=== design 1 ===
Figure 1. Floorplan with the power grid (design 1).
Scale bar: 20 um. Pins as bars on the die edge.
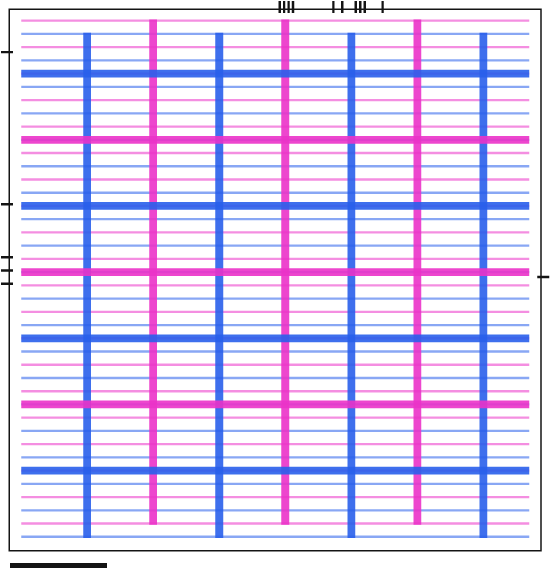
Figure 2. Placed cells, one colour a class (design 1).
Scale bar: 20 um.
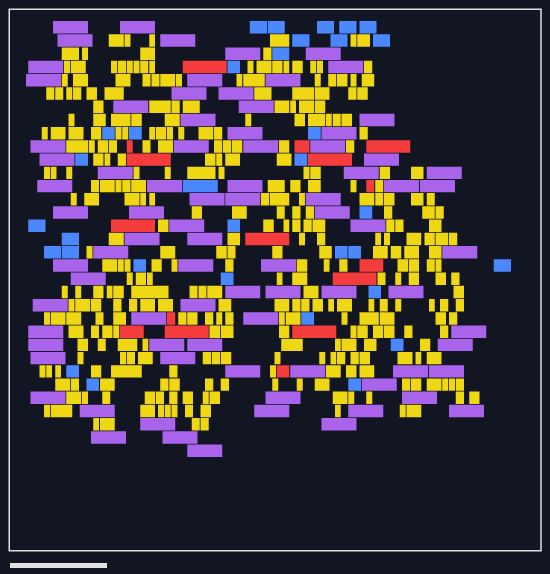
### src/rtl/ped_pkg.sv
// ped_pkg: state encoding and default 12 MHz timing for the pedestrian request front end.
package ped_pkg;

    typedef enum logic [1:0] {
        IDLE    = 2'd0,
        PENDING = 2'd1,
        SERVED  = 2'd2,
        HOLDOFF = 2'd3
    } ped_state_e;

    localparam int CLK_HZ_DEF  = 12_000_000;
    localparam int DEBOUNCE_MS = 20;
    localparam int HOLDOFF_MS  = 1000;
    localparam int BLINK_MS    = 250;
    localparam int TIMEOUT_MS  = 20_000;

    // Milliseconds to clock cycles; kHz-first ordering keeps 20 s at 12 MHz inside int range.
    function automatic int ms_to_cyc(input int clk_hz, input int ms);
        return (clk_hz / 1000) * ms;
    endfunction

    // Width of a counter that runs 0 .. limit-1 (at least one bit).
    function automatic int cnt_width(input int limit);
        return (limit > 2) ? $clog2(limit) : 1;
    endfunction

endpackage

### src/rtl/btn_debounce.sv
// btn_debounce: two-flop synchroniser followed by a stable-level debouncer.
// dout changes only after the synchronised input has differed from it for DEBOUNCE_CYC cycles.
module btn_debounce
    import ped_pkg::*;
#(
    parameter int DEBOUNCE_CYC = ms_to_cyc(CLK_HZ_DEF, DEBOUNCE_MS)
) (
    input  logic clk,
    input  logic rst,
    input  logic din,
    output logic dout
);

    localparam int            CW       = cnt_width(DEBOUNCE_CYC);
    localparam logic [CW-1:0] CNT_LAST = CW'(DEBOUNCE_CYC - 1);

    logic [1:0]    sync_q;
    logic [CW-1:0] cnt_q, cnt_d;
    logic          db_q, db_d;

    // Count consecutive disagreeing cycles; any agreement restarts the count.
    always_comb begin
        cnt_d = '0;
        db_d  = db_q;
        if (sync_q[1] != db_q) begin
            if (cnt_q == CNT_LAST) begin
                db_d = sync_q[1];
            end else begin
                cnt_d = cnt_q + 1'b1;
            end
        end
    end

    // Synchroniser, counter and debounced level registers.
    always_ff @(posedge clk) begin
        if (rst) begin
            sync_q <= 2'b00;
            cnt_q  <= '0;
            db_q   <= 1'b0;
        end else begin
            sync_q <= {sync_q[0], din};
            cnt_q  <= cnt_d;
            db_q   <= db_d;
        end
    end

    assign dout = db_q;

endmodule

### src/rtl/ped_request.sv
// ped_request: pedestrian push-button front end. Debounces the button, latches one
// crossing request with a req/ack handshake, drives the WAIT LED and enforces a
// hold-off after each walk phase.
// Optional feature macro: PED_REQ_TIMEOUT_EN (pending-age timeout with sticky err).
module ped_request
    import ped_pkg::*;
#(
    parameter int CLK_HZ       = CLK_HZ_DEF,
    parameter int DEBOUNCE_CYC = ms_to_cyc(CLK_HZ, DEBOUNCE_MS),
    parameter int HOLDOFF_CYC  = ms_to_cyc(CLK_HZ, HOLDOFF_MS),
    parameter int BLINK_CYC    = ms_to_cyc(CLK_HZ, BLINK_MS)
`ifdef PED_REQ_TIMEOUT_EN
    ,
    parameter int TIMEOUT_CYC  = ms_to_cyc(CLK_HZ, TIMEOUT_MS)
`endif
) (
    input  logic       clk,
    input  logic       rst,
    input  logic       btn_raw,
    input  logic       ack,
    input  logic       walk_active,
    output logic       req,
    output logic       wait_led,
    output logic [7:0] press_cnt,
    output logic       err
);

    localparam int            HW        = cnt_width(HOLDOFF_CYC);
    localparam logic [HW-1:0] HOLD_LAST = HW'(HOLDOFF_CYC - 1);
    localparam int            BW        = cnt_width(BLINK_CYC);
    localparam logic [BW-1:0] BLINK_LAST = BW'(BLINK_CYC - 1);

    ped_state_e    state_q, state_d;
    logic          btn_db, btn_db_prev_q, press;
    logic [7:0]    press_cnt_q, press_cnt_d;
    logic          walk_seen_q, walk_seen_d;
    logic [HW-1:0] hold_cnt_q, hold_cnt_d;
    logic [BW-1:0] blink_cnt_q, blink_cnt_d;
    logic          blink_ph_q, blink_ph_d;
    logic          req_q, req_d;
    logic          wait_led_q, wait_led_d;
    logic          timeout;   // PENDING timed out this cycle: drop req for one cycle
    logic          gap_q;     // the one-cycle req drop after a timeout

    btn_debounce #(
        .DEBOUNCE_CYC(DEBOUNCE_CYC)
    ) u_btn_debounce (
        .clk  (clk),
        .rst  (rst),
        .din  (btn_raw),
        .dout (btn_db)
    );

    assign press = btn_db & ~btn_db_prev_q;

`ifdef PED_REQ_TIMEOUT_EN
    localparam int            AW       = cnt_width(TIMEOUT_CYC);
    localparam logic [AW-1:0] AGE_LAST = AW'(TIMEOUT_CYC - 1);

    logic [AW-1:0] age_q, age_d;
    logic          err_q;

    assign timeout = (state_q == PENDING) && !gap_q && !ack && (age_q == AGE_LAST);

    // Pending age runs only on steady PENDING cycles and restarts after every timeout.
    always_comb begin
        age_d = '0;
        if ((state_q == PENDING) && !gap_q && !ack && (age_q != AGE_LAST)) begin
            age_d = age_q + 1'b1;
        end
    end

    // Age counter, req-drop cycle and sticky error flag.
    always_ff @(posedge clk) begin
        if (rst) begin
            age_q <= '0;
            gap_q <= 1'b0;
            err_q <= 1'b0;
        end else begin
            age_q <= age_d;
            gap_q <= timeout;
            err_q <= err_q | timeout;
        end
    end

    assign err = err_q;
`else
    assign timeout = 1'b0;
    assign gap_q   = 1'b0;
    assign err     = 1'b0;
`endif

    // Request FSM, press counter, hold-off timer, blink generator and registered outputs.
    always_comb begin
        state_d     = state_q;
        press_cnt_d = press_cnt_q;
        walk_seen_d = 1'b0;
        hold_cnt_d  = '0;
        blink_cnt_d = '0;
        blink_ph_d  = 1'b0;
        req_d       = 1'b0;
        wait_led_d  = 1'b0;

        if (press && (press_cnt_q != 8'hFF)) begin
            press_cnt_d = press_cnt_q + 8'd1;
        end

        case (state_q)
            IDLE: begin
                if (press && !walk_active) begin
                    state_d = PENDING;
                end
            end
            PENDING: begin
                if (ack) begin
                    state_d = SERVED;
                end
            end
            SERVED: begin
                // Leave only on a fall of a walk phase actually observed here.
                walk_seen_d = walk_seen_q | walk_active;
                if (walk_seen_q && !walk_active) begin
                    state_d = HOLDOFF;
                end
            end
            HOLDOFF: begin
                if (hold_cnt_q == HOLD_LAST) begin
                    state_d = IDLE;
                end else begin
                    hold_cnt_d = hold_cnt_q + 1'b1;
                end
            end
            default: state_d = IDLE;
        endcase

        // Blink advances on steady PENDING cycles; entry and re-entry restart it at phase 0.
        if ((state_q == PENDING) && (state_d == PENDING) && !gap_q && !timeout) begin
            if (blink_cnt_q == BLINK_LAST) begin
                blink_ph_d = ~blink_ph_q;
            end else begin
                blink_cnt_d = blink_cnt_q + 1'b1;
                blink_ph_d  = blink_ph_q;
            end
        end

        if (state_d == PENDING) begin
            req_d      = !timeout;
            wait_led_d = !timeout && !blink_ph_d;
        end else begin
            wait_led_d = (state_d == SERVED);
        end
    end

    // State and output registers.
    always_ff @(posedge clk) begin
        if (rst) begin
            state_q       <= IDLE;
            btn_db_prev_q <= 1'b0;
            press_cnt_q   <= 8'd0;
            walk_seen_q   <= 1'b0;
            hold_cnt_q    <= '0;
            blink_cnt_q   <= '0;
            blink_ph_q    <= 1'b0;
            req_q         <= 1'b0;
            wait_led_q    <= 1'b0;
        end else begin
            state_q       <= state_d;
            btn_db_prev_q <= btn_db;
            press_cnt_q   <= press_cnt_d;
            walk_seen_q   <= walk_seen_d;
            hold_cnt_q    <= hold_cnt_d;
            blink_cnt_q   <= blink_cnt_d;
            blink_ph_q    <= blink_ph_d;
            req_q         <= req_d;
            wait_led_q    <= wait_led_d;
        end
    end

    assign req       = req_q;
    assign wait_led  = wait_led_q;
    assign press_cnt = press_cnt_q;

endmodule
### config.mk
export PLATFORM = sky130hd
export DESIGN_NAME = ped_request
export DESIGN_NICKNAME = d
export VERILOG_FILES = /design/src/rtl/ped_pkg.sv /design/src/rtl/btn_debounce.sv /design/src/rtl/ped_request.sv
export SDC_FILE = /design/constraint.sdc
export NUM_CORES = 1
export LEC_CHECK = 0
export CORE_AREA = 2 2 107 109
export CTS_CLUSTER_DIAMETER = 60
export CTS_CLUSTER_SIZE = 30
export DETAILED_ROUTE_END_ITERATION = 10
export DIE_AREA = 0 0 109 111
export PLACE_DENSITY = 0.61
export SLEW_MARGIN = 15
export SYNTH_ARGS = -nofsm -noshare
export SYNTH_HDL_FRONTEND = slang
export SYNTH_HIERARCHICAL = 1
export SYNTH_SLANG_ARGS = --single-unit
export TNS_END_PERCENT = 100
### constraint.sdc
create_clock -name clk -period 2.05 [get_ports clk]
set_input_delay 0.41 -clock clk [delete_from_list [all_inputs] [get_ports clk]]
set_output_delay 0.41 -clock clk [all_outputs]
set_load 0.02 [all_outputs]
==> results.cfg <==
; generated from flow reports
[run_status]
status = completed

[worst_setup_path]
timing.critical_path.max_delay_family = simple AND/OR/NAND/NOR gates
crit-reg2reg-launch = blink_cnt_q[6]
worst_setup_path_startpoint = blink_cnt_q[6]

[logic_synthesis]
yosys_register_bits = 82
synth_sequential_area_ratio = 0.4397
ys_dominant_reg_cell = sky130_fd_sc_hd__dfxtp_1
synth.logic.top_family = simple AND/OR/NAND/NOR gates

[route]
drtAntennaViolNets = 0

[timing]
finalCriticalPeriod_ns = 1.956
period_utilization_post_route = 0.9540
hold_ws_ns = 0.4408

[die]
chip_area_um2 = 12100
placement_rows = 39

[run]
drv.max_cap_violation_count = 0

[placement]
dpl.hpwl_mm = 5.191
placed_cells = 594
dpl_worst_slack_ns = 0.03559

[min_path]
min_path_type = reg2reg
worstHoldStart = u_btn_debounce/sync_q[0]

[final_layout]
top_area_cell_class = logic gates
comb.multi_input.count = 319
## Picture notes: Figure 1
Key: blue = VSS; magenta = VDD
The core has 39 rows. 40 met1 rails follow the rows. 7 straps on met5.

## Picture notes: Figure 2
Key: purple = registers [cells 82]; yellow = remaining logic cells [cells 336]; blue = remaining buffers and delay cells [cells 33]; red = clock drivers and dummy loads [cells 16]


=== design 2 ===
Figure 3. Floorplan with the power grid (design 2).
Scale bar: 200 um. Pins as bars on the die edge.
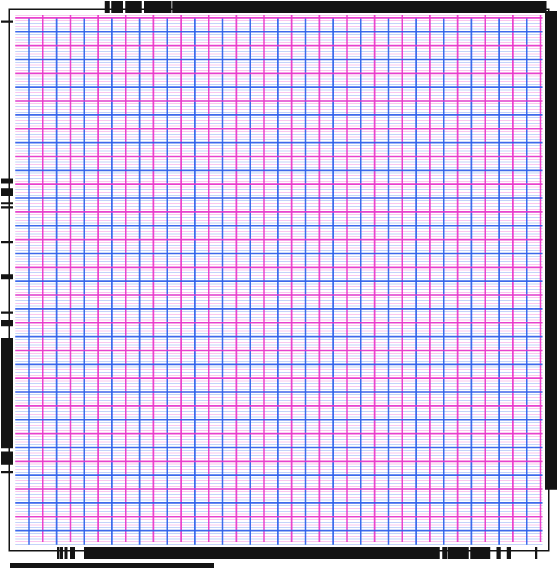
Figure 4. Placed cells, one colour a class (design 2).
Scale bar: 200 um.
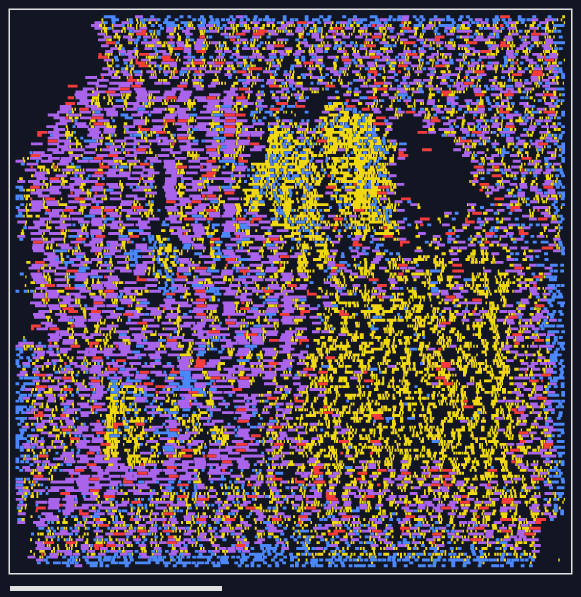
<file path="src/rtl/x25519_mult_sequencer.sv">
// X25519 multiply sequencer: issues 32 limb passes, collects limb sums, runs the two-round squeeze.
// Optional watchdog on the collect phase is enabled by defining X25519_MULT_WATCHDOG_EN.
module x25519_mult_sequencer #(
  parameter int WATCHDOG_CYCLES = 64
) (
  input  logic         clk,
  input  logic         rst,
  input  logic         start,
  input  logic [255:0] a_in,
  input  logic [255:0] b_in,
  output logic         busy,
  output logic         done,
  output logic [263:0] result,
  output logic         err,
  output logic         pass_en,
  output logic [4:0]   pass_i,
  output logic [263:0] pass_a,
  output logic [255:0] pass_b,
  input  logic         pass_out_valid,
  input  logic [31:0]  pass_out
);

  typedef enum logic [2:0] {IDLE, ISSUE, WAIT, SQ1, SQ2, DONE} state_t;

  state_t        state;
  logic [255:0]  a_lat;
  logic [255:0]  b_lat;
  logic [4:0]    cnt;
  logic [4:0]    collect_cnt;
  logic [31:0]   u;
  logic [31:0]   w [32];
  logic [31:0]   sum;
  logic          collect;
  logic          last_word;

  assign sum       = u + w[cnt];
  assign collect   = pass_out_valid && (state == ISSUE || state == WAIT);
  assign last_word = collect && (collect_cnt == 5'd31);

  // Limb j of the permuted operand is b[(i - j) mod 32]; 5-bit wrap gives the mod.
  function automatic logic [255:0] permute_b(input logic [255:0] b, input logic [4:0] i);
    logic [255:0] r;
    logic [4:0]   k;
    r = '0;
    for (int j = 0; j < 32; j++) begin
      k = i - 5'(j);
      r[8*j +: 8] = b[8*k +: 8];
    end
    return r;
  endfunction

`ifdef X25519_MULT_WATCHDOG_EN
  logic [15:0] wd_cnt;
`else
  assign err = 1'b0;
`endif

  always_ff @(posedge clk) begin
    if (rst) begin
      state       <= IDLE;
      busy        <= 1'b0;
      done        <= 1'b0;
      result      <= '0;
      pass_en     <= 1'b0;
      pass_i      <= '0;
      pass_a      <= '0;
      pass_b      <= '0;
      a_lat       <= '0;
      b_lat       <= '0;
      cnt         <= '0;
      collect_cnt <= '0;
      u           <= '0;
`ifdef X25519_MULT_WATCHDOG_EN
      err         <= 1'b0;
      wd_cnt      <= '0;
`endif
    end else begin
      done <= 1'b0;
`ifdef X25519_MULT_WATCHDOG_EN
      err  <= 1'b0;
`endif
      if (collect) collect_cnt <= collect_cnt + 5'd1;
      case (state)
        IDLE: begin
          if (start) begin
            a_lat       <= a_in;
            b_lat       <= b_in;
            busy        <= 1'b1;
            cnt         <= '0;
            collect_cnt <= '0;
            state       <= ISSUE;
          end
        end
        ISSUE: begin
          pass_en <= 1'b1;
          pass_i  <= cnt;
          pass_a  <= {8'h00, a_lat};
          pass_b  <= permute_b(b_lat, cnt);
          cnt     <= cnt + 5'd1;
          if (cnt == 5'd31) begin
            state <= WAIT;
`ifdef X25519_MULT_WATCHDOG_EN
            wd_cnt <= 16'(WATCHDOG_CYCLES - 1);
`endif
          end
        end
        WAIT: begin
          pass_en <= 1'b0;
          if (last_word) begin
            u     <= '0;
            state <= SQ1;
`ifdef X25519_MULT_WATCHDOG_EN
            wd_cnt <= '0;
          end else if (wd_cnt == 16'd0) begin
            err   <= 1'b1;
            busy  <= 1'b0;
            state <= IDLE;
          end else begin
            wd_cnt <= wd_cnt - 16'd1;
`endif
          end
        end
        SQ1: begin
          cnt <= cnt + 5'd1;
          if (cnt == 5'd31) begin
            u     <= (sum >> 7) * 32'd19;
            state <= SQ2;
          end else begin
            u <= sum >> 8;
          end
        end
        SQ2: begin
          cnt <= cnt + 5'd1;
          if (cnt == 5'd31) state <= DONE;
          else u <= sum >> 8;
        end
        DONE: begin
          for (int k = 0; k < 31; k++) result[8*k +: 8] <= w[k][7:0];
          result[263:248] <= w[31][15:0];
          done  <= 1'b1;
          busy  <= 1'b0;
          state <= IDLE;
        end
        default: state <= IDLE;
      endcase
    end
  end

  // Word buffer: written by collection, then rewritten in place by the squeeze rounds.
  always_ff @(posedge clk) begin
    if (!rst) begin
      if (collect) begin
        w[collect_cnt] <= pass_out;
      end else if (state == SQ1 || state == SQ2) begin
        if (cnt != 5'd31)      w[cnt] <= {24'h0, sum[7:0]};
        else if (state == SQ1) w[31]  <= {25'h0, sum[6:0]};
        else                   w[31]  <= {16'h0, sum[15:0]};
      end
    end
  end

endmodule

</file>
<file path="config.mk">
export PLATFORM = sky130hd
export DESIGN_NAME = x25519_mult_sequencer
export DESIGN_NICKNAME = d
export VERILOG_FILES = /design/src/rtl/x25519_mult_sequencer.sv
export SDC_FILE = /design/constraint.sdc
export NUM_CORES = 2
export LEC_CHECK = 0
export ABC_AREA = 1
export CORE_AREA = 5 5 523 525
export CTS_CLUSTER_DIAMETER = 50
export DETAILED_ROUTE_END_ITERATION = 8
export DIE_AREA = 0 0 528 530
export GPL_ROUTABILITY_DRIVEN = 0
export PLACE_DENSITY_LB_ADDON = 0.05
export SLEW_MARGIN = 20
export SYNTH_ARGS = -nofsm -noshare
export SYNTH_HDL_FRONTEND = slang
export SYNTH_SLANG_ARGS = --single-unit
</file>
<file path="constraint.sdc">
create_clock -name clk -period 5.32 [get_ports clk]
set_input_delay 1.596 -clock clk [delete_from_list [all_inputs] [get_ports clk]]
set_output_delay 1.596 -clock clk [all_outputs]
set_load 0.03 [all_outputs]
</file>
==> results.cfg <==
; generated from flow reports
[worst_setup_path]
crit_fanout = 7
r2r_end = u[26]

[timing]
period_utilization_post_route = 1.129
tightestPinTransition_ns = 1.252
finalSetupTns_ns = -12.39
timing.final.setup_violations = 24
max-slew-margin-rel = 0.1568
worst_slack_ns = -0.6865

[cts]
tritoncts_buffer_count = 312
tritoncts = built

[logic_synthesis]
synth.cells.most_frequent = sky130_fd_sc_hd__nand2_1, sky130_fd_sc_hd__o21ai_0, sky130_fd_sc_hd__dfxtp_1
xor_area_frac = 0.003675
largest_area_cell = sky130_fd_sc_hd__edfxtp_1
synthAoiAreaFrac = 0.1958
top_cell = sky130_fd_sc_hd__nand2_1
postSynth.asyncResetShare = 0
synth_area_um2 = 105200
ys_dominant_reg_cell = sky130_fd_sc_hd__dfxtp_1

[final_layout]
flop_area_um2 = 57680
layout-area-overhead-vs-synth_pct = 35.44
clk_share = 0.07322
drive_above_1_share = 0.1446
multi_input_logic_portion_of_the_cell_area = 0.3015
design.final.nets = 14850
final_layout_top_logic_cell = sky130_fd_sc_hd__nand2_1

[power]
power_frac_clock = 0.206
comb_power_share = 0.568
top_power_group = combinational logic
pg_comb_mw = 58.4

[die]
well_tap_count = 3570
chip_area_um2 = 279800
initCoreUtil = 0.3914

[run_status]
status = finished, violations left
failed_checks = setup timing

[global_routing]
grtUsageMet1 = 0.3968
grt.total_usage = 0.3276
first_global_vias = 93380
antenna_found_initial = 35

[route]
postRouteWirelength_mm = 485.1
avgRoutedWirePerCell_um = 26.93

[placement]
numPortBuffers = 1331
dpl.hpwl_mm = 350.9

[min_path]
min_path_type = reg2reg

[run]
drv.max_cap_violation_count = 0
Notes on Figure 3 above:
Key: blue = VSS; magenta = VDD
The core has 191 rows. 38 straps on met4. 1341 signal pins sit on the boundary.
Die Ht: 530 um
Max rail drop VDD: 1.292 mV
area inside the core boundary: 268900 um^2

Notes on Figure 4 above:
Key: red = clock drivers and dummy loads [cells 559]; yellow = remaining logic cells [cells 9180]; purple = registers [cells 2368]; blue = remaining buffers and delay cells [cells 2316]
sequential fraction of total cell area: 0.4048
Post-Route Utilization: 0.5300
Core Rows: 191
Design Area, Final: 142500 um^2


=== design 3 ===
[config.mk]
export PLATFORM = sky130hd
export DESIGN_NAME = reg_access_master_flat
export DESIGN_NICKNAME = d
export VERILOG_FILES = /design/src/rtl/reg_access_master_pkg.sv /design/src/rtl/reg_access_master_if.sv /design/src/rtl/reg_mst_addr_dec.sv /design/src/rtl/reg_access_master.sv /design/src/flat_wrapper.sv
export SDC_FILE = /design/constraint.sdc
export NUM_CORES = 1
export LEC_CHECK = 0
export CAP_MARGIN = 10
export CORE_AREA = 2 2 194 196
export DETAILED_ROUTE_END_ITERATION = 8
export DIE_AREA = 0 0 196 198
export SYNTH_ARGS = -nofsm -noshare
export SYNTH_HDL_FRONTEND = slang
export SYNTH_HIERARCHICAL = 1
export SYNTH_SLANG_ARGS = --single-unit
[constraint.sdc]
create_clock -name clk -period 5.7 [get_ports clk]
set_input_delay 1.71 -clock clk [delete_from_list [all_inputs] [get_ports clk]]
set_output_delay 1.71 -clock clk [all_outputs]
set_load 0.1 [all_outputs]
[src/rtl/reg_access_master_pkg.sv]
// rtl/reg_access_master_pkg.sv - state encoding and default widths for reg_access_master
// Optional feature macro: REG_MST_POLL_EN (adds the POLL_GAP state and poll bound)
package reg_access_master_pkg;

  localparam int REG_WIDTH_DEF  = 32;
  localparam int ADDR_WIDTH_DEF = 4;
  localparam int REG_NUM_DEF    = 12;
`ifdef REG_MST_POLL_EN
  localparam int POLL_MAX_DEF   = 8;
`endif

  typedef enum logic [1:0] {
    ST_IDLE     = 2'd0,
    ST_ACCESS   = 2'd1,
`ifdef REG_MST_POLL_EN
    ST_POLL_GAP = 2'd3,
`endif
    ST_RESP     = 2'd2
  } state_t;

endpackage

[src/rtl/reg_access_master_if.sv]
// rtl/reg_access_master_if.sv - request/response channels and register-bank bus of reg_access_master
// Optional feature macro: REG_MST_POLL_EN (adds req_poll)
interface reg_access_master_if #(
  parameter int REG_WIDTH  = reg_access_master_pkg::REG_WIDTH_DEF,
  parameter int ADDR_WIDTH = reg_access_master_pkg::ADDR_WIDTH_DEF,
  parameter int REG_NUM    = reg_access_master_pkg::REG_NUM_DEF
);

  logic                         req_vld;
  logic                         req_rdy;
  logic                         req_wr;
  logic [ADDR_WIDTH-1:0]        req_addr;
  logic [REG_WIDTH-1:0]         req_wdata;
`ifdef REG_MST_POLL_EN
  logic                         req_poll;
`endif
  logic                         rsp_vld;
  logic                         rsp_rdy;
  logic [REG_WIDTH-1:0]         rsp_rdata;
  logic                         rsp_err;
  logic [REG_NUM-1:0]           reg_wr_sel;
  logic                         reg_wr_rd;
  logic [REG_WIDTH-1:0]         reg_wr_data;
  logic [REG_NUM*REG_WIDTH-1:0] reg_rd_bus;

  // master = the access initiator; slave = host bridge plus register bank
  modport master (
`ifdef REG_MST_POLL_EN
    input  req_poll,
`endif
    input  req_vld, req_wr, req_addr, req_wdata, rsp_rdy, reg_rd_bus,
    output req_rdy, rsp_vld, rsp_rdata, rsp_err, reg_wr_sel, reg_wr_rd, reg_wr_data
  );

  modport slave (
`ifdef REG_MST_POLL_EN
    output req_poll,
`endif
    output req_vld, req_wr, req_addr, req_wdata, rsp_rdy, reg_rd_bus,
    input  req_rdy, rsp_vld, rsp_rdata, rsp_err, reg_wr_sel, reg_wr_rd, reg_wr_data
  );

endinterface

[src/rtl/reg_mst_addr_dec.sv]
// rtl/reg_mst_addr_dec.sv - one-hot address decode, range check and read-data slice mux
module reg_mst_addr_dec
  import reg_access_master_pkg::*;
#(
  parameter int REG_WIDTH  = REG_WIDTH_DEF,
  parameter int ADDR_WIDTH = ADDR_WIDTH_DEF,
  parameter int REG_NUM    = REG_NUM_DEF
) (
  input  logic [ADDR_WIDTH-1:0]        addr,
  input  logic [REG_NUM*REG_WIDTH-1:0] rd_bus,
  output logic [REG_NUM-1:0]           sel,
  output logic                         oor,
  output logic [REG_WIDTH-1:0]         rdata
);

  always_comb begin
    sel   = '0;
    rdata = '0;
    for (int i = 0; i < REG_NUM; i++) begin
      if (addr == ADDR_WIDTH'(i)) begin
        sel[i] = 1'b1;
        rdata  = rd_bus[i*REG_WIDTH +: REG_WIDTH];
      end
    end
  end

  // no register matched, so the address lies outside the bank
  assign oor = ~|sel;

endmodule

[src/rtl/reg_access_master.sv]
// rtl/reg_access_master.sv - single-request register access initiator with one-cycle strobes
// Optional feature macro: REG_MST_POLL_EN (poll-until-bit0-clear reads)
module reg_access_master
  import reg_access_master_pkg::*;
#(
  parameter int REG_WIDTH  = REG_WIDTH_DEF,
  parameter int ADDR_WIDTH = ADDR_WIDTH_DEF,
`ifdef REG_MST_POLL_EN
  parameter int POLL_MAX   = POLL_MAX_DEF,
`endif
  parameter int REG_NUM    = REG_NUM_DEF
) (
  input logic                 clk,
  input logic                 rst,
  reg_access_master_if.master bus
);

  state_t                  state;
  logic                    rdy_q;
  logic                    wr_q;
  logic [ADDR_WIDTH-1:0]   addr_q;
  logic                    rsp_vld_q;
  logic                    rsp_err_q;
  logic [REG_WIDTH-1:0]    rdata_q;
  logic [REG_NUM-1:0]      sel_q;
  logic                    wr_rd_q;
  logic [REG_WIDTH-1:0]    wr_data_q;
`ifdef REG_MST_POLL_EN
  localparam int CW = $clog2(POLL_MAX + 1);
  logic                    poll_q;
  logic [CW-1:0]           cnt_q;
`endif

  logic [ADDR_WIDTH-1:0]   dec_addr;
  logic [REG_NUM-1:0]      dec_sel;
  logic                    dec_oor;
  logic [REG_WIDTH-1:0]    dec_rdata;
  logic                    req_fire;

  // the incoming address is decoded while idle, the latched one afterwards
  assign dec_addr = (state == ST_IDLE) ? bus.req_addr : addr_q;
  assign req_fire = bus.req_vld & rdy_q;

  reg_mst_addr_dec #(
    .REG_WIDTH  (REG_WIDTH),
    .ADDR_WIDTH (ADDR_WIDTH),
    .REG_NUM    (REG_NUM)
  ) u_addr_dec (
    .addr   (dec_addr),
    .rd_bus (bus.reg_rd_bus),
    .sel    (dec_sel),
    .oor    (dec_oor),
    .rdata  (dec_rdata)
  );

  always_ff @(posedge clk or posedge rst) begin
    if (rst) begin
      state     <= ST_IDLE;
      rdy_q     <= 1'b0;
      wr_q      <= 1'b0;
      addr_q    <= '0;
      rsp_vld_q <= 1'b0;
      rsp_err_q <= 1'b0;
      rdata_q   <= '0;
      sel_q     <= '0;
      wr_rd_q   <= 1'b0;
      wr_data_q <= '0;
`ifdef REG_MST_POLL_EN
      poll_q    <= 1'b0;
      cnt_q     <= '0;
`endif
    end else begin
      sel_q     <= '0;
      wr_rd_q   <= 1'b0;
      wr_data_q <= '0;
      case (state)
        ST_IDLE: begin
          rdy_q <= 1'b1;
          if (req_fire) begin
            rdy_q     <= 1'b0;
            wr_q      <= bus.req_wr;
            addr_q    <= bus.req_addr;
            rdata_q   <= '0;
            rsp_err_q <= 1'b0;
`ifdef REG_MST_POLL_EN
            poll_q    <= bus.req_poll & ~bus.req_wr;
            cnt_q     <= '0;
`endif
            if (dec_oor) begin
              state     <= ST_RESP;
              rsp_vld_q <= 1'b1;
              rsp_err_q <= 1'b1;
            end else begin
              state     <= ST_ACCESS;
              sel_q     <= dec_sel;
              wr_rd_q   <= bus.req_wr;
              wr_data_q <= bus.req_wr ? bus.req_wdata : '0;
            end
          end
        end
        ST_ACCESS: begin
          if (!wr_q) rdata_q <= dec_rdata;
`ifdef REG_MST_POLL_EN
          cnt_q <= cnt_q + 1'b1;
          if (poll_q && dec_rdata[0]) begin
            // cnt_q counts accesses before this one
            if (cnt_q < CW'(POLL_MAX - 1)) begin
              state <= ST_POLL_GAP;
            end else begin
              state     <= ST_RESP;
              rsp_vld_q <= 1'b1;
              rsp_err_q <= 1'b1;
            end
          end else begin
            state     <= ST_RESP;
            rsp_vld_q <= 1'b1;
          end
`else
          state     <= ST_RESP;
          rsp_vld_q <= 1'b1;
`endif
        end
`ifdef REG_MST_POLL_EN
        ST_POLL_GAP: begin
          state   <= ST_ACCESS;
          sel_q   <= dec_sel;
          wr_rd_q <= 1'b0;
        end
`endif
        ST_RESP: begin
          if (bus.rsp_rdy) begin
            state     <= ST_IDLE;
            rdy_q     <= 1'b1;
            rsp_vld_q <= 1'b0;
            rsp_err_q <= 1'b0;
            rdata_q   <= '0;
          end
        end
        default: state <= ST_IDLE;
      endcase
    end
  end

  assign bus.req_rdy     = rdy_q;
  assign bus.rsp_vld     = rsp_vld_q;
  assign bus.rsp_rdata   = rdata_q;
  assign bus.rsp_err     = rsp_err_q;
  assign bus.reg_wr_sel  = sel_q;
  assign bus.reg_wr_rd   = wr_rd_q;
  assign bus.reg_wr_data = wr_data_q;

endmodule

[src/flat_wrapper.sv]
// flat-port wrapper written by rule: the top's interface ports become plain ports
module reg_access_master_flat import reg_access_master_pkg::*;
#(
  parameter int REG_WIDTH  = REG_WIDTH_DEF,
  parameter int ADDR_WIDTH = ADDR_WIDTH_DEF,

  parameter int REG_NUM    = REG_NUM_DEF
)
  (clk, rst, bus_req_vld, bus_req_wr, bus_req_addr, bus_req_wdata, bus_rsp_rdy, bus_reg_rd_bus, bus_req_rdy, bus_rsp_vld, bus_rsp_rdata, bus_rsp_err, bus_reg_wr_sel, bus_reg_wr_rd, bus_reg_wr_data);
  reg_access_master_if #(.REG_WIDTH(REG_WIDTH), .ADDR_WIDTH(ADDR_WIDTH), .REG_NUM(REG_NUM)) bus_i ();
  input logic clk;
  input logic rst;
  input wire logic [$bits(bus_i.req_vld)-1:0] bus_req_vld;
  input wire logic [$bits(bus_i.req_wr)-1:0] bus_req_wr;
  input wire logic [$bits(bus_i.req_addr)-1:0] bus_req_addr;
  input wire logic [$bits(bus_i.req_wdata)-1:0] bus_req_wdata;
  input wire logic [$bits(bus_i.rsp_rdy)-1:0] bus_rsp_rdy;
  input wire logic [$bits(bus_i.reg_rd_bus)-1:0] bus_reg_rd_bus;
  output wire logic [$bits(bus_i.req_rdy)-1:0] bus_req_rdy;
  output wire logic [$bits(bus_i.rsp_vld)-1:0] bus_rsp_vld;
  output wire logic [$bits(bus_i.rsp_rdata)-1:0] bus_rsp_rdata;
  output wire logic [$bits(bus_i.rsp_err)-1:0] bus_rsp_err;
  output wire logic [$bits(bus_i.reg_wr_sel)-1:0] bus_reg_wr_sel;
  output wire logic [$bits(bus_i.reg_wr_rd)-1:0] bus_reg_wr_rd;
  output wire logic [$bits(bus_i.reg_wr_data)-1:0] bus_reg_wr_data;
  assign bus_i.req_vld = bus_req_vld;
  assign bus_i.req_wr = bus_req_wr;
  assign bus_i.req_addr = bus_req_addr;
  assign bus_i.req_wdata = bus_req_wdata;
  assign bus_i.rsp_rdy = bus_rsp_rdy;
  assign bus_i.reg_rd_bus = bus_reg_rd_bus;
  assign bus_req_rdy = bus_i.req_rdy;
  assign bus_rsp_vld = bus_i.rsp_vld;
  assign bus_rsp_rdata = bus_i.rsp_rdata;
  assign bus_rsp_err = bus_i.rsp_err;
  assign bus_reg_wr_sel = bus_i.reg_wr_sel;
  assign bus_reg_wr_rd = bus_i.reg_wr_rd;
  assign bus_reg_wr_data = bus_i.reg_wr_data;
  reg_access_master #(.REG_WIDTH(REG_WIDTH), .ADDR_WIDTH(ADDR_WIDTH), .REG_NUM(REG_NUM)) u_core (.clk(clk), .rst(rst), .bus(bus_i));
endmodule
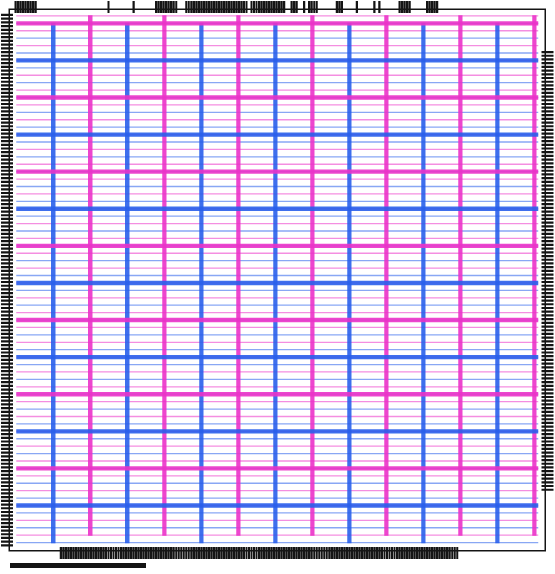
Figure 5: design 3, floorplan with the power grid.
Scale bar: 50 um. Pins as bars on the die edge.
Key: magenta = VDD; blue = VSS
The core has 71 rows. 14 straps on met4. 72 met1 rails follow the rows. 505 signal pins sit on the boundary.

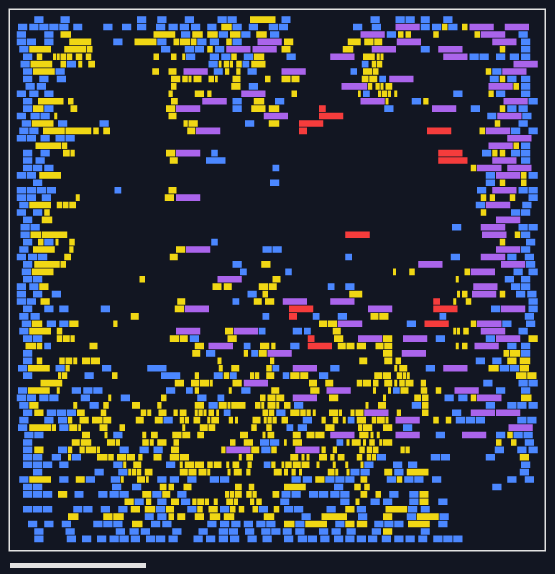
Figure 6: design 3, placed cells, one colour a class.
Scale bar: 50 um.
Key: red = clock drivers and dummy loads [cells 15]; blue = remaining buffers and delay cells [cells 527]; purple = registers [cells 87]; yellow = remaining logic cells [cells 575]

==> results.cfg <==
; generated from flow reports
[cts]
htree_num_levels = 3
cts_hold_buffers = 0
clockRootBuffer = sky130_fd_sc_hd__clkbuf_16

[logic_synthesis]
synthAdderAreaFrac = 0
yosys-stat-area_um2 = 7397
ys_warn_count = 6
muxShareOfSynthArea = 0.1996
top_cell = sky130_fd_sc_hd__dfrtp_1
synth.cells.most_frequent = sky130_fd_sc_hd__dfrtp_1, sky130_fd_sc_hd__and2_1, sky130_fd_sc_hd__nor2_1
synthTopCellsByArea = sky130_fd_sc_hd__dfrtp_1, sky130_fd_sc_hd__mux4_2, sky130_fd_sc_hd__mux2_2
post_synth_and_or_nand_nor_area_fraction = 0.1920
synthAoiAreaFrac = 0.2287
post-synth-top-area-fraction = 0.2943

[route]
drtAntennaViolNets = 0
wl_met1_mm = 16.95
postRouteWirelength_mm = 42.74
violation_count_after_the_first_detailed_routing_iteration = 669

[final_layout]
final_cell_count_without_fillers = 1682
n_fill_cell = 3834
nonClkBufAreaFrac = 0.4027
finish.instance_area_um2 = 12970
design.final.nets = 1625
antenna_cells_inserted = 4

[placement]
numPortBuffers = 504
dpl.hpwl_mm = 34.87

[timing]
tightestPinTransition_ns = 1.128
timing.final.hold_violations = 0
clock.fmax_ghz = 0.2216

[worst_setup_path]
path_cells = clkdlybuf4s50_1 -> mux2_8 -> buf_12 -> and2_0 -> a22o_1 -> a222oi_1 -> o31ai_1 -> a221o_1

[global_routing]
grt_first_pass_wirelength_mm = 59.75
grt.total_usage = 0.2131
first_global_vias = 8770

[run_status]
status = completed

[power]
cell_internal_power_mw = 2.919
power.static_leakage_nw = 5.002

[die]
core-area_um2 = 36960
well_tap_count = 474
fp.dieW_um = 196

=== design 4 ===
File: config.mk
export PLATFORM = sky130hd
export DESIGN_NAME = decode_sequencer
export DESIGN_NICKNAME = d
export VERILOG_FILES = /design/src/rtl/decode_sequencer_pkg.sv /design/src/rtl/decode_sequencer_sram_bus_mux.sv /design/src/rtl/decode_sequencer.sv
export SDC_FILE = /design/constraint.sdc
export NUM_CORES = 1
export LEC_CHECK = 0
export ABC_AREA = 1
export CAP_MARGIN = 20
export CORE_MARGIN = 3
export CORE_UTILIZATION = 38
export DETAILED_ROUTE_END_ITERATION = 7
export GPL_TIMING_DRIVEN = 0
export PLACE_DENSITY = 0.82
export SLEW_MARGIN = 10
export SYNTH_ARGS = -nofsm -noshare
export SYNTH_HDL_FRONTEND = slang
export SYNTH_SLANG_ARGS = --single-unit
File: constraint.sdc
create_clock -name CLOCK_50_I -period 2.2 [get_ports CLOCK_50_I]
set_input_delay 0.44 -clock CLOCK_50_I [delete_from_list [all_inputs] [get_ports CLOCK_50_I]]
set_output_delay 0.44 -clock CLOCK_50_I [all_outputs]
set_load 0.005 [all_outputs]
File: src/rtl/decode_sequencer_pkg.sv
`default_nettype none
// ============================================================================
//  Module   : define_state (package)
//  Purpose  : Shared state encoding and load-timeout default for the
//             decode sequencer and its SRAM bus multiplexer.
//  Contents : state_t             - sequencer state enum (3-bit codes)
//             RX_TIMEOUT_DEFAULT  - idle cycles that end a UART file load
//             AUTOSTART_IDLE_CYCLES - idle count that triggers sim autostart
//  Revision : 1.0 - initial release
// ============================================================================
package define_state;

  // One second of UART silence at 50 MHz marks the end of a file load.
  localparam logic [25:0] RX_TIMEOUT_DEFAULT    = 26'd49999999;
  localparam logic [25:0] AUTOSTART_IDLE_CYCLES = 26'd10;

  typedef enum logic [2:0] {
    S_IDLE      = 3'd0,
    S_UART_EN   = 3'd1,
    S_UART_WAIT = 3'd2,
    S_M2        = 3'd3,
    S_M1        = 3'd4
  } state_t;

endpackage
`default_nettype wire

File: src/rtl/decode_sequencer_sram_bus_mux.sv
`default_nettype none
// ============================================================================
//  Module   : sram_bus_mux
//  Purpose  : Selects which requester drives the SRAM controller, based only
//             on the sequencer's registered state. Purely combinational.
//  Ports    : sel_state            - registered sequencer state
//             uart_* / m1_* / m2_* - requester address, write data, we_n
//             vga_addr             - VGA read address (read-only requester)
//             sram_*               - selected address, write data, we_n
//  Revision : 1.0 - initial release
// ============================================================================
module sram_bus_mux
  import define_state::*;
(
  input  state_t      sel_state,
  input  logic [17:0] uart_addr,
  input  logic [15:0] uart_wdata,
  input  logic        uart_we_n,
  input  logic [17:0] m1_addr,
  input  logic [15:0] m1_wdata,
  input  logic        m1_we_n,
  input  logic [17:0] m2_addr,
  input  logic [15:0] m2_wdata,
  input  logic        m2_we_n,
  input  logic [17:0] vga_addr,
  output logic [17:0] sram_address,
  output logic [15:0] sram_write_data,
  output logic        sram_we_n
);

  // Default (idle and any illegal code) is the read-only VGA path, so a
  // requester that does not own the bus can never assert a write.
  always_comb begin
    sram_address    = vga_addr;
    sram_write_data = uart_wdata;
    sram_we_n       = 1'b1;
    case (sel_state)
      S_UART_EN, S_UART_WAIT: begin
        sram_address    = uart_addr;
        sram_write_data = uart_wdata;
        sram_we_n       = uart_we_n;
      end
      S_M2: begin
        sram_address    = m2_addr;
        sram_write_data = m2_wdata;
        sram_we_n       = m2_we_n;
      end
      S_M1: begin
        sram_address    = m1_addr;
        sram_write_data = m1_wdata;
        sram_we_n       = m1_we_n;
      end
      default: begin
        sram_address    = vga_addr;
        sram_write_data = uart_wdata;
        sram_we_n       = 1'b1;
      end
    endcase
  end

endmodule
`default_nettype wire

File: src/rtl/decode_sequencer.sv
`default_nettype none
// ============================================================================
//  Module   : decode_sequencer
//  Purpose  : Top-level sequencer: UART file load -> milestone 2 ->
//             milestone 1 -> VGA display, plus SRAM bus ownership.
//  Params   : RX_TIMEOUT    - UART idle cycles that end a file load
//             SIM_AUTOSTART - 1: idle state starts decoding after 10 idle
//                             cycles (simulation shortcut)
//  Ports    : CLOCK_50_I, resetn (async, active-low)
//             uart_rx_line, pb_start          - load triggers
//             uart_* / m1_* / m2_* / vga_addr - SRAM requesters
//             m1_finish, m2_finish            - milestone completion
//             sram_*                          - to SRAM controller
//             uart_init, uart_enable, m1_start, m2_start - one-cycle pulses
//             vga_enable, state_code, decode_done        - status
//  Revision : 1.0 - initial release
// ============================================================================
module decode_sequencer
  import define_state::*;
#(
  parameter logic [25:0] RX_TIMEOUT    = RX_TIMEOUT_DEFAULT,
  parameter bit          SIM_AUTOSTART = 1'b0
) (
  input  logic        CLOCK_50_I,
  input  logic        resetn,
  input  logic        uart_rx_line,
  input  logic        pb_start,
  input  logic [17:0] uart_addr,
  input  logic [15:0] uart_wdata,
  input  logic        uart_we_n,
  input  logic [17:0] m1_addr,
  input  logic [15:0] m1_wdata,
  input  logic        m1_we_n,
  input  logic        m1_finish,
  input  logic [17:0] m2_addr,
  input  logic [15:0] m2_wdata,
  input  logic        m2_we_n,
  input  logic        m2_finish,
  input  logic [17:0] vga_addr,
  output logic [17:0] sram_address,
  output logic [15:0] sram_write_data,
  output logic        sram_we_n,
  output logic        uart_init,
  output logic        uart_enable,
  output logic        m1_start,
  output logic        m2_start,
  output logic        vga_enable,
  output logic [2:0]  state_code,
  output logic        decode_done
);

  state_t      r_state;
  state_t      w_state_next;
  logic [25:0] r_rx_timer;
  logic        r_uart_init, r_uart_enable, r_m1_start, r_m2_start;
  logic        r_vga_enable, r_decode_done;
  logic        w_uart_init, w_uart_enable, w_m1_start, w_m2_start;
  logic        w_vga_enable, w_decode_done;
  logic        w_rx_activity;
  logic        w_autostart;

  assign w_rx_activity = !uart_rx_line || pb_start;
  assign w_autostart   = SIM_AUTOSTART && (r_rx_timer == AUTOSTART_IDLE_CYCLES);

  // Idle counter: restarts on every UART write and on each uart_init pulse,
  // saturates so a long idle period never wraps back onto RX_TIMEOUT.
  always_ff @(posedge CLOCK_50_I or negedge resetn) begin
    if (!resetn) begin
      r_rx_timer <= '0;
    end else if (r_uart_init || !uart_we_n) begin
      r_rx_timer <= '0;
    end else if (r_rx_timer != '1) begin
      r_rx_timer <= r_rx_timer + 26'd1;
    end
  end

  always_ff @(posedge CLOCK_50_I or negedge resetn) begin
    if (!resetn) begin
      r_state       <= S_IDLE;
      r_uart_init   <= 1'b0;
      r_uart_enable <= 1'b0;
      r_m1_start    <= 1'b0;
      r_m2_start    <= 1'b0;
      r_vga_enable  <= 1'b1;
      r_decode_done <= 1'b0;
    end else begin
      r_state       <= w_state_next;
      r_uart_init   <= w_uart_init;
      r_uart_enable <= w_uart_enable;
      r_m1_start    <= w_m1_start;
      r_m2_start    <= w_m2_start;
      r_vga_enable  <= w_vga_enable;
      r_decode_done <= w_decode_done;
    end
  end

  // Start pulses land in the first cycle of their target state, so a finish
  // is only accepted once the matching start register has dropped.
  always_comb begin
    w_state_next  = r_state;
    w_uart_init   = 1'b0;
    w_uart_enable = 1'b0;
    w_m1_start    = 1'b0;
    w_m2_start    = 1'b0;
    w_vga_enable  = r_vga_enable;
    w_decode_done = r_decode_done;
    case (r_state)
      S_IDLE: begin
        if (w_rx_activity) begin
          w_uart_init   = 1'b1;
          w_vga_enable  = 1'b0;
          w_decode_done = 1'b0;
          w_state_next  = S_UART_EN;
        end else if (w_autostart) begin
          w_m2_start    = 1'b1;
          w_vga_enable  = 1'b0;
          w_decode_done = 1'b0;
          w_state_next  = S_M2;
        end
      end
      S_UART_EN: begin
        w_uart_enable = 1'b1;
        w_state_next  = S_UART_WAIT;
      end
      S_UART_WAIT: begin
        // An empty load (nothing written past address 0) keeps waiting.
        if ((r_rx_timer == RX_TIMEOUT) && (uart_addr != '0)) begin
          w_uart_init  = 1'b1;
          w_m2_start   = 1'b1;
          w_state_next = S_M2;
        end
      end
      S_M2: begin
        if (m2_finish && !r_m2_start) begin
          w_m1_start   = 1'b1;
          w_state_next = S_M1;
        end
      end
      S_M1: begin
        if (m1_finish && !r_m1_start) begin
          w_vga_enable  = 1'b1;
          w_decode_done = 1'b1;
          w_state_next  = S_IDLE;
        end
      end
      default: begin
        w_vga_enable = 1'b1;
        w_state_next = S_IDLE;
      end
    endcase
  end

  sram_bus_mux u_sram_bus_mux (
    .sel_state       (r_state),
    .uart_addr       (uart_addr),
    .uart_wdata      (uart_wdata),
    .uart_we_n       (uart_we_n),
    .m1_addr         (m1_addr),
    .m1_wdata        (m1_wdata),
    .m1_we_n         (m1_we_n),
    .m2_addr         (m2_addr),
    .m2_wdata        (m2_wdata),
    .m2_we_n         (m2_we_n),
    .vga_addr        (vga_addr),
    .sram_address    (sram_address),
    .sram_write_data (sram_write_data),
    .sram_we_n       (sram_we_n)
  );

  assign uart_init   = r_uart_init;
  assign uart_enable = r_uart_enable;
  assign m1_start    = r_m1_start;
  assign m2_start    = r_m2_start;
  assign vga_enable  = r_vga_enable;
  assign decode_done = r_decode_done;
  assign state_code  = r_state;

endmodule
`default_nettype wire

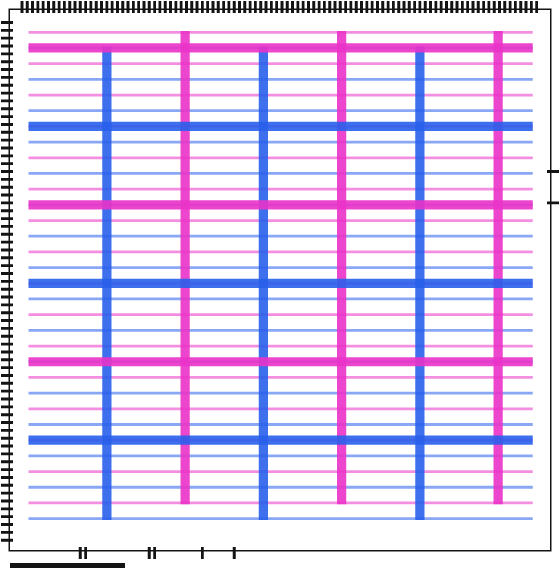
Figure 7: design 4, floorplan with the power grid.
Scale bar: 20 um. Pins as bars on the die edge.
Key: magenta = VDD; blue = VSS
6 straps on met5. The core has 31 rows.
area inside the core boundary: 7370 um^2
Die Ht: 93.63 um
Die X-Extent: 93.63 um
Max rail drop VDD: 0.2364 mV

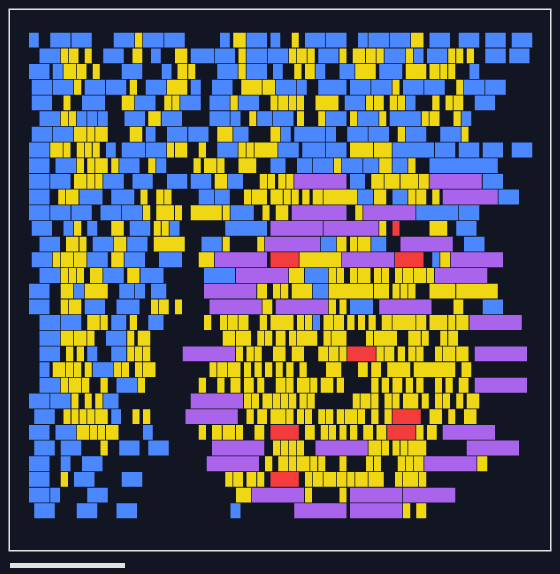
Figure 8: design 4, placed cells, one colour a class.
Scale bar: 20 um.
Key: red = clock drivers and dummy loads [cells 8]; purple = registers [cells 35]; yellow = remaining logic cells [cells 415]; blue = remaining buffers and delay cells [cells 217]

==> results.cfg <==
; generated from flow reports
[placement]
dpl.hpwl_mm = 9.773
area_post_placement_um2 = 4758
placed_cells = 734
routabilityCongestion = 0.9320

[cts]
clock_insertion_delay_worst_skew_ns = 0.29
clock_path_buffers = 2
tritoncts_buffer_count = 5

[logic_synthesis]
synthAoiAreaFrac = 0.08448
post_synth_and_or_nand_nor_area_fraction = 0.5274
post_synth_inst_count = 463
post_synth_num_cell_types = 38
top_cell = sky130_fd_sc_hd__nand2_1
synth.logic.top_family = simple AND/OR/NAND/NOR gates
xor_area_frac = 0.003002

[final_layout]
largest_reg_flops = 26
clk_share = 0.01922
multi_input_logic_portion_of_the_cell_area = 0.3705
sh_seq_area = 0.1691
clkbuf_count = 8
signal_buffers = 217
nonClkBufAreaFrac = 0.3864

[route]
violation_count_after_the_first_detailed_routing_iteration = 269
metal3_wl_um = 979
met2RoutedLength_mm = 6.316

[global_routing]
first_global_vias = 4036
grt.total_usage = 0.2862
grtUsageMet1 = 0.3467

[timing]
period_utilization_post_route = 1.031
grt_setup_unrepaired = true
timing.final.setup_violations = 17
worst_slack_ns = -0.06742

[worst_setup_path]
ff2ff_setup_slack_ns = 0.42
r2r_end = r_rx_timer[1]
signal_arrival_time_at_the_worst_endpoint_ns = 1.83
crit-reg2reg-launch = r_rx_timer[0]
slowest_stage = sky130_fd_sc_hd__dfrtp_2
critPathLaunchType = flop

[power]
power.sequential.fraction = 0.424
top_power_group = sequential cells
pg_comb_mw = 0.409

[run_status]
failed_checks = setup timing
status = finished, violations left

=== design 5 ===
Figure 9. Floorplan with the power grid (design 5).
Scale bar: 50 um. Pins as bars on the die edge.
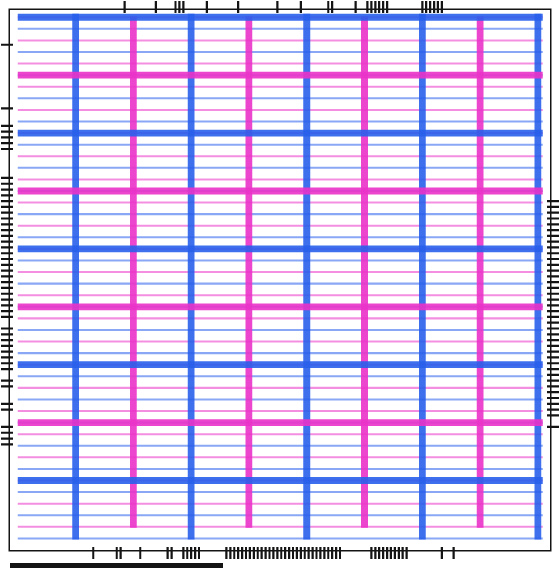
Figure 10. Placed cells, one colour a class (design 5).
Scale bar: 50 um.
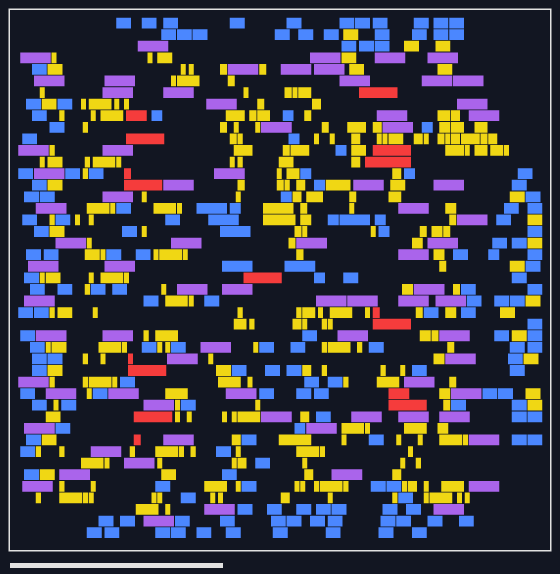
Figure 11. Clock distribution (design 5).
Scale bar: 50 um.
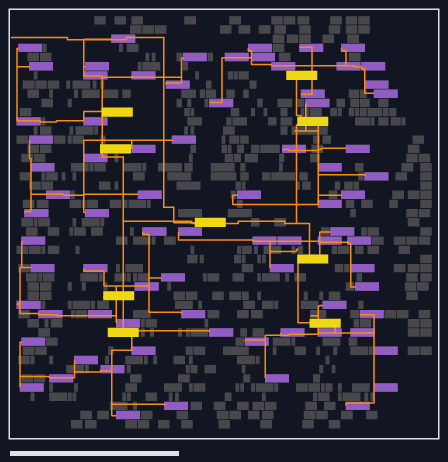
`config.mk`:
```
export PLATFORM = sky130hd
export DESIGN_NAME = mem_arbiter_flat
export DESIGN_NICKNAME = d
export VERILOG_FILES = /design/src/rtl/mem_arbiter_if.sv /design/src/rtl/mem_arbiter.sv /design/src/flat_wrapper.sv
export SDC_FILE = /design/constraint.sdc
export NUM_CORES = 1
export LEC_CHECK = 0
export CELL_PAD_IN_SITES_DETAIL_PLACEMENT = 0
export CELL_PAD_IN_SITES_GLOBAL_PLACEMENT = 2
export CORE_MARGIN = 1.5
export CORE_UTILIZATION = 24
export CTS_CLUSTER_DIAMETER = 150
export DETAILED_ROUTE_END_ITERATION = 12
export PLACE_DENSITY_LB_ADDON = 0.1
export SLEW_MARGIN = 5
export SYNTH_ARGS = -nofsm -noshare
export SYNTH_HDL_FRONTEND = slang
export SYNTH_SLANG_ARGS = --single-unit
```
`constraint.sdc`:
```
create_clock -name Clk -period 2.42 [get_ports Clk]
set_clock_uncertainty 0.05 [all_clocks]
set_input_delay 0.484 -clock Clk [delete_from_list [all_inputs] [get_ports Clk]]
set_output_delay 0.484 -clock Clk [all_outputs]
set_load 0.005 [all_outputs]
```
`src/rtl/mem_arbiter_if.sv`:
```
// Requester-side bus for the memory arbiter: CPU datapath (read/write) and
// program loader (write only). The requesters drive the master side and the
// arbiter implements the slave side.
interface mem_arbiter_if #(
  parameter int ADDR_W = 16,
  parameter int DATA_W = 16
);
  logic              cpu_req;
  logic              cpu_we;
  logic [ADDR_W-1:0] cpu_addr;
  logic [DATA_W-1:0] cpu_wdata;
  logic [DATA_W-1:0] cpu_rdata;
  logic              cpu_ack;

  logic              ld_req;
  logic [ADDR_W-1:0] ld_addr;
  logic [DATA_W-1:0] ld_wdata;
  logic              ld_ack;

  modport master (
    output cpu_req, cpu_we, cpu_addr, cpu_wdata,
    output ld_req, ld_addr, ld_wdata,
    input  cpu_rdata, cpu_ack, ld_ack
  );

  modport slave (
    input  cpu_req, cpu_we, cpu_addr, cpu_wdata,
    input  ld_req, ld_addr, ld_wdata,
    output cpu_rdata, cpu_ack, ld_ack
  );
endinterface

```
`src/rtl/mem_arbiter.sv`:
```
// Shares the single-port SLC-3 memory between the CPU datapath and the
// program loader, inserting fixed wait states and decoding one memory-mapped
// I/O word (reads return switches, writes latch the hex display value).
//
//  state    | meaning
//  ---------+-----------------------------------------------------------
//  S_IDLE   | sample requests, arbitrate, launch memory or I/O access
//  S_ACCESS | memory control held; cnt counts remaining wait cycles
//  S_DONE   | access finished; winner's ack registered for one cycle
module mem_arbiter #(
  parameter int              ADDR_W     = 16,
  parameter int              DATA_W     = 16,
  parameter int              MEM_LAT    = 2,
  parameter int              STARVE_MAX = 4,
  parameter logic [ADDR_W-1:0] IO_ADDR  = 16'hFFFF
) (
  input  logic              Clk,
  input  logic              Reset,
  mem_arbiter_if.slave      bus,
  output logic              mem_ce,
  output logic              mem_we,
  output logic [ADDR_W-1:0] mem_addr,
  output logic [DATA_W-1:0] mem_wdata,
  input  logic [DATA_W-1:0] mem_rdata,
  input  logic [9:0]        SW,
  output logic [15:0]       hex_data,
  output logic              busy
);

  localparam int              SC_W       = $clog2(STARVE_MAX + 1);
  localparam logic [SC_W-1:0] STARVE_LIM = SC_W'(STARVE_MAX);
  localparam logic [3:0]      LAT_M1     = 4'(MEM_LAT - 1);

  typedef enum logic [1:0] {S_IDLE, S_ACCESS, S_DONE} state_t;

  state_t            state_q, state_d;
  logic [3:0]        cnt_q, cnt_d;
  logic              winner_q, winner_d;   // 1 = loader owns the transaction
  logic [SC_W-1:0]   starve_q, starve_d;
  logic              mem_ce_q, mem_ce_d;
  logic              mem_we_q, mem_we_d;
  logic [ADDR_W-1:0] mem_addr_q, mem_addr_d;
  logic [DATA_W-1:0] mem_wdata_q, mem_wdata_d;
  logic [DATA_W-1:0] cpu_rdata_q, cpu_rdata_d;
  logic [15:0]       hex_q, hex_d;
  logic              cpu_ack_q, cpu_ack_d;
  logic              ld_ack_q, ld_ack_d;

  logic              starved;
  logic              cpu_win;
  logic              ld_win;
  logic              io_hit;
  logic [ADDR_W-1:0] sel_addr;
  logic [DATA_W-1:0] sw_ext;

  // Arbitration: loader first unless the CPU has waited STARVE_MAX grants.
  always_comb begin
    starved  = (starve_q == STARVE_LIM);
    cpu_win  = bus.cpu_req && (!bus.ld_req || starved);
    ld_win   = bus.ld_req && !cpu_win;
    sel_addr = ld_win ? bus.ld_addr : bus.cpu_addr;
    io_hit   = (sel_addr == IO_ADDR);
    sw_ext   = {{(DATA_W-10){1'b0}}, SW};
  end

  // State and datapath registers; synchronous reset abandons any transaction.
  always_ff @(posedge Clk) begin
    if (Reset) begin
      state_q     <= S_IDLE;
      cnt_q       <= '0;
      winner_q    <= 1'b0;
      starve_q    <= '0;
      mem_ce_q    <= 1'b0;
      mem_we_q    <= 1'b0;
      mem_addr_q  <= '0;
      mem_wdata_q <= '0;
      cpu_rdata_q <= '0;
      hex_q       <= '0;
      cpu_ack_q   <= 1'b0;
      ld_ack_q    <= 1'b0;
    end else begin
      state_q     <= state_d;
      cnt_q       <= cnt_d;
      winner_q    <= winner_d;
      starve_q    <= starve_d;
      mem_ce_q    <= mem_ce_d;
      mem_we_q    <= mem_we_d;
      mem_addr_q  <= mem_addr_d;
      mem_wdata_q <= mem_wdata_d;
      cpu_rdata_q <= cpu_rdata_d;
      hex_q       <= hex_d;
      cpu_ack_q   <= cpu_ack_d;
      ld_ack_q    <= ld_ack_d;
    end
  end

  // Next-state: I/O hits skip the wait states and go straight to DONE.
  always_comb begin
    state_d = state_q;
    case (state_q)
      S_IDLE: begin
        if (cpu_win || ld_win) state_d = io_hit ? S_DONE : S_ACCESS;
      end
      S_ACCESS: begin
        if (cnt_q == '0) state_d = S_DONE;
      end
      S_DONE:  state_d = S_IDLE;
      default: state_d = S_IDLE;
    endcase
  end

  // Output/datapath next values: launch, wait-state count, capture, ack.
  always_comb begin
    cnt_d       = cnt_q;
    winner_d    = winner_q;
    mem_ce_d    = mem_ce_q;
    mem_we_d    = mem_we_q;
    mem_addr_d  = mem_addr_q;
    mem_wdata_d = mem_wdata_q;
    cpu_rdata_d = cpu_rdata_q;
    hex_d       = hex_q;
    cpu_ack_d   = 1'b0;
    ld_ack_d    = 1'b0;
    starve_d    = bus.cpu_req ? starve_q : '0;
    case (state_q)
      S_IDLE: begin
        if (ld_win && bus.cpu_req) starve_d = starve_q + 1'b1;
        if (cpu_win) starve_d = '0;
        if (cpu_win || ld_win) begin
          winner_d = ld_win;
          if (io_hit) begin
            // Loader writes to the I/O word are acknowledged but dropped.
            if (cpu_win && !bus.cpu_we) cpu_rdata_d = sw_ext;
            if (cpu_win && bus.cpu_we)  hex_d = bus.cpu_wdata[15:0];
          end else begin
            mem_ce_d    = 1'b1;
            mem_we_d    = ld_win ? 1'b1 : bus.cpu_we;
            mem_addr_d  = sel_addr;
            mem_wdata_d = ld_win ? bus.ld_wdata : bus.cpu_wdata;
            cnt_d       = LAT_M1;
          end
        end
      end
      S_ACCESS: begin
        if (cnt_q == '0) begin
          if (!winner_q && !mem_we_q) cpu_rdata_d = mem_rdata;
          mem_ce_d = 1'b0;
          mem_we_d = 1'b0;
        end else begin
          cnt_d = cnt_q - 1'b1;
        end
      end
      S_DONE: begin
        if (winner_q) ld_ack_d  = 1'b1;
        else          cpu_ack_d = 1'b1;
      end
      default: ;
    endcase
  end

  assign mem_ce        = mem_ce_q;
  assign mem_we        = mem_we_q;
  assign mem_addr      = mem_addr_q;
  assign mem_wdata     = mem_wdata_q;
  assign hex_data      = hex_q;
  assign busy          = (state_q != S_IDLE);
  assign bus.cpu_rdata = cpu_rdata_q;
  assign bus.cpu_ack   = cpu_ack_q;
  assign bus.ld_ack    = ld_ack_q;

endmodule

```
`src/flat_wrapper.sv`:
```
// flat-port wrapper written by rule: the top's interface ports become plain ports
module mem_arbiter_flat 
#(
  parameter int              ADDR_W     = 16,
  parameter int              DATA_W     = 16,
  parameter int              MEM_LAT    = 2,
  parameter int              STARVE_MAX = 4,
  parameter logic [ADDR_W-1:0] IO_ADDR  = 16'hFFFF
)
  (Clk, Reset, mem_ce, mem_we, mem_addr, mem_wdata, mem_rdata, SW, hex_data, busy, bus_cpu_req, bus_cpu_we, bus_cpu_addr, bus_cpu_wdata, bus_ld_req, bus_ld_addr, bus_ld_wdata, bus_cpu_rdata, bus_cpu_ack, bus_ld_ack);
  mem_arbiter_if #(.ADDR_W(ADDR_W), .DATA_W(DATA_W)) bus_i ();
  input  logic Clk;
  input  logic Reset;
  output logic mem_ce;
  output logic mem_we;
  output logic [ADDR_W-1:0] mem_addr;
  output logic [DATA_W-1:0] mem_wdata;
  input  logic [DATA_W-1:0] mem_rdata;
  input  logic [9:0] SW;
  output logic [15:0] hex_data;
  output logic busy;
  input wire logic [$bits(bus_i.cpu_req)-1:0] bus_cpu_req;
  input wire logic [$bits(bus_i.cpu_we)-1:0] bus_cpu_we;
  input wire logic [$bits(bus_i.cpu_addr)-1:0] bus_cpu_addr;
  input wire logic [$bits(bus_i.cpu_wdata)-1:0] bus_cpu_wdata;
  input wire logic [$bits(bus_i.ld_req)-1:0] bus_ld_req;
  input wire logic [$bits(bus_i.ld_addr)-1:0] bus_ld_addr;
  input wire logic [$bits(bus_i.ld_wdata)-1:0] bus_ld_wdata;
  output wire logic [$bits(bus_i.cpu_rdata)-1:0] bus_cpu_rdata;
  output wire logic [$bits(bus_i.cpu_ack)-1:0] bus_cpu_ack;
  output wire logic [$bits(bus_i.ld_ack)-1:0] bus_ld_ack;
  assign bus_i.cpu_req = bus_cpu_req;
  assign bus_i.cpu_we = bus_cpu_we;
  assign bus_i.cpu_addr = bus_cpu_addr;
  assign bus_i.cpu_wdata = bus_cpu_wdata;
  assign bus_i.ld_req = bus_ld_req;
  assign bus_i.ld_addr = bus_ld_addr;
  assign bus_i.ld_wdata = bus_ld_wdata;
  assign bus_cpu_rdata = bus_i.cpu_rdata;
  assign bus_cpu_ack = bus_i.cpu_ack;
  assign bus_ld_ack = bus_i.ld_ack;
  mem_arbiter #(.ADDR_W(ADDR_W), .DATA_W(DATA_W), .MEM_LAT(MEM_LAT), .STARVE_MAX(STARVE_MAX), .IO_ADDR(IO_ADDR)) u_core (.Clk(Clk), .Reset(Reset), .bus(bus_i), .mem_ce(mem_ce), .mem_we(mem_we), .mem_addr(mem_addr), .mem_wdata(mem_wdata), .mem_rdata(mem_rdata), .SW(SW), .hex_data(hex_data), .busy(busy));
endmodule
```
==> results.cfg <==
; generated from flow reports
[run_status]
status = completed

[worst_setup_path]
r2r_end = u_core.bus.cpu_rdata[3]
cp-end-kind = primary output
crit-reg2reg-launch = u_core.cnt_q[0]
timing.critical_path.max_delay_family = buffers and inverters
crit_path_end = busy
slowest_stage = sky130_fd_sc_hd__clkdlybuf4s50_1
ff2ff_setup_slack_ns = 0.30
worstPathBufferInverterCount = 2
crit_fanout = 9
worst_setup_path_startpoint = u_core.state_q[0]

[logic_synthesis]
post_synth_inst_count = 392
top_cell = sky130_fd_sc_hd__dfxtp_1
yosys-stat-area_um2 = 3680
largest_area_cell = sky130_fd_sc_hd__dfxtp_1
ys_warn_count = 0
synth.cells.most_frequent = sky130_fd_sc_hd__dfxtp_1, sky130_fd_sc_hd__nand2_1, sky130_fd_sc_hd__nor2_1
edf_count = 0
synth.logic.top_family = simple AND/OR/NAND/NOR gates

[timing]
worst_slack_ns = 0.2033
finalCriticalPeriod_ns = 2.217
clock.fmax_ghz = 0.4511
tightestPinTransition_ns = 0.7073

[cts]
tritoncts = built
post_cts.resized_instances = 0
tritoncts_buffer_count = 9

[global_routing]
grt_start_max_net_pins = 50
grt.total_usage = 0.1525
grt_first_pass_wirelength_mm = 19.22

[power]
pg_comb_mw = 1.10
top_power_group = sequential cells
comb_power_share = 0.277
p_total_mw = 3.978
power.sequential.fraction = 0.377

[die]
fp.dieW_um = 126.8
io_pins = 164
initCoreUtil = 0.2439

[min_path]
worstHoldStart = u_core.bus.cpu_rdata[1]

[route]
num_vias = 3462

[final_layout]
n_fill_cell = 1540
top_area_cell_class = logic gates
final_layout_top_logic_cells = sky130_fd_sc_hd__clkdlybuf4s50_1, sky130_fd_sc_hd__dfxtp_1, sky130_fd_sc_hd__nand2_1
drive_above_1_share = 0.1408
design.seq.count = 78

[placement]
placed_cells = 733
About Figure 9:
Key: magenta = VDD; blue = VSS
9 straps on met4. 164 signal pins sit on the boundary. The core has 45 rows. 46 met1 rails follow the rows. 9 straps on met5.

About Figure 10:
Key: red = clock drivers and dummy loads [cells 16]; yellow = remaining logic cells [cells 283]; purple = registers [cells 78]; blue = remaining buffers and delay cells [cells 184]

About Figure 11:
Key: yellow = clock-net drivers [count 9]; purple = flip-flops [count 78]; orange = clock wires [length 1240 um]
Position of the flops: widely spread.
worst skew pair latency: 0.33 ns
power in the clock group: 1.38 mW
share of power burned in the clock network: 0.346


=== design 6 ===
Figure 12. Floorplan with the power grid (design 6).
Scale bar: 50 um. Pins as bars on the die edge.
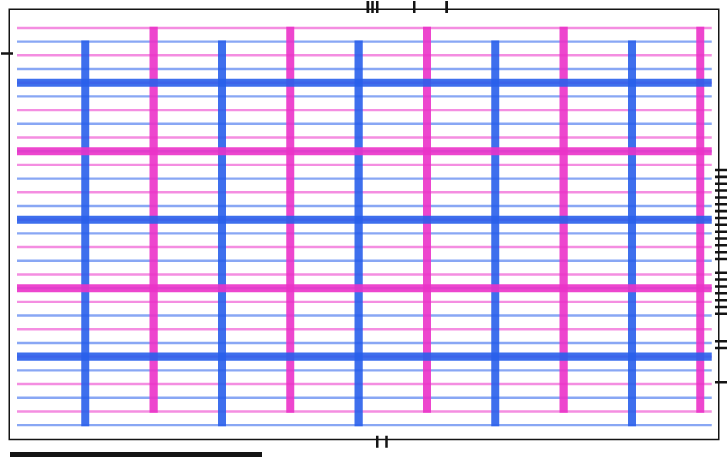
Figure 13. Placed cells, one colour a class (design 6).
Scale bar: 50 um.
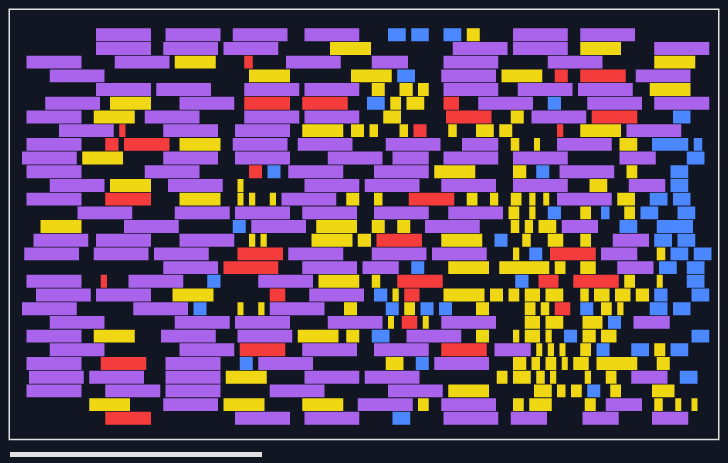
Figure 14. Clock distribution (design 6).
Scale bar: 50 um.
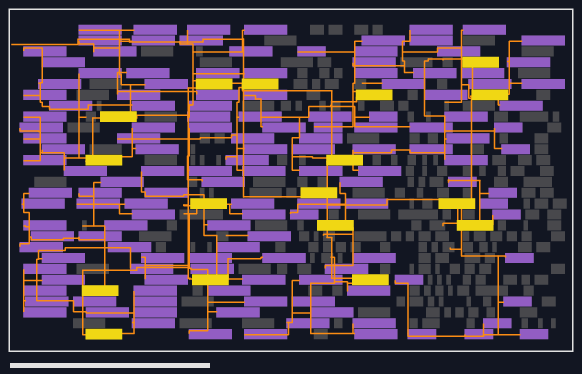
===== src/rtl/dp_ram_core.sv =====
// dp_ram_core: dual-port RAM with one write port and one registered read port.
// After every reset a sweep writes INIT_VALUE to each location. The ports are
// live only once init_done is high. A read and a write to the same address in
// the same cycle resolve write-first, and the collision output flags the event.

module dp_ram_core #(
    parameter int                    DATA_WIDTH = 8,
    parameter int                    ADDR_WIDTH = 4,
    parameter logic [DATA_WIDTH-1:0] INIT_VALUE = '0
) (
    input  logic                  clk,
    input  logic                  rst_n,
    input  logic                  wr_en,
    input  logic [ADDR_WIDTH-1:0] wr_addr,
    input  logic [DATA_WIDTH-1:0] wr_data,
    input  logic                  rd_en,
    input  logic [ADDR_WIDTH-1:0] rd_addr,
    output logic [DATA_WIDTH-1:0] rd_data,
    output logic                  rd_valid,
    output logic                  init_done,
    output logic                  collision,
    output logic                  req_drop
);

    localparam int DEPTH = 1 << ADDR_WIDTH;

    // The pointer has one extra bit, so the terminal compare never aliases with a wrapped value.
    localparam logic [ADDR_WIDTH:0] PTR_LAST = (ADDR_WIDTH + 1)'(DEPTH - 1);
    localparam logic [ADDR_WIDTH:0] PTR_ONE  = (ADDR_WIDTH + 1)'(1);

    localparam logic [0:0] ST_INIT  = 1'b0;
    localparam logic [0:0] ST_READY = 1'b1;

    logic [DATA_WIDTH-1:0] mem [DEPTH];

    logic [0:0]            state_q, state_d;
    logic [ADDR_WIDTH:0]   ptr_q, ptr_d;
    logic [DATA_WIDTH-1:0] rd_data_q, rd_data_d;
    logic                  rd_valid_q, rd_valid_d;
    logic                  collision_q, collision_d;
    logic                  req_drop_q, req_drop_d;

    logic                  mem_we;
    logic [ADDR_WIDTH-1:0] mem_waddr;
    logic [DATA_WIDTH-1:0] mem_wdata;

    logic                  ready;
    logic                  wr_accept;
    logic                  rd_accept;
    logic                  same_addr;

    assign ready     = (state_q == ST_READY);
    assign wr_accept = ready && wr_en;
    assign rd_accept = ready && rd_en;
    assign same_addr = (wr_addr == rd_addr);

    // Next-state logic: sweep sequencing, write-port steering, write-first read data and event pulses.
    always_comb begin
        state_d     = state_q;
        ptr_d       = ptr_q;
        rd_data_d   = rd_data_q;
        rd_valid_d  = 1'b0;
        collision_d = 1'b0;
        req_drop_d  = 1'b0;
        mem_we      = 1'b0;
        mem_waddr   = wr_addr;
        mem_wdata   = wr_data;

        if (state_q == ST_INIT) begin
            // The sweep owns the write port. User requests are dropped and flagged.
            mem_we     = 1'b1;
            mem_waddr  = ptr_q[ADDR_WIDTH-1:0];
            mem_wdata  = INIT_VALUE;
            ptr_d      = ptr_q + PTR_ONE;
            req_drop_d = wr_en || rd_en;
            if (ptr_q == PTR_LAST) begin
                state_d = ST_READY;
            end
        end else begin
            mem_we = wr_accept;
            if (rd_accept) begin
                rd_valid_d = 1'b1;
                if (wr_accept && same_addr) begin
                    // The array still holds the old word at this edge, so bypass the incoming data.
                    rd_data_d   = wr_data;
                    collision_d = 1'b1;
                end else begin
                    rd_data_d = mem[rd_addr];
                end
            end
        end
    end

    // Memory array write. Contents are not reset; a write is blocked while reset is held.
    always_ff @(posedge clk) begin
        if (mem_we && rst_n) begin
            mem[mem_waddr] <= mem_wdata;
        end
    end

    // Control and output registers. Reset restarts the sweep and discards any in-flight read.
    always_ff @(posedge clk) begin
        if (!rst_n) begin
            state_q     <= ST_INIT;
            ptr_q       <= '0;
            rd_data_q   <= '0;
            rd_valid_q  <= 1'b0;
            collision_q <= 1'b0;
            req_drop_q  <= 1'b0;
        end else begin
            state_q     <= state_d;
            ptr_q       <= ptr_d;
            rd_data_q   <= rd_data_d;
            rd_valid_q  <= rd_valid_d;
            collision_q <= collision_d;
            req_drop_q  <= req_drop_d;
        end
    end

    assign rd_data   = rd_data_q;
    assign rd_valid  = rd_valid_q;
    assign init_done = ready;
    assign collision = collision_q;
    assign req_drop  = req_drop_q;

endmodule


===== config.mk =====
export PLATFORM = sky130hd
export DESIGN_NAME = dp_ram_core
export DESIGN_NICKNAME = d
export VERILOG_FILES = /design/src/rtl/dp_ram_core.sv
export SDC_FILE = /design/constraint.sdc
export NUM_CORES = 1
export LEC_CHECK = 0
export CAP_MARGIN = 40
export CELL_PAD_IN_SITES_DETAIL_PLACEMENT = 1
export CELL_PAD_IN_SITES_GLOBAL_PLACEMENT = 1
export CORE_ASPECT_RATIO = 0.6
export CORE_UTILIZATION = 50
export DETAILED_ROUTE_END_ITERATION = 8
export MAX_ROUTING_LAYER = met4
export PLACE_DENSITY_LB_ADDON = 0.1
export SLEW_MARGIN = 0
export SYNTH_ARGS = -nofsm -noshare
export SYNTH_HDL_FRONTEND = slang
export SYNTH_SLANG_ARGS = --single-unit

===== constraint.sdc =====
create_clock -name clk -period 2.35 [get_ports clk]
set_input_delay 0.235 -clock clk [delete_from_list [all_inputs] [get_ports clk]]
set_output_delay 0.235 -clock clk [all_outputs]
set_load 0.01 [all_outputs]

==> results.cfg <==
; generated from flow reports
[worst_setup_path]
ff2ff_setup_slack_ns = 0.15
crit-reg2reg-launch = init_done
crit_fanout = 11

[final_layout]
nonClkBufAreaFrac = 0.07536
inverters = 4
top_area_cell_class = flip-flops and latches
design.final.nets = 391
drive_above_1_share = 0.2382

[logic_synthesis]
synth_area_um2 = 5763
synthTopCellsByArea = sky130_fd_sc_hd__edfxtp_1, sky130_fd_sc_hd__mux4_2, sky130_fd_sc_hd__dfxtp_1

[power]
comb_power_share = 0.047
power.ir.vdd_worst_mv = 0.5137
power_frac_clock = 0.455

[global_routing]
grt.total_usage = 0.2678
grt_first_pass_wirelength_mm = 21.21

[route]
drtAntennaViolNets = 0
drt-vias-per-instance = 6.209
metal3_wl_um = 968

[timing]
fin_skew_ns = 0.01419

[placement]
area_post_placement_um2 = 6374

[die]
die_height_um = 85.16

[run_status]
status = completed

[cts]
post_cts.resized_instances = 0
Notes on Figure 12 above:
Key: magenta = VDD; blue = VSS
The core has 29 rows. 5 straps on met5. 10 straps on met4. 30 met1 rails follow the rows.

Notes on Figure 13 above:
Key: yellow = remaining logic cells [cells 148]; red = clock drivers and dummy loads [cells 32]; purple = registers [cells 145]; blue = remaining buffers and delay cells [cells 57]

Notes on Figure 14 above:
Key: purple = flip-flops [count 145]; orange = clock wires [length 1800 um]; yellow = clock-net drivers [count 17]
There are 18 routed clock nets. Position of the flops: widely spread.


=== design 7 ===
**src/rtl/ps2_key_decoder.sv**
```systemverilog
// ps2_key_decoder: turns PS/2 set-2 scan code bytes into key-release pulses
// (Ctrl, Enter, decimal digits) and keeps a BCD entry accumulator that is
// snapshotted into 'value' when Enter is released.
// Optional feature macro: PS2_BACKSPACE_EN (Backspace, code 66, removes the
// most recent digit from the accumulator).
module ps2_key_decoder #(
   parameter int NUM_DIGITS = 4,
   parameter int CNT_W      = 3
) (
   input  logic                    clk,
   input  logic                    reset,
   input  logic [7:0]              Dato_rx,
   input  logic                    rx_done,
   output logic                    ctrl,
   output logic                    ctrl_held,
   output logic                    enter,
   output logic                    dato,
   output logic [3:0]              digit,
   output logic [4*NUM_DIGITS-1:0] value,
   output logic                    value_valid,
   output logic [CNT_W-1:0]        digit_count,
   output logic                    overflow
);

   localparam logic [7:0] CODE_BRK   = 8'hF0;
   localparam logic [7:0] CODE_EXT   = 8'hE0;
   localparam logic [7:0] CODE_CTRL  = 8'h14;
   localparam logic [7:0] CODE_ENTER = 8'h5A;
`ifdef PS2_BACKSPACE_EN
   localparam logic [7:0] CODE_BKSP  = 8'h66;
`endif
   localparam logic [CNT_W-1:0] CNT_FULL = CNT_W'(NUM_DIGITS);
   localparam logic [CNT_W-1:0] CNT_ONE  = CNT_W'(1);

   typedef enum logic [1:0] {
      IDLE    = 2'd0,
      BRK     = 2'd1,
      EXT     = 2'd2,
      EXT_BRK = 2'd3
   } state_t;

   state_t                  state_q, state_d;
   logic [4*NUM_DIGITS-1:0] acc_q, acc_d;
   logic [4*NUM_DIGITS-1:0] value_q, value_d;
   logic [3:0]              digit_q, digit_d;
   logic [CNT_W-1:0]        count_q, count_d;
   logic                    overflow_q, overflow_d;
   logic                    held_q, held_d;
   logic                    ctrl_q, ctrl_d;
   logic                    enter_q, enter_d;
   logic                    dato_q, dato_d;
   logic [4:0]              digit_map_s;

   // Maps a scan code to {valid, bcd}; valid=0 for non-digit codes.
   function automatic logic [4:0] map_digit(input logic [7:0] code);
      case (code)
         8'h45:   map_digit = 5'h10;
         8'h16:   map_digit = 5'h11;
         8'h1E:   map_digit = 5'h12;
         8'h26:   map_digit = 5'h13;
         8'h25:   map_digit = 5'h14;
         8'h2E:   map_digit = 5'h15;
         8'h36:   map_digit = 5'h16;
         8'h3D:   map_digit = 5'h17;
         8'h3E:   map_digit = 5'h18;
         8'h46:   map_digit = 5'h19;
         default: map_digit = 5'h00;
      endcase
   endfunction

   assign digit_map_s = map_digit(Dato_rx);

   // Next-state and key actions; only a byte leaving BRK/EXT_BRK acts on a key.
   always_comb begin
      state_d    = state_q;
      acc_d      = acc_q;
      value_d    = value_q;
      digit_d    = digit_q;
      count_d    = count_q;
      overflow_d = overflow_q;
      held_d     = held_q;
      ctrl_d     = 1'b0;
      enter_d    = 1'b0;
      dato_d     = 1'b0;
      if (rx_done) begin
         case (state_q)
            IDLE: begin
               if (Dato_rx == CODE_BRK) begin
                  state_d = BRK;
               end else if (Dato_rx == CODE_EXT) begin
                  state_d = EXT;
               end else begin
                  state_d = IDLE;
                  if (Dato_rx == CODE_CTRL) begin
                     held_d = 1'b1;
                  end else begin
                     held_d = held_q;
                  end
               end
            end
            EXT: begin
               if (Dato_rx == CODE_BRK) begin
                  state_d = EXT_BRK;
               end else begin
                  state_d = IDLE;
                  if (Dato_rx == CODE_CTRL) begin
                     held_d = 1'b1;
                  end else begin
                     held_d = held_q;
                  end
               end
            end
            BRK, EXT_BRK: begin
               // Any byte ends the break sequence; repeated F0/E0 fall
               // through as unmapped codes.
               state_d = IDLE;
               if (Dato_rx == CODE_CTRL) begin
                  ctrl_d = 1'b1;
                  held_d = 1'b0;
               end else if (Dato_rx == CODE_ENTER) begin
                  enter_d    = 1'b1;
                  value_d    = acc_q;
                  acc_d      = '0;
                  count_d    = '0;
                  overflow_d = 1'b0;
               end else if ((state_q == BRK) && digit_map_s[4]) begin
                  dato_d  = 1'b1;
                  digit_d = digit_map_s[3:0];
                  if (count_q < CNT_FULL) begin
                     acc_d       = acc_q << 3'd4;
                     acc_d[3:0]  = digit_map_s[3:0];
                     count_d     = count_q + CNT_ONE;
                  end else begin
                     overflow_d = 1'b1;
                  end
`ifdef PS2_BACKSPACE_EN
               end else if ((state_q == BRK) && (Dato_rx == CODE_BKSP)) begin
                  if (count_q != '0) begin
                     acc_d      = acc_q >> 3'd4;
                     count_d    = count_q - CNT_ONE;
                     overflow_d = 1'b0;
                  end else begin
                     acc_d = acc_q;
                  end
`endif
               end else begin
                  acc_d = acc_q;
               end
            end
            default: begin
               state_d = IDLE;
            end
         endcase
      end else begin
         state_d = state_q;
      end
   end

   // State and registered outputs; reset clears everything immediately.
   always_ff @(posedge clk or negedge reset) begin
      if (!reset) begin
         state_q    <= IDLE;
         acc_q      <= '0;
         value_q    <= '0;
         digit_q    <= 4'd0;
         count_q    <= '0;
         overflow_q <= 1'b0;
         held_q     <= 1'b0;
         ctrl_q     <= 1'b0;
         enter_q    <= 1'b0;
         dato_q     <= 1'b0;
      end else begin
         state_q    <= state_d;
         acc_q      <= acc_d;
         value_q    <= value_d;
         digit_q    <= digit_d;
         count_q    <= count_d;
         overflow_q <= overflow_d;
         held_q     <= held_d;
         ctrl_q     <= ctrl_d;
         enter_q    <= enter_d;
         dato_q     <= dato_d;
      end
   end

   assign ctrl        = ctrl_q;
   assign ctrl_held   = held_q;
   assign enter       = enter_q;
   assign value_valid = enter_q;
   assign dato        = dato_q;
   assign digit       = digit_q;
   assign value       = value_q;
   assign digit_count = count_q;
   assign overflow    = overflow_q;

endmodule

```
**config.mk**
```make
export PLATFORM = sky130hd
export DESIGN_NAME = ps2_key_decoder
export DESIGN_NICKNAME = d
export VERILOG_FILES = /design/src/rtl/ps2_key_decoder.sv
export SDC_FILE = /design/constraint.sdc
export NUM_CORES = 1
export LEC_CHECK = 0
export CORE_MARGIN = 2
export CORE_UTILIZATION = 51
export DETAILED_ROUTE_END_ITERATION = 7
export PLACE_DENSITY = 0.75
export SYNTH_ARGS = -nofsm -noshare
export SYNTH_HDL_FRONTEND = slang
export SYNTH_SLANG_ARGS = --single-unit
export TNS_END_PERCENT = 5
```
**constraint.sdc**
```tcl
create_clock -name clk -period 2.37 [get_ports clk]
set_input_delay 0.237 -clock clk [delete_from_list [all_inputs] [get_ports clk]]
set_output_delay 0.237 -clock clk [all_outputs]
set_load 0.05 [all_outputs]
```
==> results.cfg <==
; generated from flow reports
[run_status]
status = completed

[logic_synthesis]
synthAoiAreaFrac = 0.06643
yosys-stat-area_um2 = 2147
synthAdderAreaFrac = 0.005828
xor_area_frac = 0.01224
post_synth_num_cell_types = 47
ys_warn_count = 0
post_synth_and_or_nand_nor_area_fraction = 0.1253
muxShareOfSynthArea = 0.1830

[min_path]
min_path_type = in2async

[final_layout]
final_layout_top_logic_cells = sky130_fd_sc_hd__dfrtp_1, sky130_fd_sc_hd__clkdlybuf4s50_1, sky130_fd_sc_hd__buf_4
layout.area.comb_um2 = 843.3
flop_area_um2 = 1151
comb.multi_input.count = 107
layout-area-overhead-vs-synth_pct = 31.12
final_layout_top_logic_cell = sky130_fd_sc_hd__dfrtp_1

[timing]
grt_setup_unrepaired = false
final_max_slew_viol_count = 0
clock.fmax_ghz = 0.4739
timing.final.setup_violations = 0

[route]
num_vias = 1524
drtAntennaViolNets = 0
wl_met1_mm = 1.895

[power]
power.sequential.fraction = 0.502

[global_routing]
antenna_found_initial = 0
grt_util_met2 = 0.3582
globalRoute.totalOverflow = 0

[worst_setup_path]
critPathRequiredTime_ns = 2.58
critical-path-top-cell-by-count = sky130_fd_sc_hd__buf_4
crit_path_max_incr_delay_ns = 0.50

[die]
well_tap_count = 50

[placement]
numPortBuffers = 39
dpl_worst_slack_ns = -0.04908
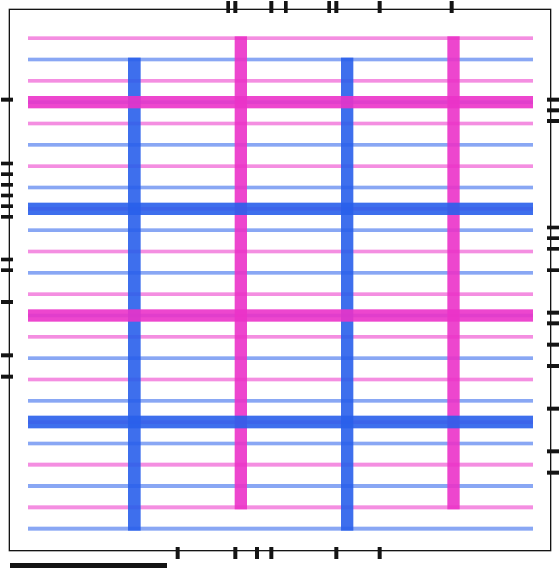
Figure 15: design 7, floorplan with the power grid.
Scale bar: 20 um. Pins as bars on the die edge.
Key: magenta = VDD; blue = VSS
40 signal pins sit on the boundary. The core has 23 rows. 24 met1 rails follow the rows. 4 straps on met5. 4 straps on met4.
Max rail drop VDD: 0.3299 mV
Die X-Extent: 68.89 um
Die Ht: 68.89 um
area inside the core boundary: 4029 um^2

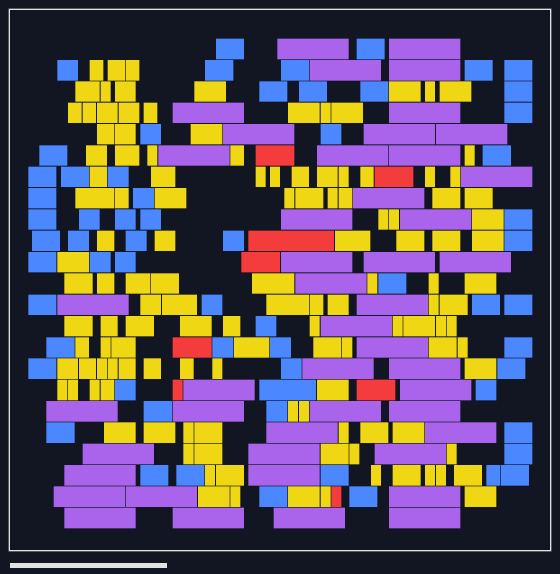
Figure 16: design 7, placed cells, one colour a class.
Scale bar: 20 um.
Key: blue = remaining buffers and delay cells [cells 62]; red = clock drivers and dummy loads [cells 8]; purple = registers [cells 46]; yellow = remaining logic cells [cells 128]

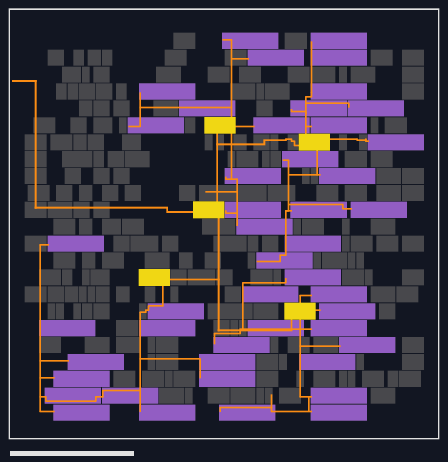
Figure 17: design 7, clock distribution.
Scale bar: 20 um.
Key: orange = clock wires [length 458 um]; yellow = clock-net drivers [count 5]; purple = flip-flops [count 46]
Position of the flops: widely spread. There are 6 routed clock nets.
Post-Route Skew: 0.005788 ns
share of power burned in the clock network: 0.314
power in the clock group: 0.553 mW
worst skew pair latency: 0.29 ns


=== design 8 ===
Figure 18. Cell placement (design 8).
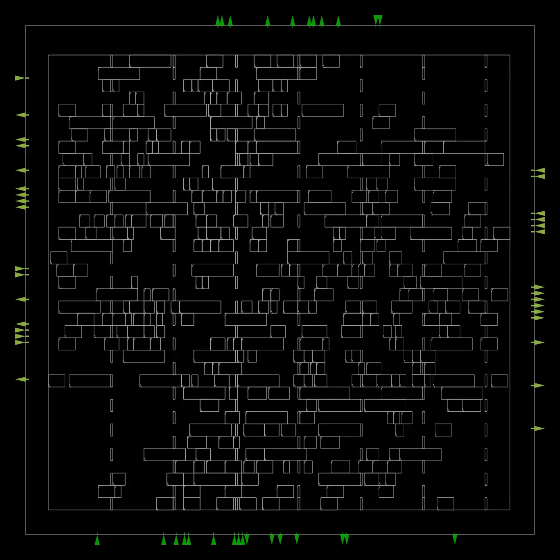
[src/rtl/bit_error_counter.sv]
// Bit error counter: compares the received bit stream against the aligned
// reference bit. It counts compared bits and bit errors over a measurement
// window that is set when a measurement starts.
module bit_error_counter #(
    parameter int WIN_WIDTH = 16,
    parameter int ERR_WIDTH = 16
) (
    input  logic                 clk,
    input  logic                 reset,
    input  logic                 enable,
    input  logic                 ref_bit,
    input  logic                 rx_bit,
    input  logic                 start,
    input  logic                 clear,
    input  logic [WIN_WIDTH-1:0] window_len,
    output logic                 busy,
    output logic                 done,
    output logic                 error_flag,
    output logic [ERR_WIDTH-1:0] error_count,
    output logic [WIN_WIDTH-1:0] bit_count,
    output logic                 err_sat
);

    typedef enum logic [1:0] {
        S_IDLE    = 2'd0,
        S_MEASURE = 2'd1,
        S_DONE    = 2'd2
    } state_t;

    localparam logic [ERR_WIDTH-1:0] ERR_MAX = {ERR_WIDTH{1'b1}};
    localparam logic [ERR_WIDTH-1:0] ERR_ONE = {{(ERR_WIDTH-1){1'b0}}, 1'b1};
    localparam logic [WIN_WIDTH-1:0] WIN_ONE = {{(WIN_WIDTH-1){1'b0}}, 1'b1};

    state_t                state_q, state_d;
    logic [WIN_WIDTH-1:0]  win_q, win_d;
    logic [WIN_WIDTH-1:0]  bit_cnt_q, bit_cnt_d;
    logic [ERR_WIDTH-1:0]  err_cnt_q, err_cnt_d;
    logic                  err_flag_q, err_flag_d;
    logic                  err_sat_q, err_sat_d;
    logic                  busy_q, busy_d;
    logic                  done_q, done_d;
    logic                  mismatch;
    logic [ERR_WIDTH-1:0]  err_inc;
    logic [WIN_WIDTH-1:0]  bit_inc;

    assign mismatch = ref_bit ^ rx_bit;
    assign err_inc  = err_cnt_q + ERR_ONE;
    assign bit_inc  = bit_cnt_q + WIN_ONE;

    // Next-state logic: clear has priority over everything, and start (re)arms from IDLE or DONE
    always_comb begin
        state_d    = state_q;
        win_d      = win_q;
        bit_cnt_d  = bit_cnt_q;
        err_cnt_d  = err_cnt_q;
        err_flag_d = err_flag_q;
        err_sat_d  = err_sat_q;

        if (clear) begin
            state_d    = S_IDLE;
            bit_cnt_d  = '0;
            err_cnt_d  = '0;
            err_flag_d = 1'b0;
            err_sat_d  = 1'b0;
        end else begin
            case (state_q)
                S_IDLE, S_DONE: begin
                    // The error flag is only meaningful while measuring.
                    err_flag_d = 1'b0;
                    if (start) begin
                        win_d     = window_len;
                        bit_cnt_d = '0;
                        err_cnt_d = '0;
                        err_sat_d = 1'b0;
                        // A zero-length window completes immediately with empty counts.
                        state_d   = (window_len == '0) ? S_DONE : S_MEASURE;
                    end
                end
                S_MEASURE: begin
                    if (enable) begin
                        bit_cnt_d  = bit_inc;
                        err_flag_d = mismatch;
                        if (mismatch && (err_cnt_q != ERR_MAX)) begin
                            err_cnt_d = err_inc;
                            if (err_inc == ERR_MAX) begin
                                err_sat_d = 1'b1;
                            end
                        end
                        // The bit that fills the window is counted on the same edge that ends it.
                        if (bit_inc == win_q) begin
                            state_d    = S_DONE;
                            err_flag_d = 1'b0;
                        end
                    end
                end
                default: begin
                    state_d = S_IDLE;
                end
            endcase
        end

        busy_d = (state_d == S_MEASURE);
        done_d = (state_d == S_DONE);
    end

    // State and output registers, cleared asynchronously by reset
    always_ff @(posedge clk or posedge reset) begin
        if (reset) begin
            state_q    <= S_IDLE;
            win_q      <= '0;
            bit_cnt_q  <= '0;
            err_cnt_q  <= '0;
            err_flag_q <= 1'b0;
            err_sat_q  <= 1'b0;
            busy_q     <= 1'b0;
            done_q     <= 1'b0;
        end else begin
            state_q    <= state_d;
            win_q      <= win_d;
            bit_cnt_q  <= bit_cnt_d;
            err_cnt_q  <= err_cnt_d;
            err_flag_q <= err_flag_d;
            err_sat_q  <= err_sat_d;
            busy_q     <= busy_d;
            done_q     <= done_d;
        end
    end

    assign busy        = busy_q;
    assign done        = done_q;
    assign error_flag  = err_flag_q;
    assign error_count = err_cnt_q;
    assign bit_count   = bit_cnt_q;
    assign err_sat     = err_sat_q;

endmodule

[config.mk]
export PLATFORM = sky130hd
export DESIGN_NAME = bit_error_counter
export DESIGN_NICKNAME = d
export VERILOG_FILES = /design/src/rtl/bit_error_counter.sv
export SDC_FILE = /design/constraint.sdc
export NUM_CORES = 1
export LEC_CHECK = 0
export CORE_MARGIN = 5
export CORE_UTILIZATION = 30
export CTS_CLUSTER_SIZE = 40
export DETAILED_ROUTE_END_ITERATION = 8
export PLACE_DENSITY_LB_ADDON = 0.1
export SLEW_MARGIN = 20
export SYNTH_ARGS = -nofsm -noshare
export SYNTH_HDL_FRONTEND = slang
export SYNTH_SLANG_ARGS = --single-unit
[constraint.sdc]
create_clock -name clk -period 6.95 [get_ports clk]
set_input_delay 0.695 -clock clk [delete_from_list [all_inputs] [get_ports clk]]
set_output_delay 0.695 -clock clk [all_outputs]
set_load 0.02 [all_outputs]
==> results.cfg <==
; generated from flow reports
[logic_synthesis]
synth.cells.most_frequent = sky130_fd_sc_hd__dfrtp_1, sky130_fd_sc_hd__nand2_1, sky130_fd_sc_hd__o21ai_0
ys_dominant_reg_cell = sky130_fd_sc_hd__dfrtp_1
edf_count = 0
synthesis.nets = 363

[global_routing]
groute.layer.met3.usage = 0.02642
globalRoute.totalOverflow = 0
grt.total_usage = 0.1466

[timing]
tightestPinTransition_ns = 0.9175
fin_skew_ns = 0.008322

[placement]
dpl_worst_slack_ns = 3.628

[power]
switching_part_of_the_total_power = 0.2694
clock_net_power_mw = 0.224
power.static_leakage_nw = 1.516

[min_path]
worst_hold_path.endpoint = win_q[0]

[run_status]
status = completed

[final_layout]
nonClkBufAreaFrac = 0.1496
## Picture notes: Figure 18
Post-Route Utilization: 0.3874
final cell count without fillers: 527
flip-flop and latch count: 54


=== design 9 ===
**src/rtl/boot_monitor.sv**
```systemverilog
// UART-side boot monitor: loads program bytes into RAM, releases the cpu at a
// start address, waits for it to halt, and dumps RAM back to the host.
module boot_monitor #(
   parameter int addr_width = 9
) (
   input  logic                  clk,
   input  logic                  reset,
   input  logic [7:0]            rx_data,
   input  logic                  rx_valid,
   output logic [7:0]            tx_data,
   output logic                  tx_start,
   input  logic                  tx_busy,
   output logic [addr_width-1:0] mem_raddr,
   input  logic [7:0]            mem_data_out,
   output logic [addr_width-1:0] mem_waddr,
   output logic [7:0]            mem_data_in,
   output logic                  mem_write,
   output logic                  cpu_reset,
   output logic [addr_width-1:0] cpu_start_address,
   input  logic                  cpu_halted
);

   localparam logic [3:0] IDLE     = 4'd0;
   localparam logic [3:0] ARGS     = 4'd1;
   localparam logic [3:0] LOADDATA = 4'd2;
   localparam logic [3:0] LOADWR   = 4'd3;
   localparam logic [3:0] DUMPADDR = 4'd4;
   localparam logic [3:0] DUMPW1   = 4'd5;
   localparam logic [3:0] DUMPW2   = 4'd6;
   localparam logic [3:0] DUMPSEND = 4'd7;
   localparam logic [3:0] RELEASE  = 4'd8;
   localparam logic [3:0] RUN      = 4'd9;
   localparam logic [3:0] REPLY    = 4'd10;
   localparam logic [3:0] TXHOLD   = 4'd11;
   localparam logic [3:0] TXWAIT   = 4'd12;

   localparam logic [7:0] OP_L  = 8'h4C;
   localparam logic [7:0] OP_D  = 8'h44;
   localparam logic [7:0] OP_R  = 8'h52;
   localparam logic [7:0] RSP_A = 8'h41;
   localparam logic [7:0] RSP_E = 8'h45;
   localparam logic [7:0] RSP_H = 8'h48;

   logic [3:0]            state_q, state_d;
   logic [7:0]            op_q, op_d;
   logic [1:0]            argcnt_q, argcnt_d;
   logic [15:0]           addr_q, addr_d;
   logic [15:0]           len_q, len_d;
   logic [7:0]            byte_q, byte_d;
   logic                  dump_q, dump_d;
   logic [7:0]            tx_data_q, tx_data_d;
   logic                  tx_start_q, tx_start_d;
   logic [addr_width-1:0] raddr_q, raddr_d;
   logic [addr_width-1:0] waddr_q, waddr_d;
   logic [7:0]            wdata_q, wdata_d;
   logic                  we_q, we_d;
   logic                  cpu_rst_q, cpu_rst_d;
   logic [addr_width-1:0] cpu_sa_q, cpu_sa_d;
   logic [15:0]           arg_word;

   always_comb begin
      state_d    = state_q;
      op_d       = op_q;
      argcnt_d   = argcnt_q;
      addr_d     = addr_q;
      len_d      = len_q;
      byte_d     = byte_q;
      dump_d     = dump_q;
      tx_data_d  = tx_data_q;
      tx_start_d = 1'b0;
      raddr_d    = raddr_q;
      waddr_d    = waddr_q;
      wdata_d    = wdata_q;
      we_d       = 1'b0;
      cpu_rst_d  = cpu_rst_q;
      cpu_sa_d   = cpu_sa_q;
      arg_word   = 16'd0;

      case (state_q)
         IDLE: if (rx_valid) begin
            op_d     = rx_data;
            argcnt_d = 2'd0;
            if (rx_data == OP_L || rx_data == OP_D || rx_data == OP_R) begin
               state_d = ARGS;
            end else begin
               byte_d  = RSP_E;
               state_d = REPLY;
            end
         end
         // Arguments arrive big-endian: shift each new byte in at the bottom.
         ARGS: if (rx_valid) begin
            argcnt_d = argcnt_q + 2'd1;
            if (argcnt_q < 2'd2) begin
               arg_word = {addr_q[7:0], rx_data};
               addr_d   = arg_word;
            end else begin
               arg_word = {len_q[7:0], rx_data};
               len_d    = arg_word;
            end
            if (op_q == OP_R && argcnt_q == 2'd1) begin
               cpu_sa_d = arg_word[addr_width-1:0];
               state_d  = RELEASE;
            end else if (argcnt_q == 2'd3) begin
               if (arg_word == 16'd0) begin
                  byte_d  = RSP_A;
                  state_d = REPLY;
               end else if (op_q == OP_L) begin
                  state_d = LOADDATA;
               end else begin
                  dump_d  = 1'b1;
                  state_d = DUMPADDR;
               end
            end
         end
         LOADDATA: if (rx_valid) begin
            waddr_d = addr_q[addr_width-1:0];
            wdata_d = rx_data;
            we_d    = 1'b1;
            addr_d  = addr_q + 16'd1;
            len_d   = len_q - 16'd1;
            state_d = LOADWR;
         end
         LOADWR: begin
            if (len_q == 16'd0) begin
               byte_d  = RSP_A;
               state_d = REPLY;
            end else begin
               state_d = LOADDATA;
            end
         end
         DUMPADDR: begin
            raddr_d = addr_q[addr_width-1:0];
            state_d = DUMPW1;
         end
         DUMPW1: state_d = DUMPW2;
         DUMPW2: state_d = DUMPSEND;
         DUMPSEND: if (!tx_busy) begin
            tx_data_d  = mem_data_out;
            tx_start_d = 1'b1;
            addr_d     = addr_q + 16'd1;
            len_d      = len_q - 16'd1;
            state_d    = TXHOLD;
         end
         // Start address was registered last cycle, so it is stable at release.
         RELEASE: begin
            cpu_rst_d = 1'b0;
            state_d   = RUN;
         end
         RUN: if (cpu_halted) begin
            cpu_rst_d = 1'b1;
            byte_d    = RSP_H;
            state_d   = REPLY;
         end
         REPLY: if (!tx_busy) begin
            tx_data_d  = byte_q;
            tx_start_d = 1'b1;
            state_d    = TXHOLD;
         end
         TXHOLD: state_d = TXWAIT;
         TXWAIT: if (!tx_busy) begin
            if (!dump_q) begin
               state_d = IDLE;
            end else if (len_q == 16'd0) begin
               dump_d  = 1'b0;
               byte_d  = RSP_A;
               state_d = REPLY;
            end else begin
               state_d = DUMPADDR;
            end
         end
         default: state_d = IDLE;
      endcase
   end

   always_ff @(posedge clk) begin
      if (reset) begin
         state_q    <= IDLE;
         op_q       <= 8'd0;
         argcnt_q   <= 2'd0;
         addr_q     <= 16'd0;
         len_q      <= 16'd0;
         byte_q     <= 8'd0;
         dump_q     <= 1'b0;
         tx_data_q  <= 8'd0;
         tx_start_q <= 1'b0;
         raddr_q    <= '0;
         waddr_q    <= '0;
         wdata_q    <= 8'd0;
         we_q       <= 1'b0;
         cpu_rst_q  <= 1'b1;
         cpu_sa_q   <= '0;
      end else begin
         state_q    <= state_d;
         op_q       <= op_d;
         argcnt_q   <= argcnt_d;
         addr_q     <= addr_d;
         len_q      <= len_d;
         byte_q     <= byte_d;
         dump_q     <= dump_d;
         tx_data_q  <= tx_data_d;
         tx_start_q <= tx_start_d;
         raddr_q    <= raddr_d;
         waddr_q    <= waddr_d;
         wdata_q    <= wdata_d;
         we_q       <= we_d;
         cpu_rst_q  <= cpu_rst_d;
         cpu_sa_q   <= cpu_sa_d;
      end
   end

   assign tx_data           = tx_data_q;
   assign tx_start          = tx_start_q;
   assign mem_raddr         = raddr_q;
   assign mem_waddr         = waddr_q;
   assign mem_data_in       = wdata_q;
   assign mem_write         = we_q;
   assign cpu_reset         = cpu_rst_q;
   assign cpu_start_address = cpu_sa_q;

endmodule

```
**config.mk**
```make
export PLATFORM = sky130hd
export DESIGN_NAME = boot_monitor
export DESIGN_NICKNAME = d
export VERILOG_FILES = /design/src/rtl/boot_monitor.sv
export SDC_FILE = /design/constraint.sdc
export NUM_CORES = 1
export LEC_CHECK = 0
export CORE_MARGIN = 2
export CORE_UTILIZATION = 35
export CTS_CLUSTER_DIAMETER = 100
export DETAILED_ROUTE_END_ITERATION = 10
export PLACE_DENSITY = 0.53
export SETUP_SLACK_MARGIN = 0.05
export SYNTH_ARGS = -nofsm -noshare
export SYNTH_HDL_FRONTEND = slang
export SYNTH_SLANG_ARGS = --single-unit
```
**constraint.sdc**
```tcl
create_clock -name clk -period 2.8 [get_ports clk]
set_clock_uncertainty 0.1 [all_clocks]
set_input_delay 0.28 -clock clk [delete_from_list [all_inputs] [get_ports clk]]
set_output_delay 0.28 -clock clk [all_outputs]
set_load 0.05 [all_outputs]
```
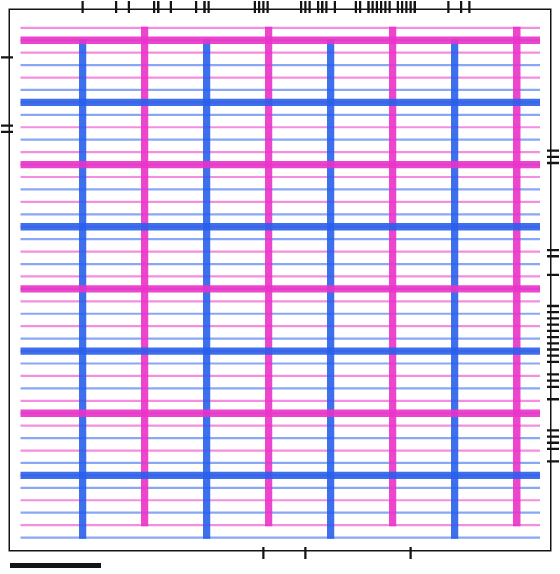
Figure 19: design 9, floorplan with the power grid.
Scale bar: 20 um. Pins as bars on the die edge.
Key: magenta = VDD; blue = VSS
42 met1 rails follow the rows. 8 straps on met4. 8 straps on met5. The core has 41 rows. 67 signal pins sit on the boundary.
area inside the core boundary: 12670 um^2
Max rail drop VDD: 0.4093 mV
Die Ht: 118.1 um
Die X-Extent: 118.1 um

==> results.cfg <==
; generated from flow reports
[run_status]
status = completed

[logic_synthesis]
yosys_register_bits = 90
synthTopCellsByArea = sky130_fd_sc_hd__dfxtp_1, sky130_fd_sc_hd__mux2i_1, sky130_fd_sc_hd__nand2_1
synthAdderAreaFrac = 0.01372
muxShareOfSynthArea = 0.07519
synth.cells.most_frequent = sky130_fd_sc_hd__dfxtp_1, sky130_fd_sc_hd__nand2_1, sky130_fd_sc_hd__nor2_1
largest_area_cell = sky130_fd_sc_hd__dfxtp_1
avgSynthCellArea_um2 = 8.412
synth_sequential_area_ratio = 0.3952
synthAoiAreaFrac = 0.2201
post_synth_and_or_nand_nor_area_fraction = 0.2363

[final_layout]
final_cell_count_without_fillers = 789
flop_area_um2 = 1802
n_fill_cell = 1291
inverters = 10
final_layout_top_logic_cell = sky130_fd_sc_hd__dfxtp_1
nonClkBufAreaFrac = 0.1573
largest_reg_flops = 16
design.seq.count = 90

[worst_setup_path]
crit_path_max_incr_delay_ns = 0.60
ff2ff_setup_slack_ns = 0.32
path_cells = nand2b_1 -> o211ai_2 -> a2111oi_2 -> nand3_1 -> o32a_1 -> o21ai_1
worstPathBufferInverterCount = 0

[placement]
placed_cells = 773
area_post_placement_um2 = 5466

[route]
drcViolationCount = 0
avgRoutedWirePerCell_um = 16.10
drt-vias-per-instance = 5.394

[cts]
post_cts.resized_instances = 0
clkTransAtPathRegs_ns = 0.06
clock_sinks = 90
htree_num_levels = 3

[timing]
max-slew-margin-rel = 0.5805

[power]
power.sequential.fraction = 0.335
p_total_mw = 5.082

[global_routing]
grt_util_met2 = 0.3096
grt_start_max_net_pins = 54
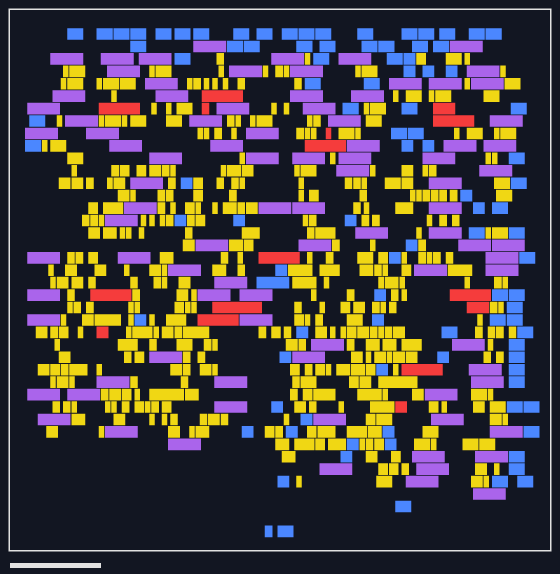
Figure 20: design 9, placed cells, one colour a class.
Scale bar: 20 um.
Key: purple = registers [cells 90]; red = clock drivers and dummy loads [cells 16]; yellow = remaining logic cells [cells 413]; blue = remaining buffers and delay cells [cells 98]
Post-Route Utilization: 0.4556
sequential fraction of total cell area: 0.3121


=== design 10 ===
## src/rtl/alu_arbiter.sv

```systemverilog
// alu_arbiter: shares one external 8-bit combinational ALU between two
// requesters (R0, R1) using round-robin arbitration, one command in flight.
//
// Ports:
//   clk, rst                 clock (rising edge), async active-high reset
//   rN_valid/rN_ready        command handshake (rN_ready is combinational)
//   rN_a, rN_b, rN_op, rN_sel command payload
//   rN_resp_valid/ready      response handshake
//   rN_resp_data/carry       registered ALU result and carry
//   alu_a/b/op/sel           drive the external ALU (held between commands)
//   alu_out, alu_carry       ALU result sampled at the end of EXEC
//   busy                     high whenever the FSM is not IDLE
//   grant_id                 requester owning the current/last transaction
module alu_arbiter #(
  parameter bit PRIO_INIT = 1'b0
) (
  input  logic       clk,
  input  logic       rst,

  input  logic       r0_valid,
  output logic       r0_ready,
  input  logic [7:0] r0_a,
  input  logic [7:0] r0_b,
  input  logic [2:0] r0_op,
  input  logic       r0_sel,
  output logic       r0_resp_valid,
  input  logic       r0_resp_ready,
  output logic [7:0] r0_resp_data,
  output logic       r0_resp_carry,

  input  logic       r1_valid,
  output logic       r1_ready,
  input  logic [7:0] r1_a,
  input  logic [7:0] r1_b,
  input  logic [2:0] r1_op,
  input  logic       r1_sel,
  output logic       r1_resp_valid,
  input  logic       r1_resp_ready,
  output logic [7:0] r1_resp_data,
  output logic       r1_resp_carry,

  output logic [7:0] alu_a,
  output logic [7:0] alu_b,
  output logic [2:0] alu_op,
  output logic       alu_sel,
  input  logic [7:0] alu_out,
  input  logic       alu_carry,

  output logic       busy,
  output logic       grant_id
);

  typedef enum logic [1:0] {
    IDLE = 2'd0,
    EXEC = 2'd1,
    RESP = 2'd2
  } state_t;

  state_t     state_q;
  logic       ptr_q;
  logic       grant_q;
  logic       busy_q;
  logic [7:0] a_q;
  logic [7:0] b_q;
  logic [2:0] op_q;
  logic       sel_q;
  logic       r0_resp_valid_q;
  logic       r1_resp_valid_q;
  logic [7:0] r0_resp_data_q;
  logic [7:0] r1_resp_data_q;
  logic       r0_resp_carry_q;
  logic       r1_resp_carry_q;
  logic       resp_hs;

  // Accept only in IDLE; a lone valid wins, a tie goes to the pointer.
  assign r0_ready = ~rst && (state_q == IDLE) && r0_valid && (~r1_valid || ~ptr_q);
  assign r1_ready = ~rst && (state_q == IDLE) && r1_valid && (~r0_valid ||  ptr_q);

  // Response handshake of whichever requester holds the grant.
  assign resp_hs = grant_q ? (r1_resp_valid_q && r1_resp_ready)
                           : (r0_resp_valid_q && r0_resp_ready);

  // Arbitration FSM with all outputs registered.
  always_ff @(posedge clk or posedge rst) begin
    if (rst) begin
      state_q         <= IDLE;
      ptr_q           <= PRIO_INIT;
      grant_q         <= PRIO_INIT;
      busy_q          <= 1'b0;
      a_q             <= 8'd0;
      b_q             <= 8'd0;
      op_q            <= 3'd0;
      sel_q           <= 1'b0;
      r0_resp_valid_q <= 1'b0;
      r1_resp_valid_q <= 1'b0;
      r0_resp_data_q  <= 8'd0;
      r1_resp_data_q  <= 8'd0;
      r0_resp_carry_q <= 1'b0;
      r1_resp_carry_q <= 1'b0;
    end else begin
      case (state_q)
        IDLE: begin
          if (r0_ready || r1_ready) begin
            grant_q <= r1_ready;
            a_q     <= r1_ready ? r1_a   : r0_a;
            b_q     <= r1_ready ? r1_b   : r0_b;
            op_q    <= r1_ready ? r1_op  : r0_op;
            sel_q   <= r1_ready ? r1_sel : r0_sel;
            busy_q  <= 1'b1;
            state_q <= EXEC;
          end
        end
        EXEC: begin
          // ALU inputs have been stable all cycle; capture its result.
          if (grant_q) begin
            r1_resp_data_q  <= alu_out;
            r1_resp_carry_q <= alu_carry;
            r1_resp_valid_q <= 1'b1;
          end else begin
            r0_resp_data_q  <= alu_out;
            r0_resp_carry_q <= alu_carry;
            r0_resp_valid_q <= 1'b1;
          end
          state_q <= RESP;
        end
        RESP: begin
          if (resp_hs) begin
            r0_resp_valid_q <= 1'b0;
            r1_resp_valid_q <= 1'b0;
            ptr_q           <= ~grant_q;
            busy_q          <= 1'b0;
            state_q         <= IDLE;
          end
        end
        default: begin
          state_q <= IDLE;
        end
      endcase
    end
  end

  assign alu_a         = a_q;
  assign alu_b         = b_q;
  assign alu_op        = op_q;
  assign alu_sel       = sel_q;
  assign busy          = busy_q;
  assign grant_id      = grant_q;
  assign r0_resp_valid = r0_resp_valid_q;
  assign r1_resp_valid = r1_resp_valid_q;
  assign r0_resp_data  = r0_resp_data_q;
  assign r1_resp_data  = r1_resp_data_q;
  assign r0_resp_carry = r0_resp_carry_q;
  assign r1_resp_carry = r1_resp_carry_q;

endmodule

```

## config.mk

```make
export PLATFORM = sky130hd
export DESIGN_NAME = alu_arbiter
export DESIGN_NICKNAME = d
export VERILOG_FILES = /design/src/rtl/alu_arbiter.sv
export SDC_FILE = /design/constraint.sdc
export NUM_CORES = 1
export LEC_CHECK = 0
export CAP_MARGIN = 0
export CELL_PAD_IN_SITES_DETAIL_PLACEMENT = 1
export CELL_PAD_IN_SITES_GLOBAL_PLACEMENT = 1
export CORE_MARGIN = 5
export CORE_UTILIZATION = 30
export DETAILED_ROUTE_END_ITERATION = 10
export PLACE_DENSITY_LB_ADDON = 0.1
export REMOVE_ABC_BUFFERS = 1
export SLEW_MARGIN = 20
export SYNTH_ARGS = -nofsm -noshare
export SYNTH_HDL_FRONTEND = slang
export SYNTH_SLANG_ARGS = --single-unit
export TNS_END_PERCENT = 10
```

## constraint.sdc

```tcl
create_clock -name clk -period 1.65 [get_ports clk]
set_clock_uncertainty 0.15 [all_clocks]
set_input_delay 0.33 -clock clk [delete_from_list [all_inputs] [get_ports clk]]
set_output_delay 0.33 -clock clk [all_outputs]
set_load 0.02 [all_outputs]
```

==> results.cfg <==
; generated from flow reports
[logic_synthesis]
yosys_register_bits = 45
post-synth-top-area-fraction = 0.5380
synth_sequential_area_ratio = 0.5380
synth.cells.most_frequent = sky130_fd_sc_hd__dfrtp_1, sky130_fd_sc_hd__a21oi_1, sky130_fd_sc_hd__a31oi_1, sky130_fd_sc_hd__nand4_1, sky130_fd_sc_hd__o31ai_1
largest_area_cell = sky130_fd_sc_hd__dfrtp_1

[worst_setup_path]
signal_arrival_time_at_the_worst_endpoint_ns = 1.39
r2r_cells = 6
cp.depth = 3
crit_path_end = r1_ready
crit_fanout = 2
ff2ff_setup_slack_ns = -0.19

[route]
met2RoutedLength_mm = 3.600
drcViolationCount = 0

[timing]
worst_slack_ns = -0.2223
final_max_slew_viol_count = 0
tightestPinTransition_ns = 0.2831
timing.final.setup_violations = 25
finalCriticalPeriod_ns = 1.872

[min_path]
min_path_type = in2async

[final_layout]
inverters = 5
layout-area-overhead-vs-synth_pct = 71.73
clk_share = 0.03724
final_cell_count_without_fillers = 408
nonClkBufAreaFrac = 0.3536
flop_area_um2 = 1127
signal_buffers = 133

[run_status]
failed_checks = setup timing
status = finished, violations left

[cts]
htree_num_levels = 2
tritoncts = built

[global_routing]
grt_first_pass_wirelength_mm = 11.33
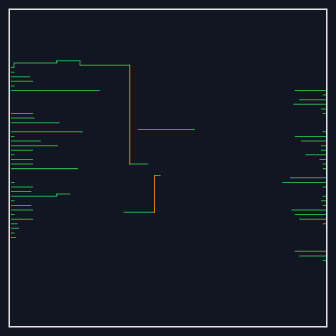
Figure 21: design 10, metal layers overlaid.
Two of the layers only.
Key: orange = M4 [wire length 40.1 um]; green = M3 [wire length 402 um]
average wire per standard cell: 17.42 um
Via Count: 2031

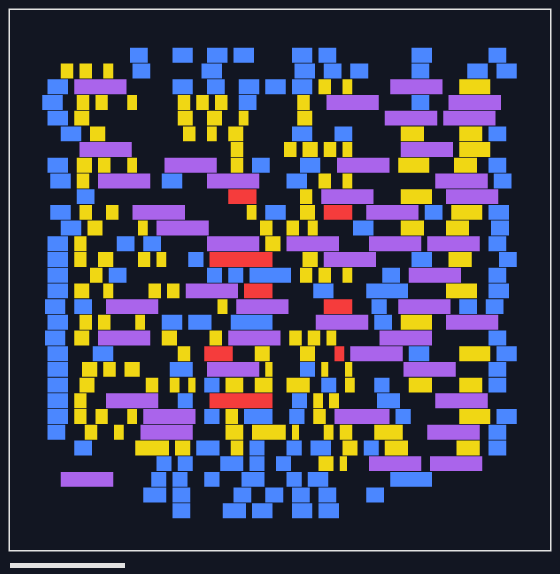
Figure 22: design 10, placed cells, one colour a class.
Scale bar: 20 um.
Key: blue = remaining buffers and delay cells [cells 133]; red = clock drivers and dummy loads [cells 8]; purple = registers [cells 45]; yellow = remaining logic cells [cells 126]
sequential fraction of total cell area: 0.3136
Post-Route Utilization: 0.5291
Design Area, Final: 3595 um^2
Core Rows: 30
area inside the core boundary: 6794 um^2

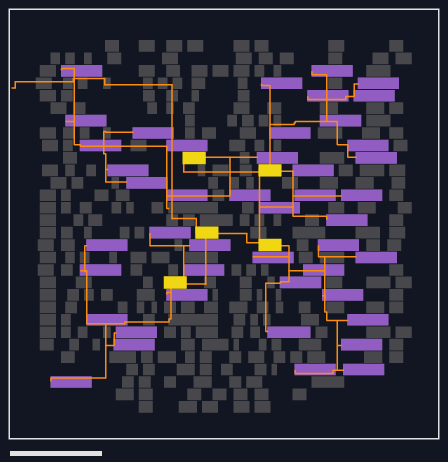
Figure 23: design 10, clock distribution.
Scale bar: 20 um.
Key: yellow = clock-net drivers [count 5]; orange = clock wires [length 573 um]; purple = flip-flops [count 45]
There are 6 routed clock nets.
worst skew pair latency: 0.29 ns
share of power burned in the clock network: 0.163


=== design 11 ===
--- config.mk ---
export PLATFORM = sky130hd
export DESIGN_NAME = instr_mem_loader
export DESIGN_NICKNAME = d
export VERILOG_FILES = /design/src/rtl/instr_mem_loader.sv
export SDC_FILE = /design/constraint.sdc
export NUM_CORES = 1
export LEC_CHECK = 0
export CELL_PAD_IN_SITES_DETAIL_PLACEMENT = 1
export CELL_PAD_IN_SITES_GLOBAL_PLACEMENT = 1
export CORE_ASPECT_RATIO = 0.9
export CORE_MARGIN = 2
export CORE_UTILIZATION = 38
export DETAILED_ROUTE_END_ITERATION = 16
export PLACE_DENSITY_LB_ADDON = 0.1
export REMOVE_ABC_BUFFERS = 1
export SLEW_MARGIN = 20
export SYNTH_ARGS = -nofsm -noshare
export SYNTH_HDL_FRONTEND = slang
export SYNTH_SLANG_ARGS = --single-unit
--- constraint.sdc ---
create_clock -name clk -period 5 [get_ports clk]
set_input_delay 1 -clock clk [delete_from_list [all_inputs] [get_ports clk]]
set_output_delay 1 -clock clk [all_outputs]
set_load 0.03 [all_outputs]
--- src/rtl/instr_mem_loader.sv ---
// Streams 32-bit instruction words into a byte-wide instruction store, little-endian, one byte per cycle.
// Five-state FSM; every output is decoded from registered state so nothing combinational leaks from the inputs.
module instr_mem_loader #(
  parameter int MEM_BYTES = 65536
) (
  input  logic        clk,
  input  logic        reset,
  input  logic        start,
  input  logic [63:0] base_addr,
  input  logic        in_valid,
  output logic        in_ready,
  input  logic [31:0] in_word,
  input  logic        in_last,
  output logic        mem_we,
  output logic [63:0] mem_addr,
  output logic [7:0]  mem_wdata,
  output logic        busy,
  output logic        done,
  output logic        error,
  output logic [15:0] word_count
);

  localparam logic [2:0] S_IDLE   = 3'd0;
  localparam logic [2:0] S_ACCEPT = 3'd1;
  localparam logic [2:0] S_WRITE  = 3'd2;
  localparam logic [2:0] S_DONE   = 3'd3;
  localparam logic [2:0] S_ERROR  = 3'd4;

  // Highest byte address at which a whole word still fits in the store.
  localparam logic [63:0] LAST_WORD_ADDR = 64'(MEM_BYTES - 4);

  logic [2:0]  state;
  logic [63:0] addr;
  logic [31:0] word;
  logic        last;
  logic [1:0]  byte_idx;
  logic [63:0] next_addr;
  logic        base_bad;

  assign next_addr = addr + 64'd4;
  assign base_bad  = (base_addr[1:0] != 2'b00) || (base_addr > LAST_WORD_ADDR);

  always_ff @(posedge clk or posedge reset) begin
    if (reset) begin
      state      <= S_IDLE;
      addr       <= '0;
      word       <= '0;
      last       <= 1'b0;
      byte_idx   <= '0;
      word_count <= '0;
    end else begin
      case (state)
        S_IDLE: begin
          if (start) begin
            if (base_bad) begin
              state <= S_ERROR;
            end else begin
              addr       <= base_addr;
              word_count <= '0;
              state      <= S_ACCEPT;
            end
          end
        end
        S_ACCEPT: begin
          if (in_valid) begin
            word     <= in_word;
            last     <= in_last;
            byte_idx <= '0;
            state    <= S_WRITE;
          end
        end
        S_WRITE: begin
          byte_idx <= byte_idx + 2'd1;
          if (byte_idx == 2'd3) begin
            word_count <= word_count + 16'd1;
            addr       <= next_addr;
            // A final word may end exactly at the top of the store; only a continuation must fit.
            if (last) begin
              state <= S_DONE;
            end else if (next_addr > LAST_WORD_ADDR) begin
              state <= S_ERROR;
            end else begin
              state <= S_ACCEPT;
            end
          end
        end
        S_DONE:  state <= S_IDLE;
        S_ERROR: state <= S_ERROR;
        default: state <= S_IDLE;
      endcase
    end
  end

  assign in_ready  = (state == S_ACCEPT);
  assign mem_we    = (state == S_WRITE);
  assign mem_addr  = mem_we ? (addr + {62'd0, byte_idx}) : '0;
  assign mem_wdata = mem_we ? word[{byte_idx, 3'b000} +: 8] : '0;
  assign busy      = (state != S_IDLE);
  assign done      = (state == S_DONE);
  assign error     = (state == S_ERROR);

endmodule

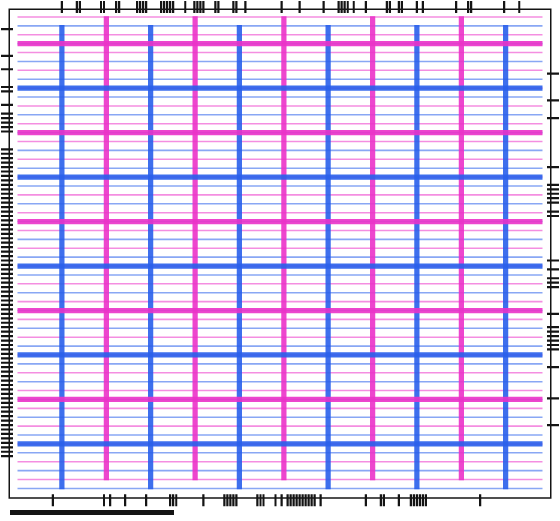
Figure 24: design 11, floorplan with the power grid.
Scale bar: 50 um. Pins as bars on the die edge.
Key: magenta = VDD; blue = VSS
11 straps on met4. 10 straps on met5. 54 met1 rails follow the rows.

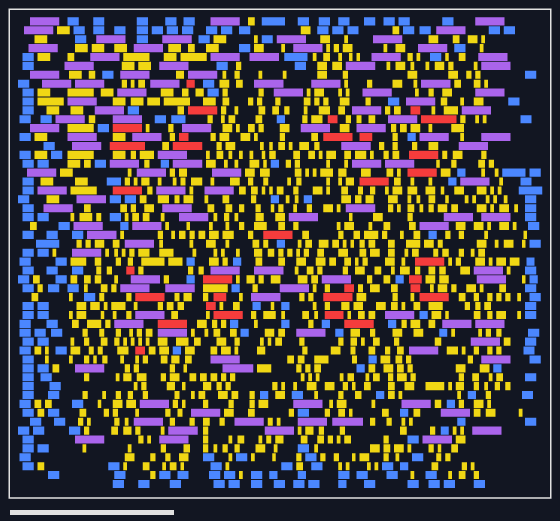
Figure 25: design 11, placed cells, one colour a class.
Scale bar: 50 um.
Key: purple = registers [cells 118]; yellow = remaining logic cells [cells 890]; blue = remaining buffers and delay cells [cells 232]; red = clock drivers and dummy loads [cells 32]
sequential fraction of total cell area: 0.2534
Core Rows: 53
Design Area, Final: 11660 um^2
Post-Route Utilization: 0.5040

==> results.cfg <==
; generated from flow reports
[global_routing]
grt.total_usage = 0.2702
globalRoute.totalOverflow = 0

[route]
drt-vias-per-instance = 5.760
met2RoutedLength_mm = 15.20

[logic_synthesis]
xor_area_frac = 0.1026
ys_warn_count = 0
post_synth_inst_count = 1118
ys_dominant_reg_cell = sky130_fd_sc_hd__dfrtp_1
postSynth.asyncResetShare = 1.000
yosys-stat-area_um2 = 8879

[power]
power_frac_clock = 0.451
seq-power_mw = 1.16

[worst_setup_path]
setup.worst_path.class = reg2out
critical-path-top-cell-by-count = sky130_fd_sc_hd__nand2_1
r2r_end = state[2]

[cts]
clockRootBuffer = sky130_fd_sc_hd__clkbuf_16
tritoncts_buffer_count = 17
htree_num_levels = 4

[final_layout]
regMostFlops = addr
inverters = 11
top_area_cell_class = logic gates
multi_input_logic_portion_of_the_cell_area = 0.4634
nonClkBufAreaFrac = 0.1946

[die]
core-area_um2 = 23140
io_pins = 194

[run_status]
status = completed


## Gallery

Metal layers overlaid.
Two of the layers only.
(a)
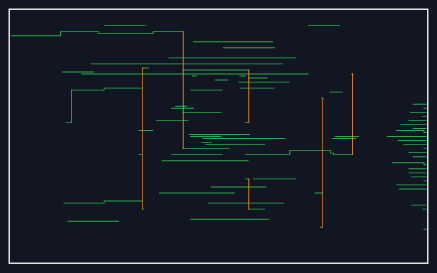
(b)
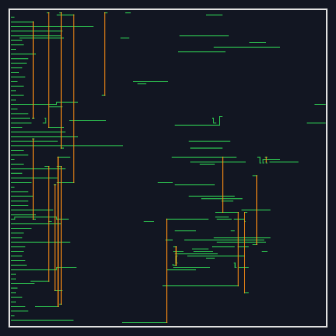
(c)
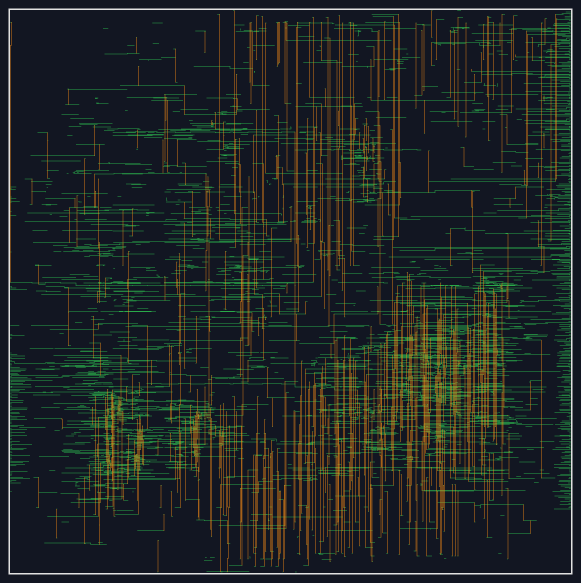
(d)
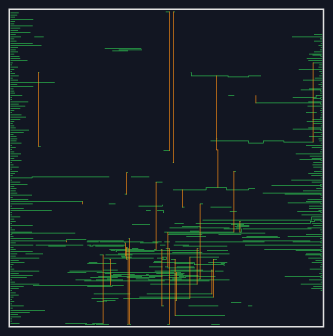
(e)
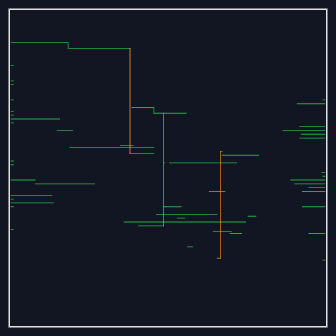
(f)
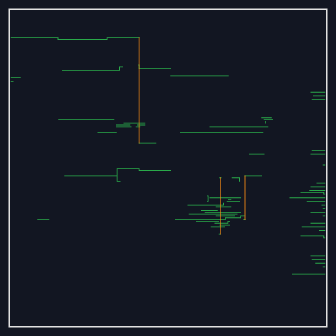
design 3: (d)
design 2: (c)
design 8: (e)
design 4: (b)
design 6: (a)
design 9: (f)


==> screenshots <==
Clock distribution.
Plate I
Scale bar: 50 um.
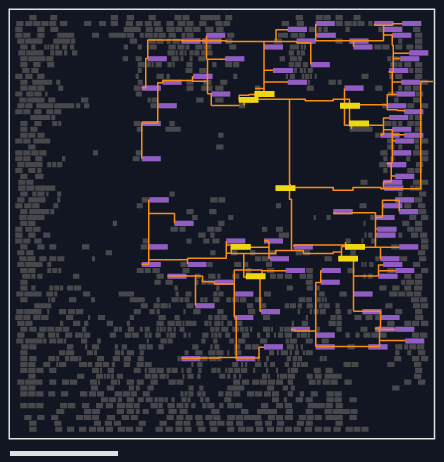
Plate II
Scale bar: 200 um.
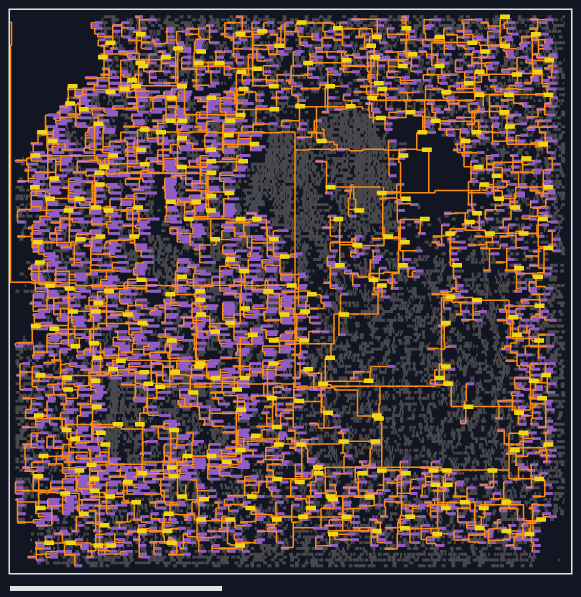
Plate III
Scale bar: 20 um.
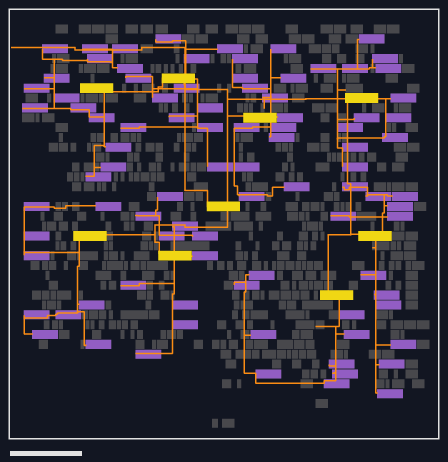
Plate IV
Scale bar: 20 um.
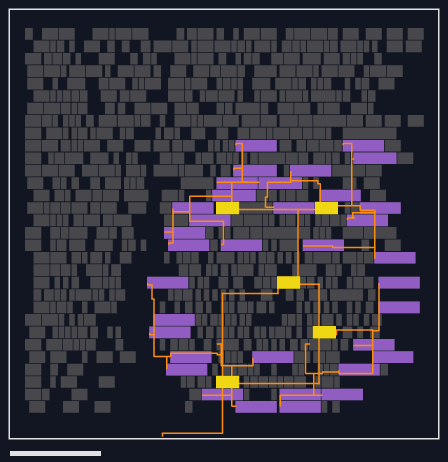
Plate V
Scale bar: 50 um.
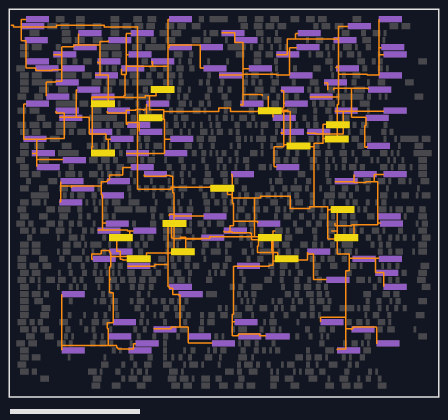
Plate VI
Scale bar: 20 um.
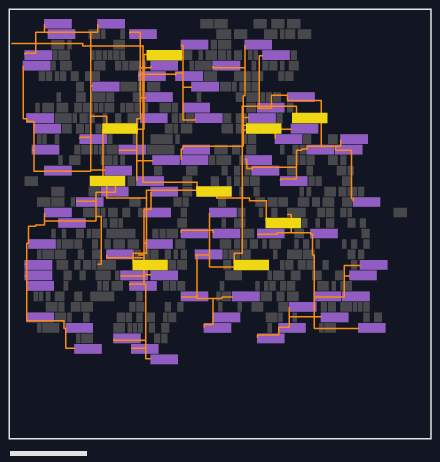
Plate III comes from design 9.
Plate V comes from design 11.
Plate II comes from design 2.
Plate I comes from design 3.
Plate IV comes from design 4.
Plate VI comes from design 1.
The one with the fewest sequential cells is Plate IV.
The one with the most sequential cells is Plate II.

Power is estimated from default activity; no workload was simulated.
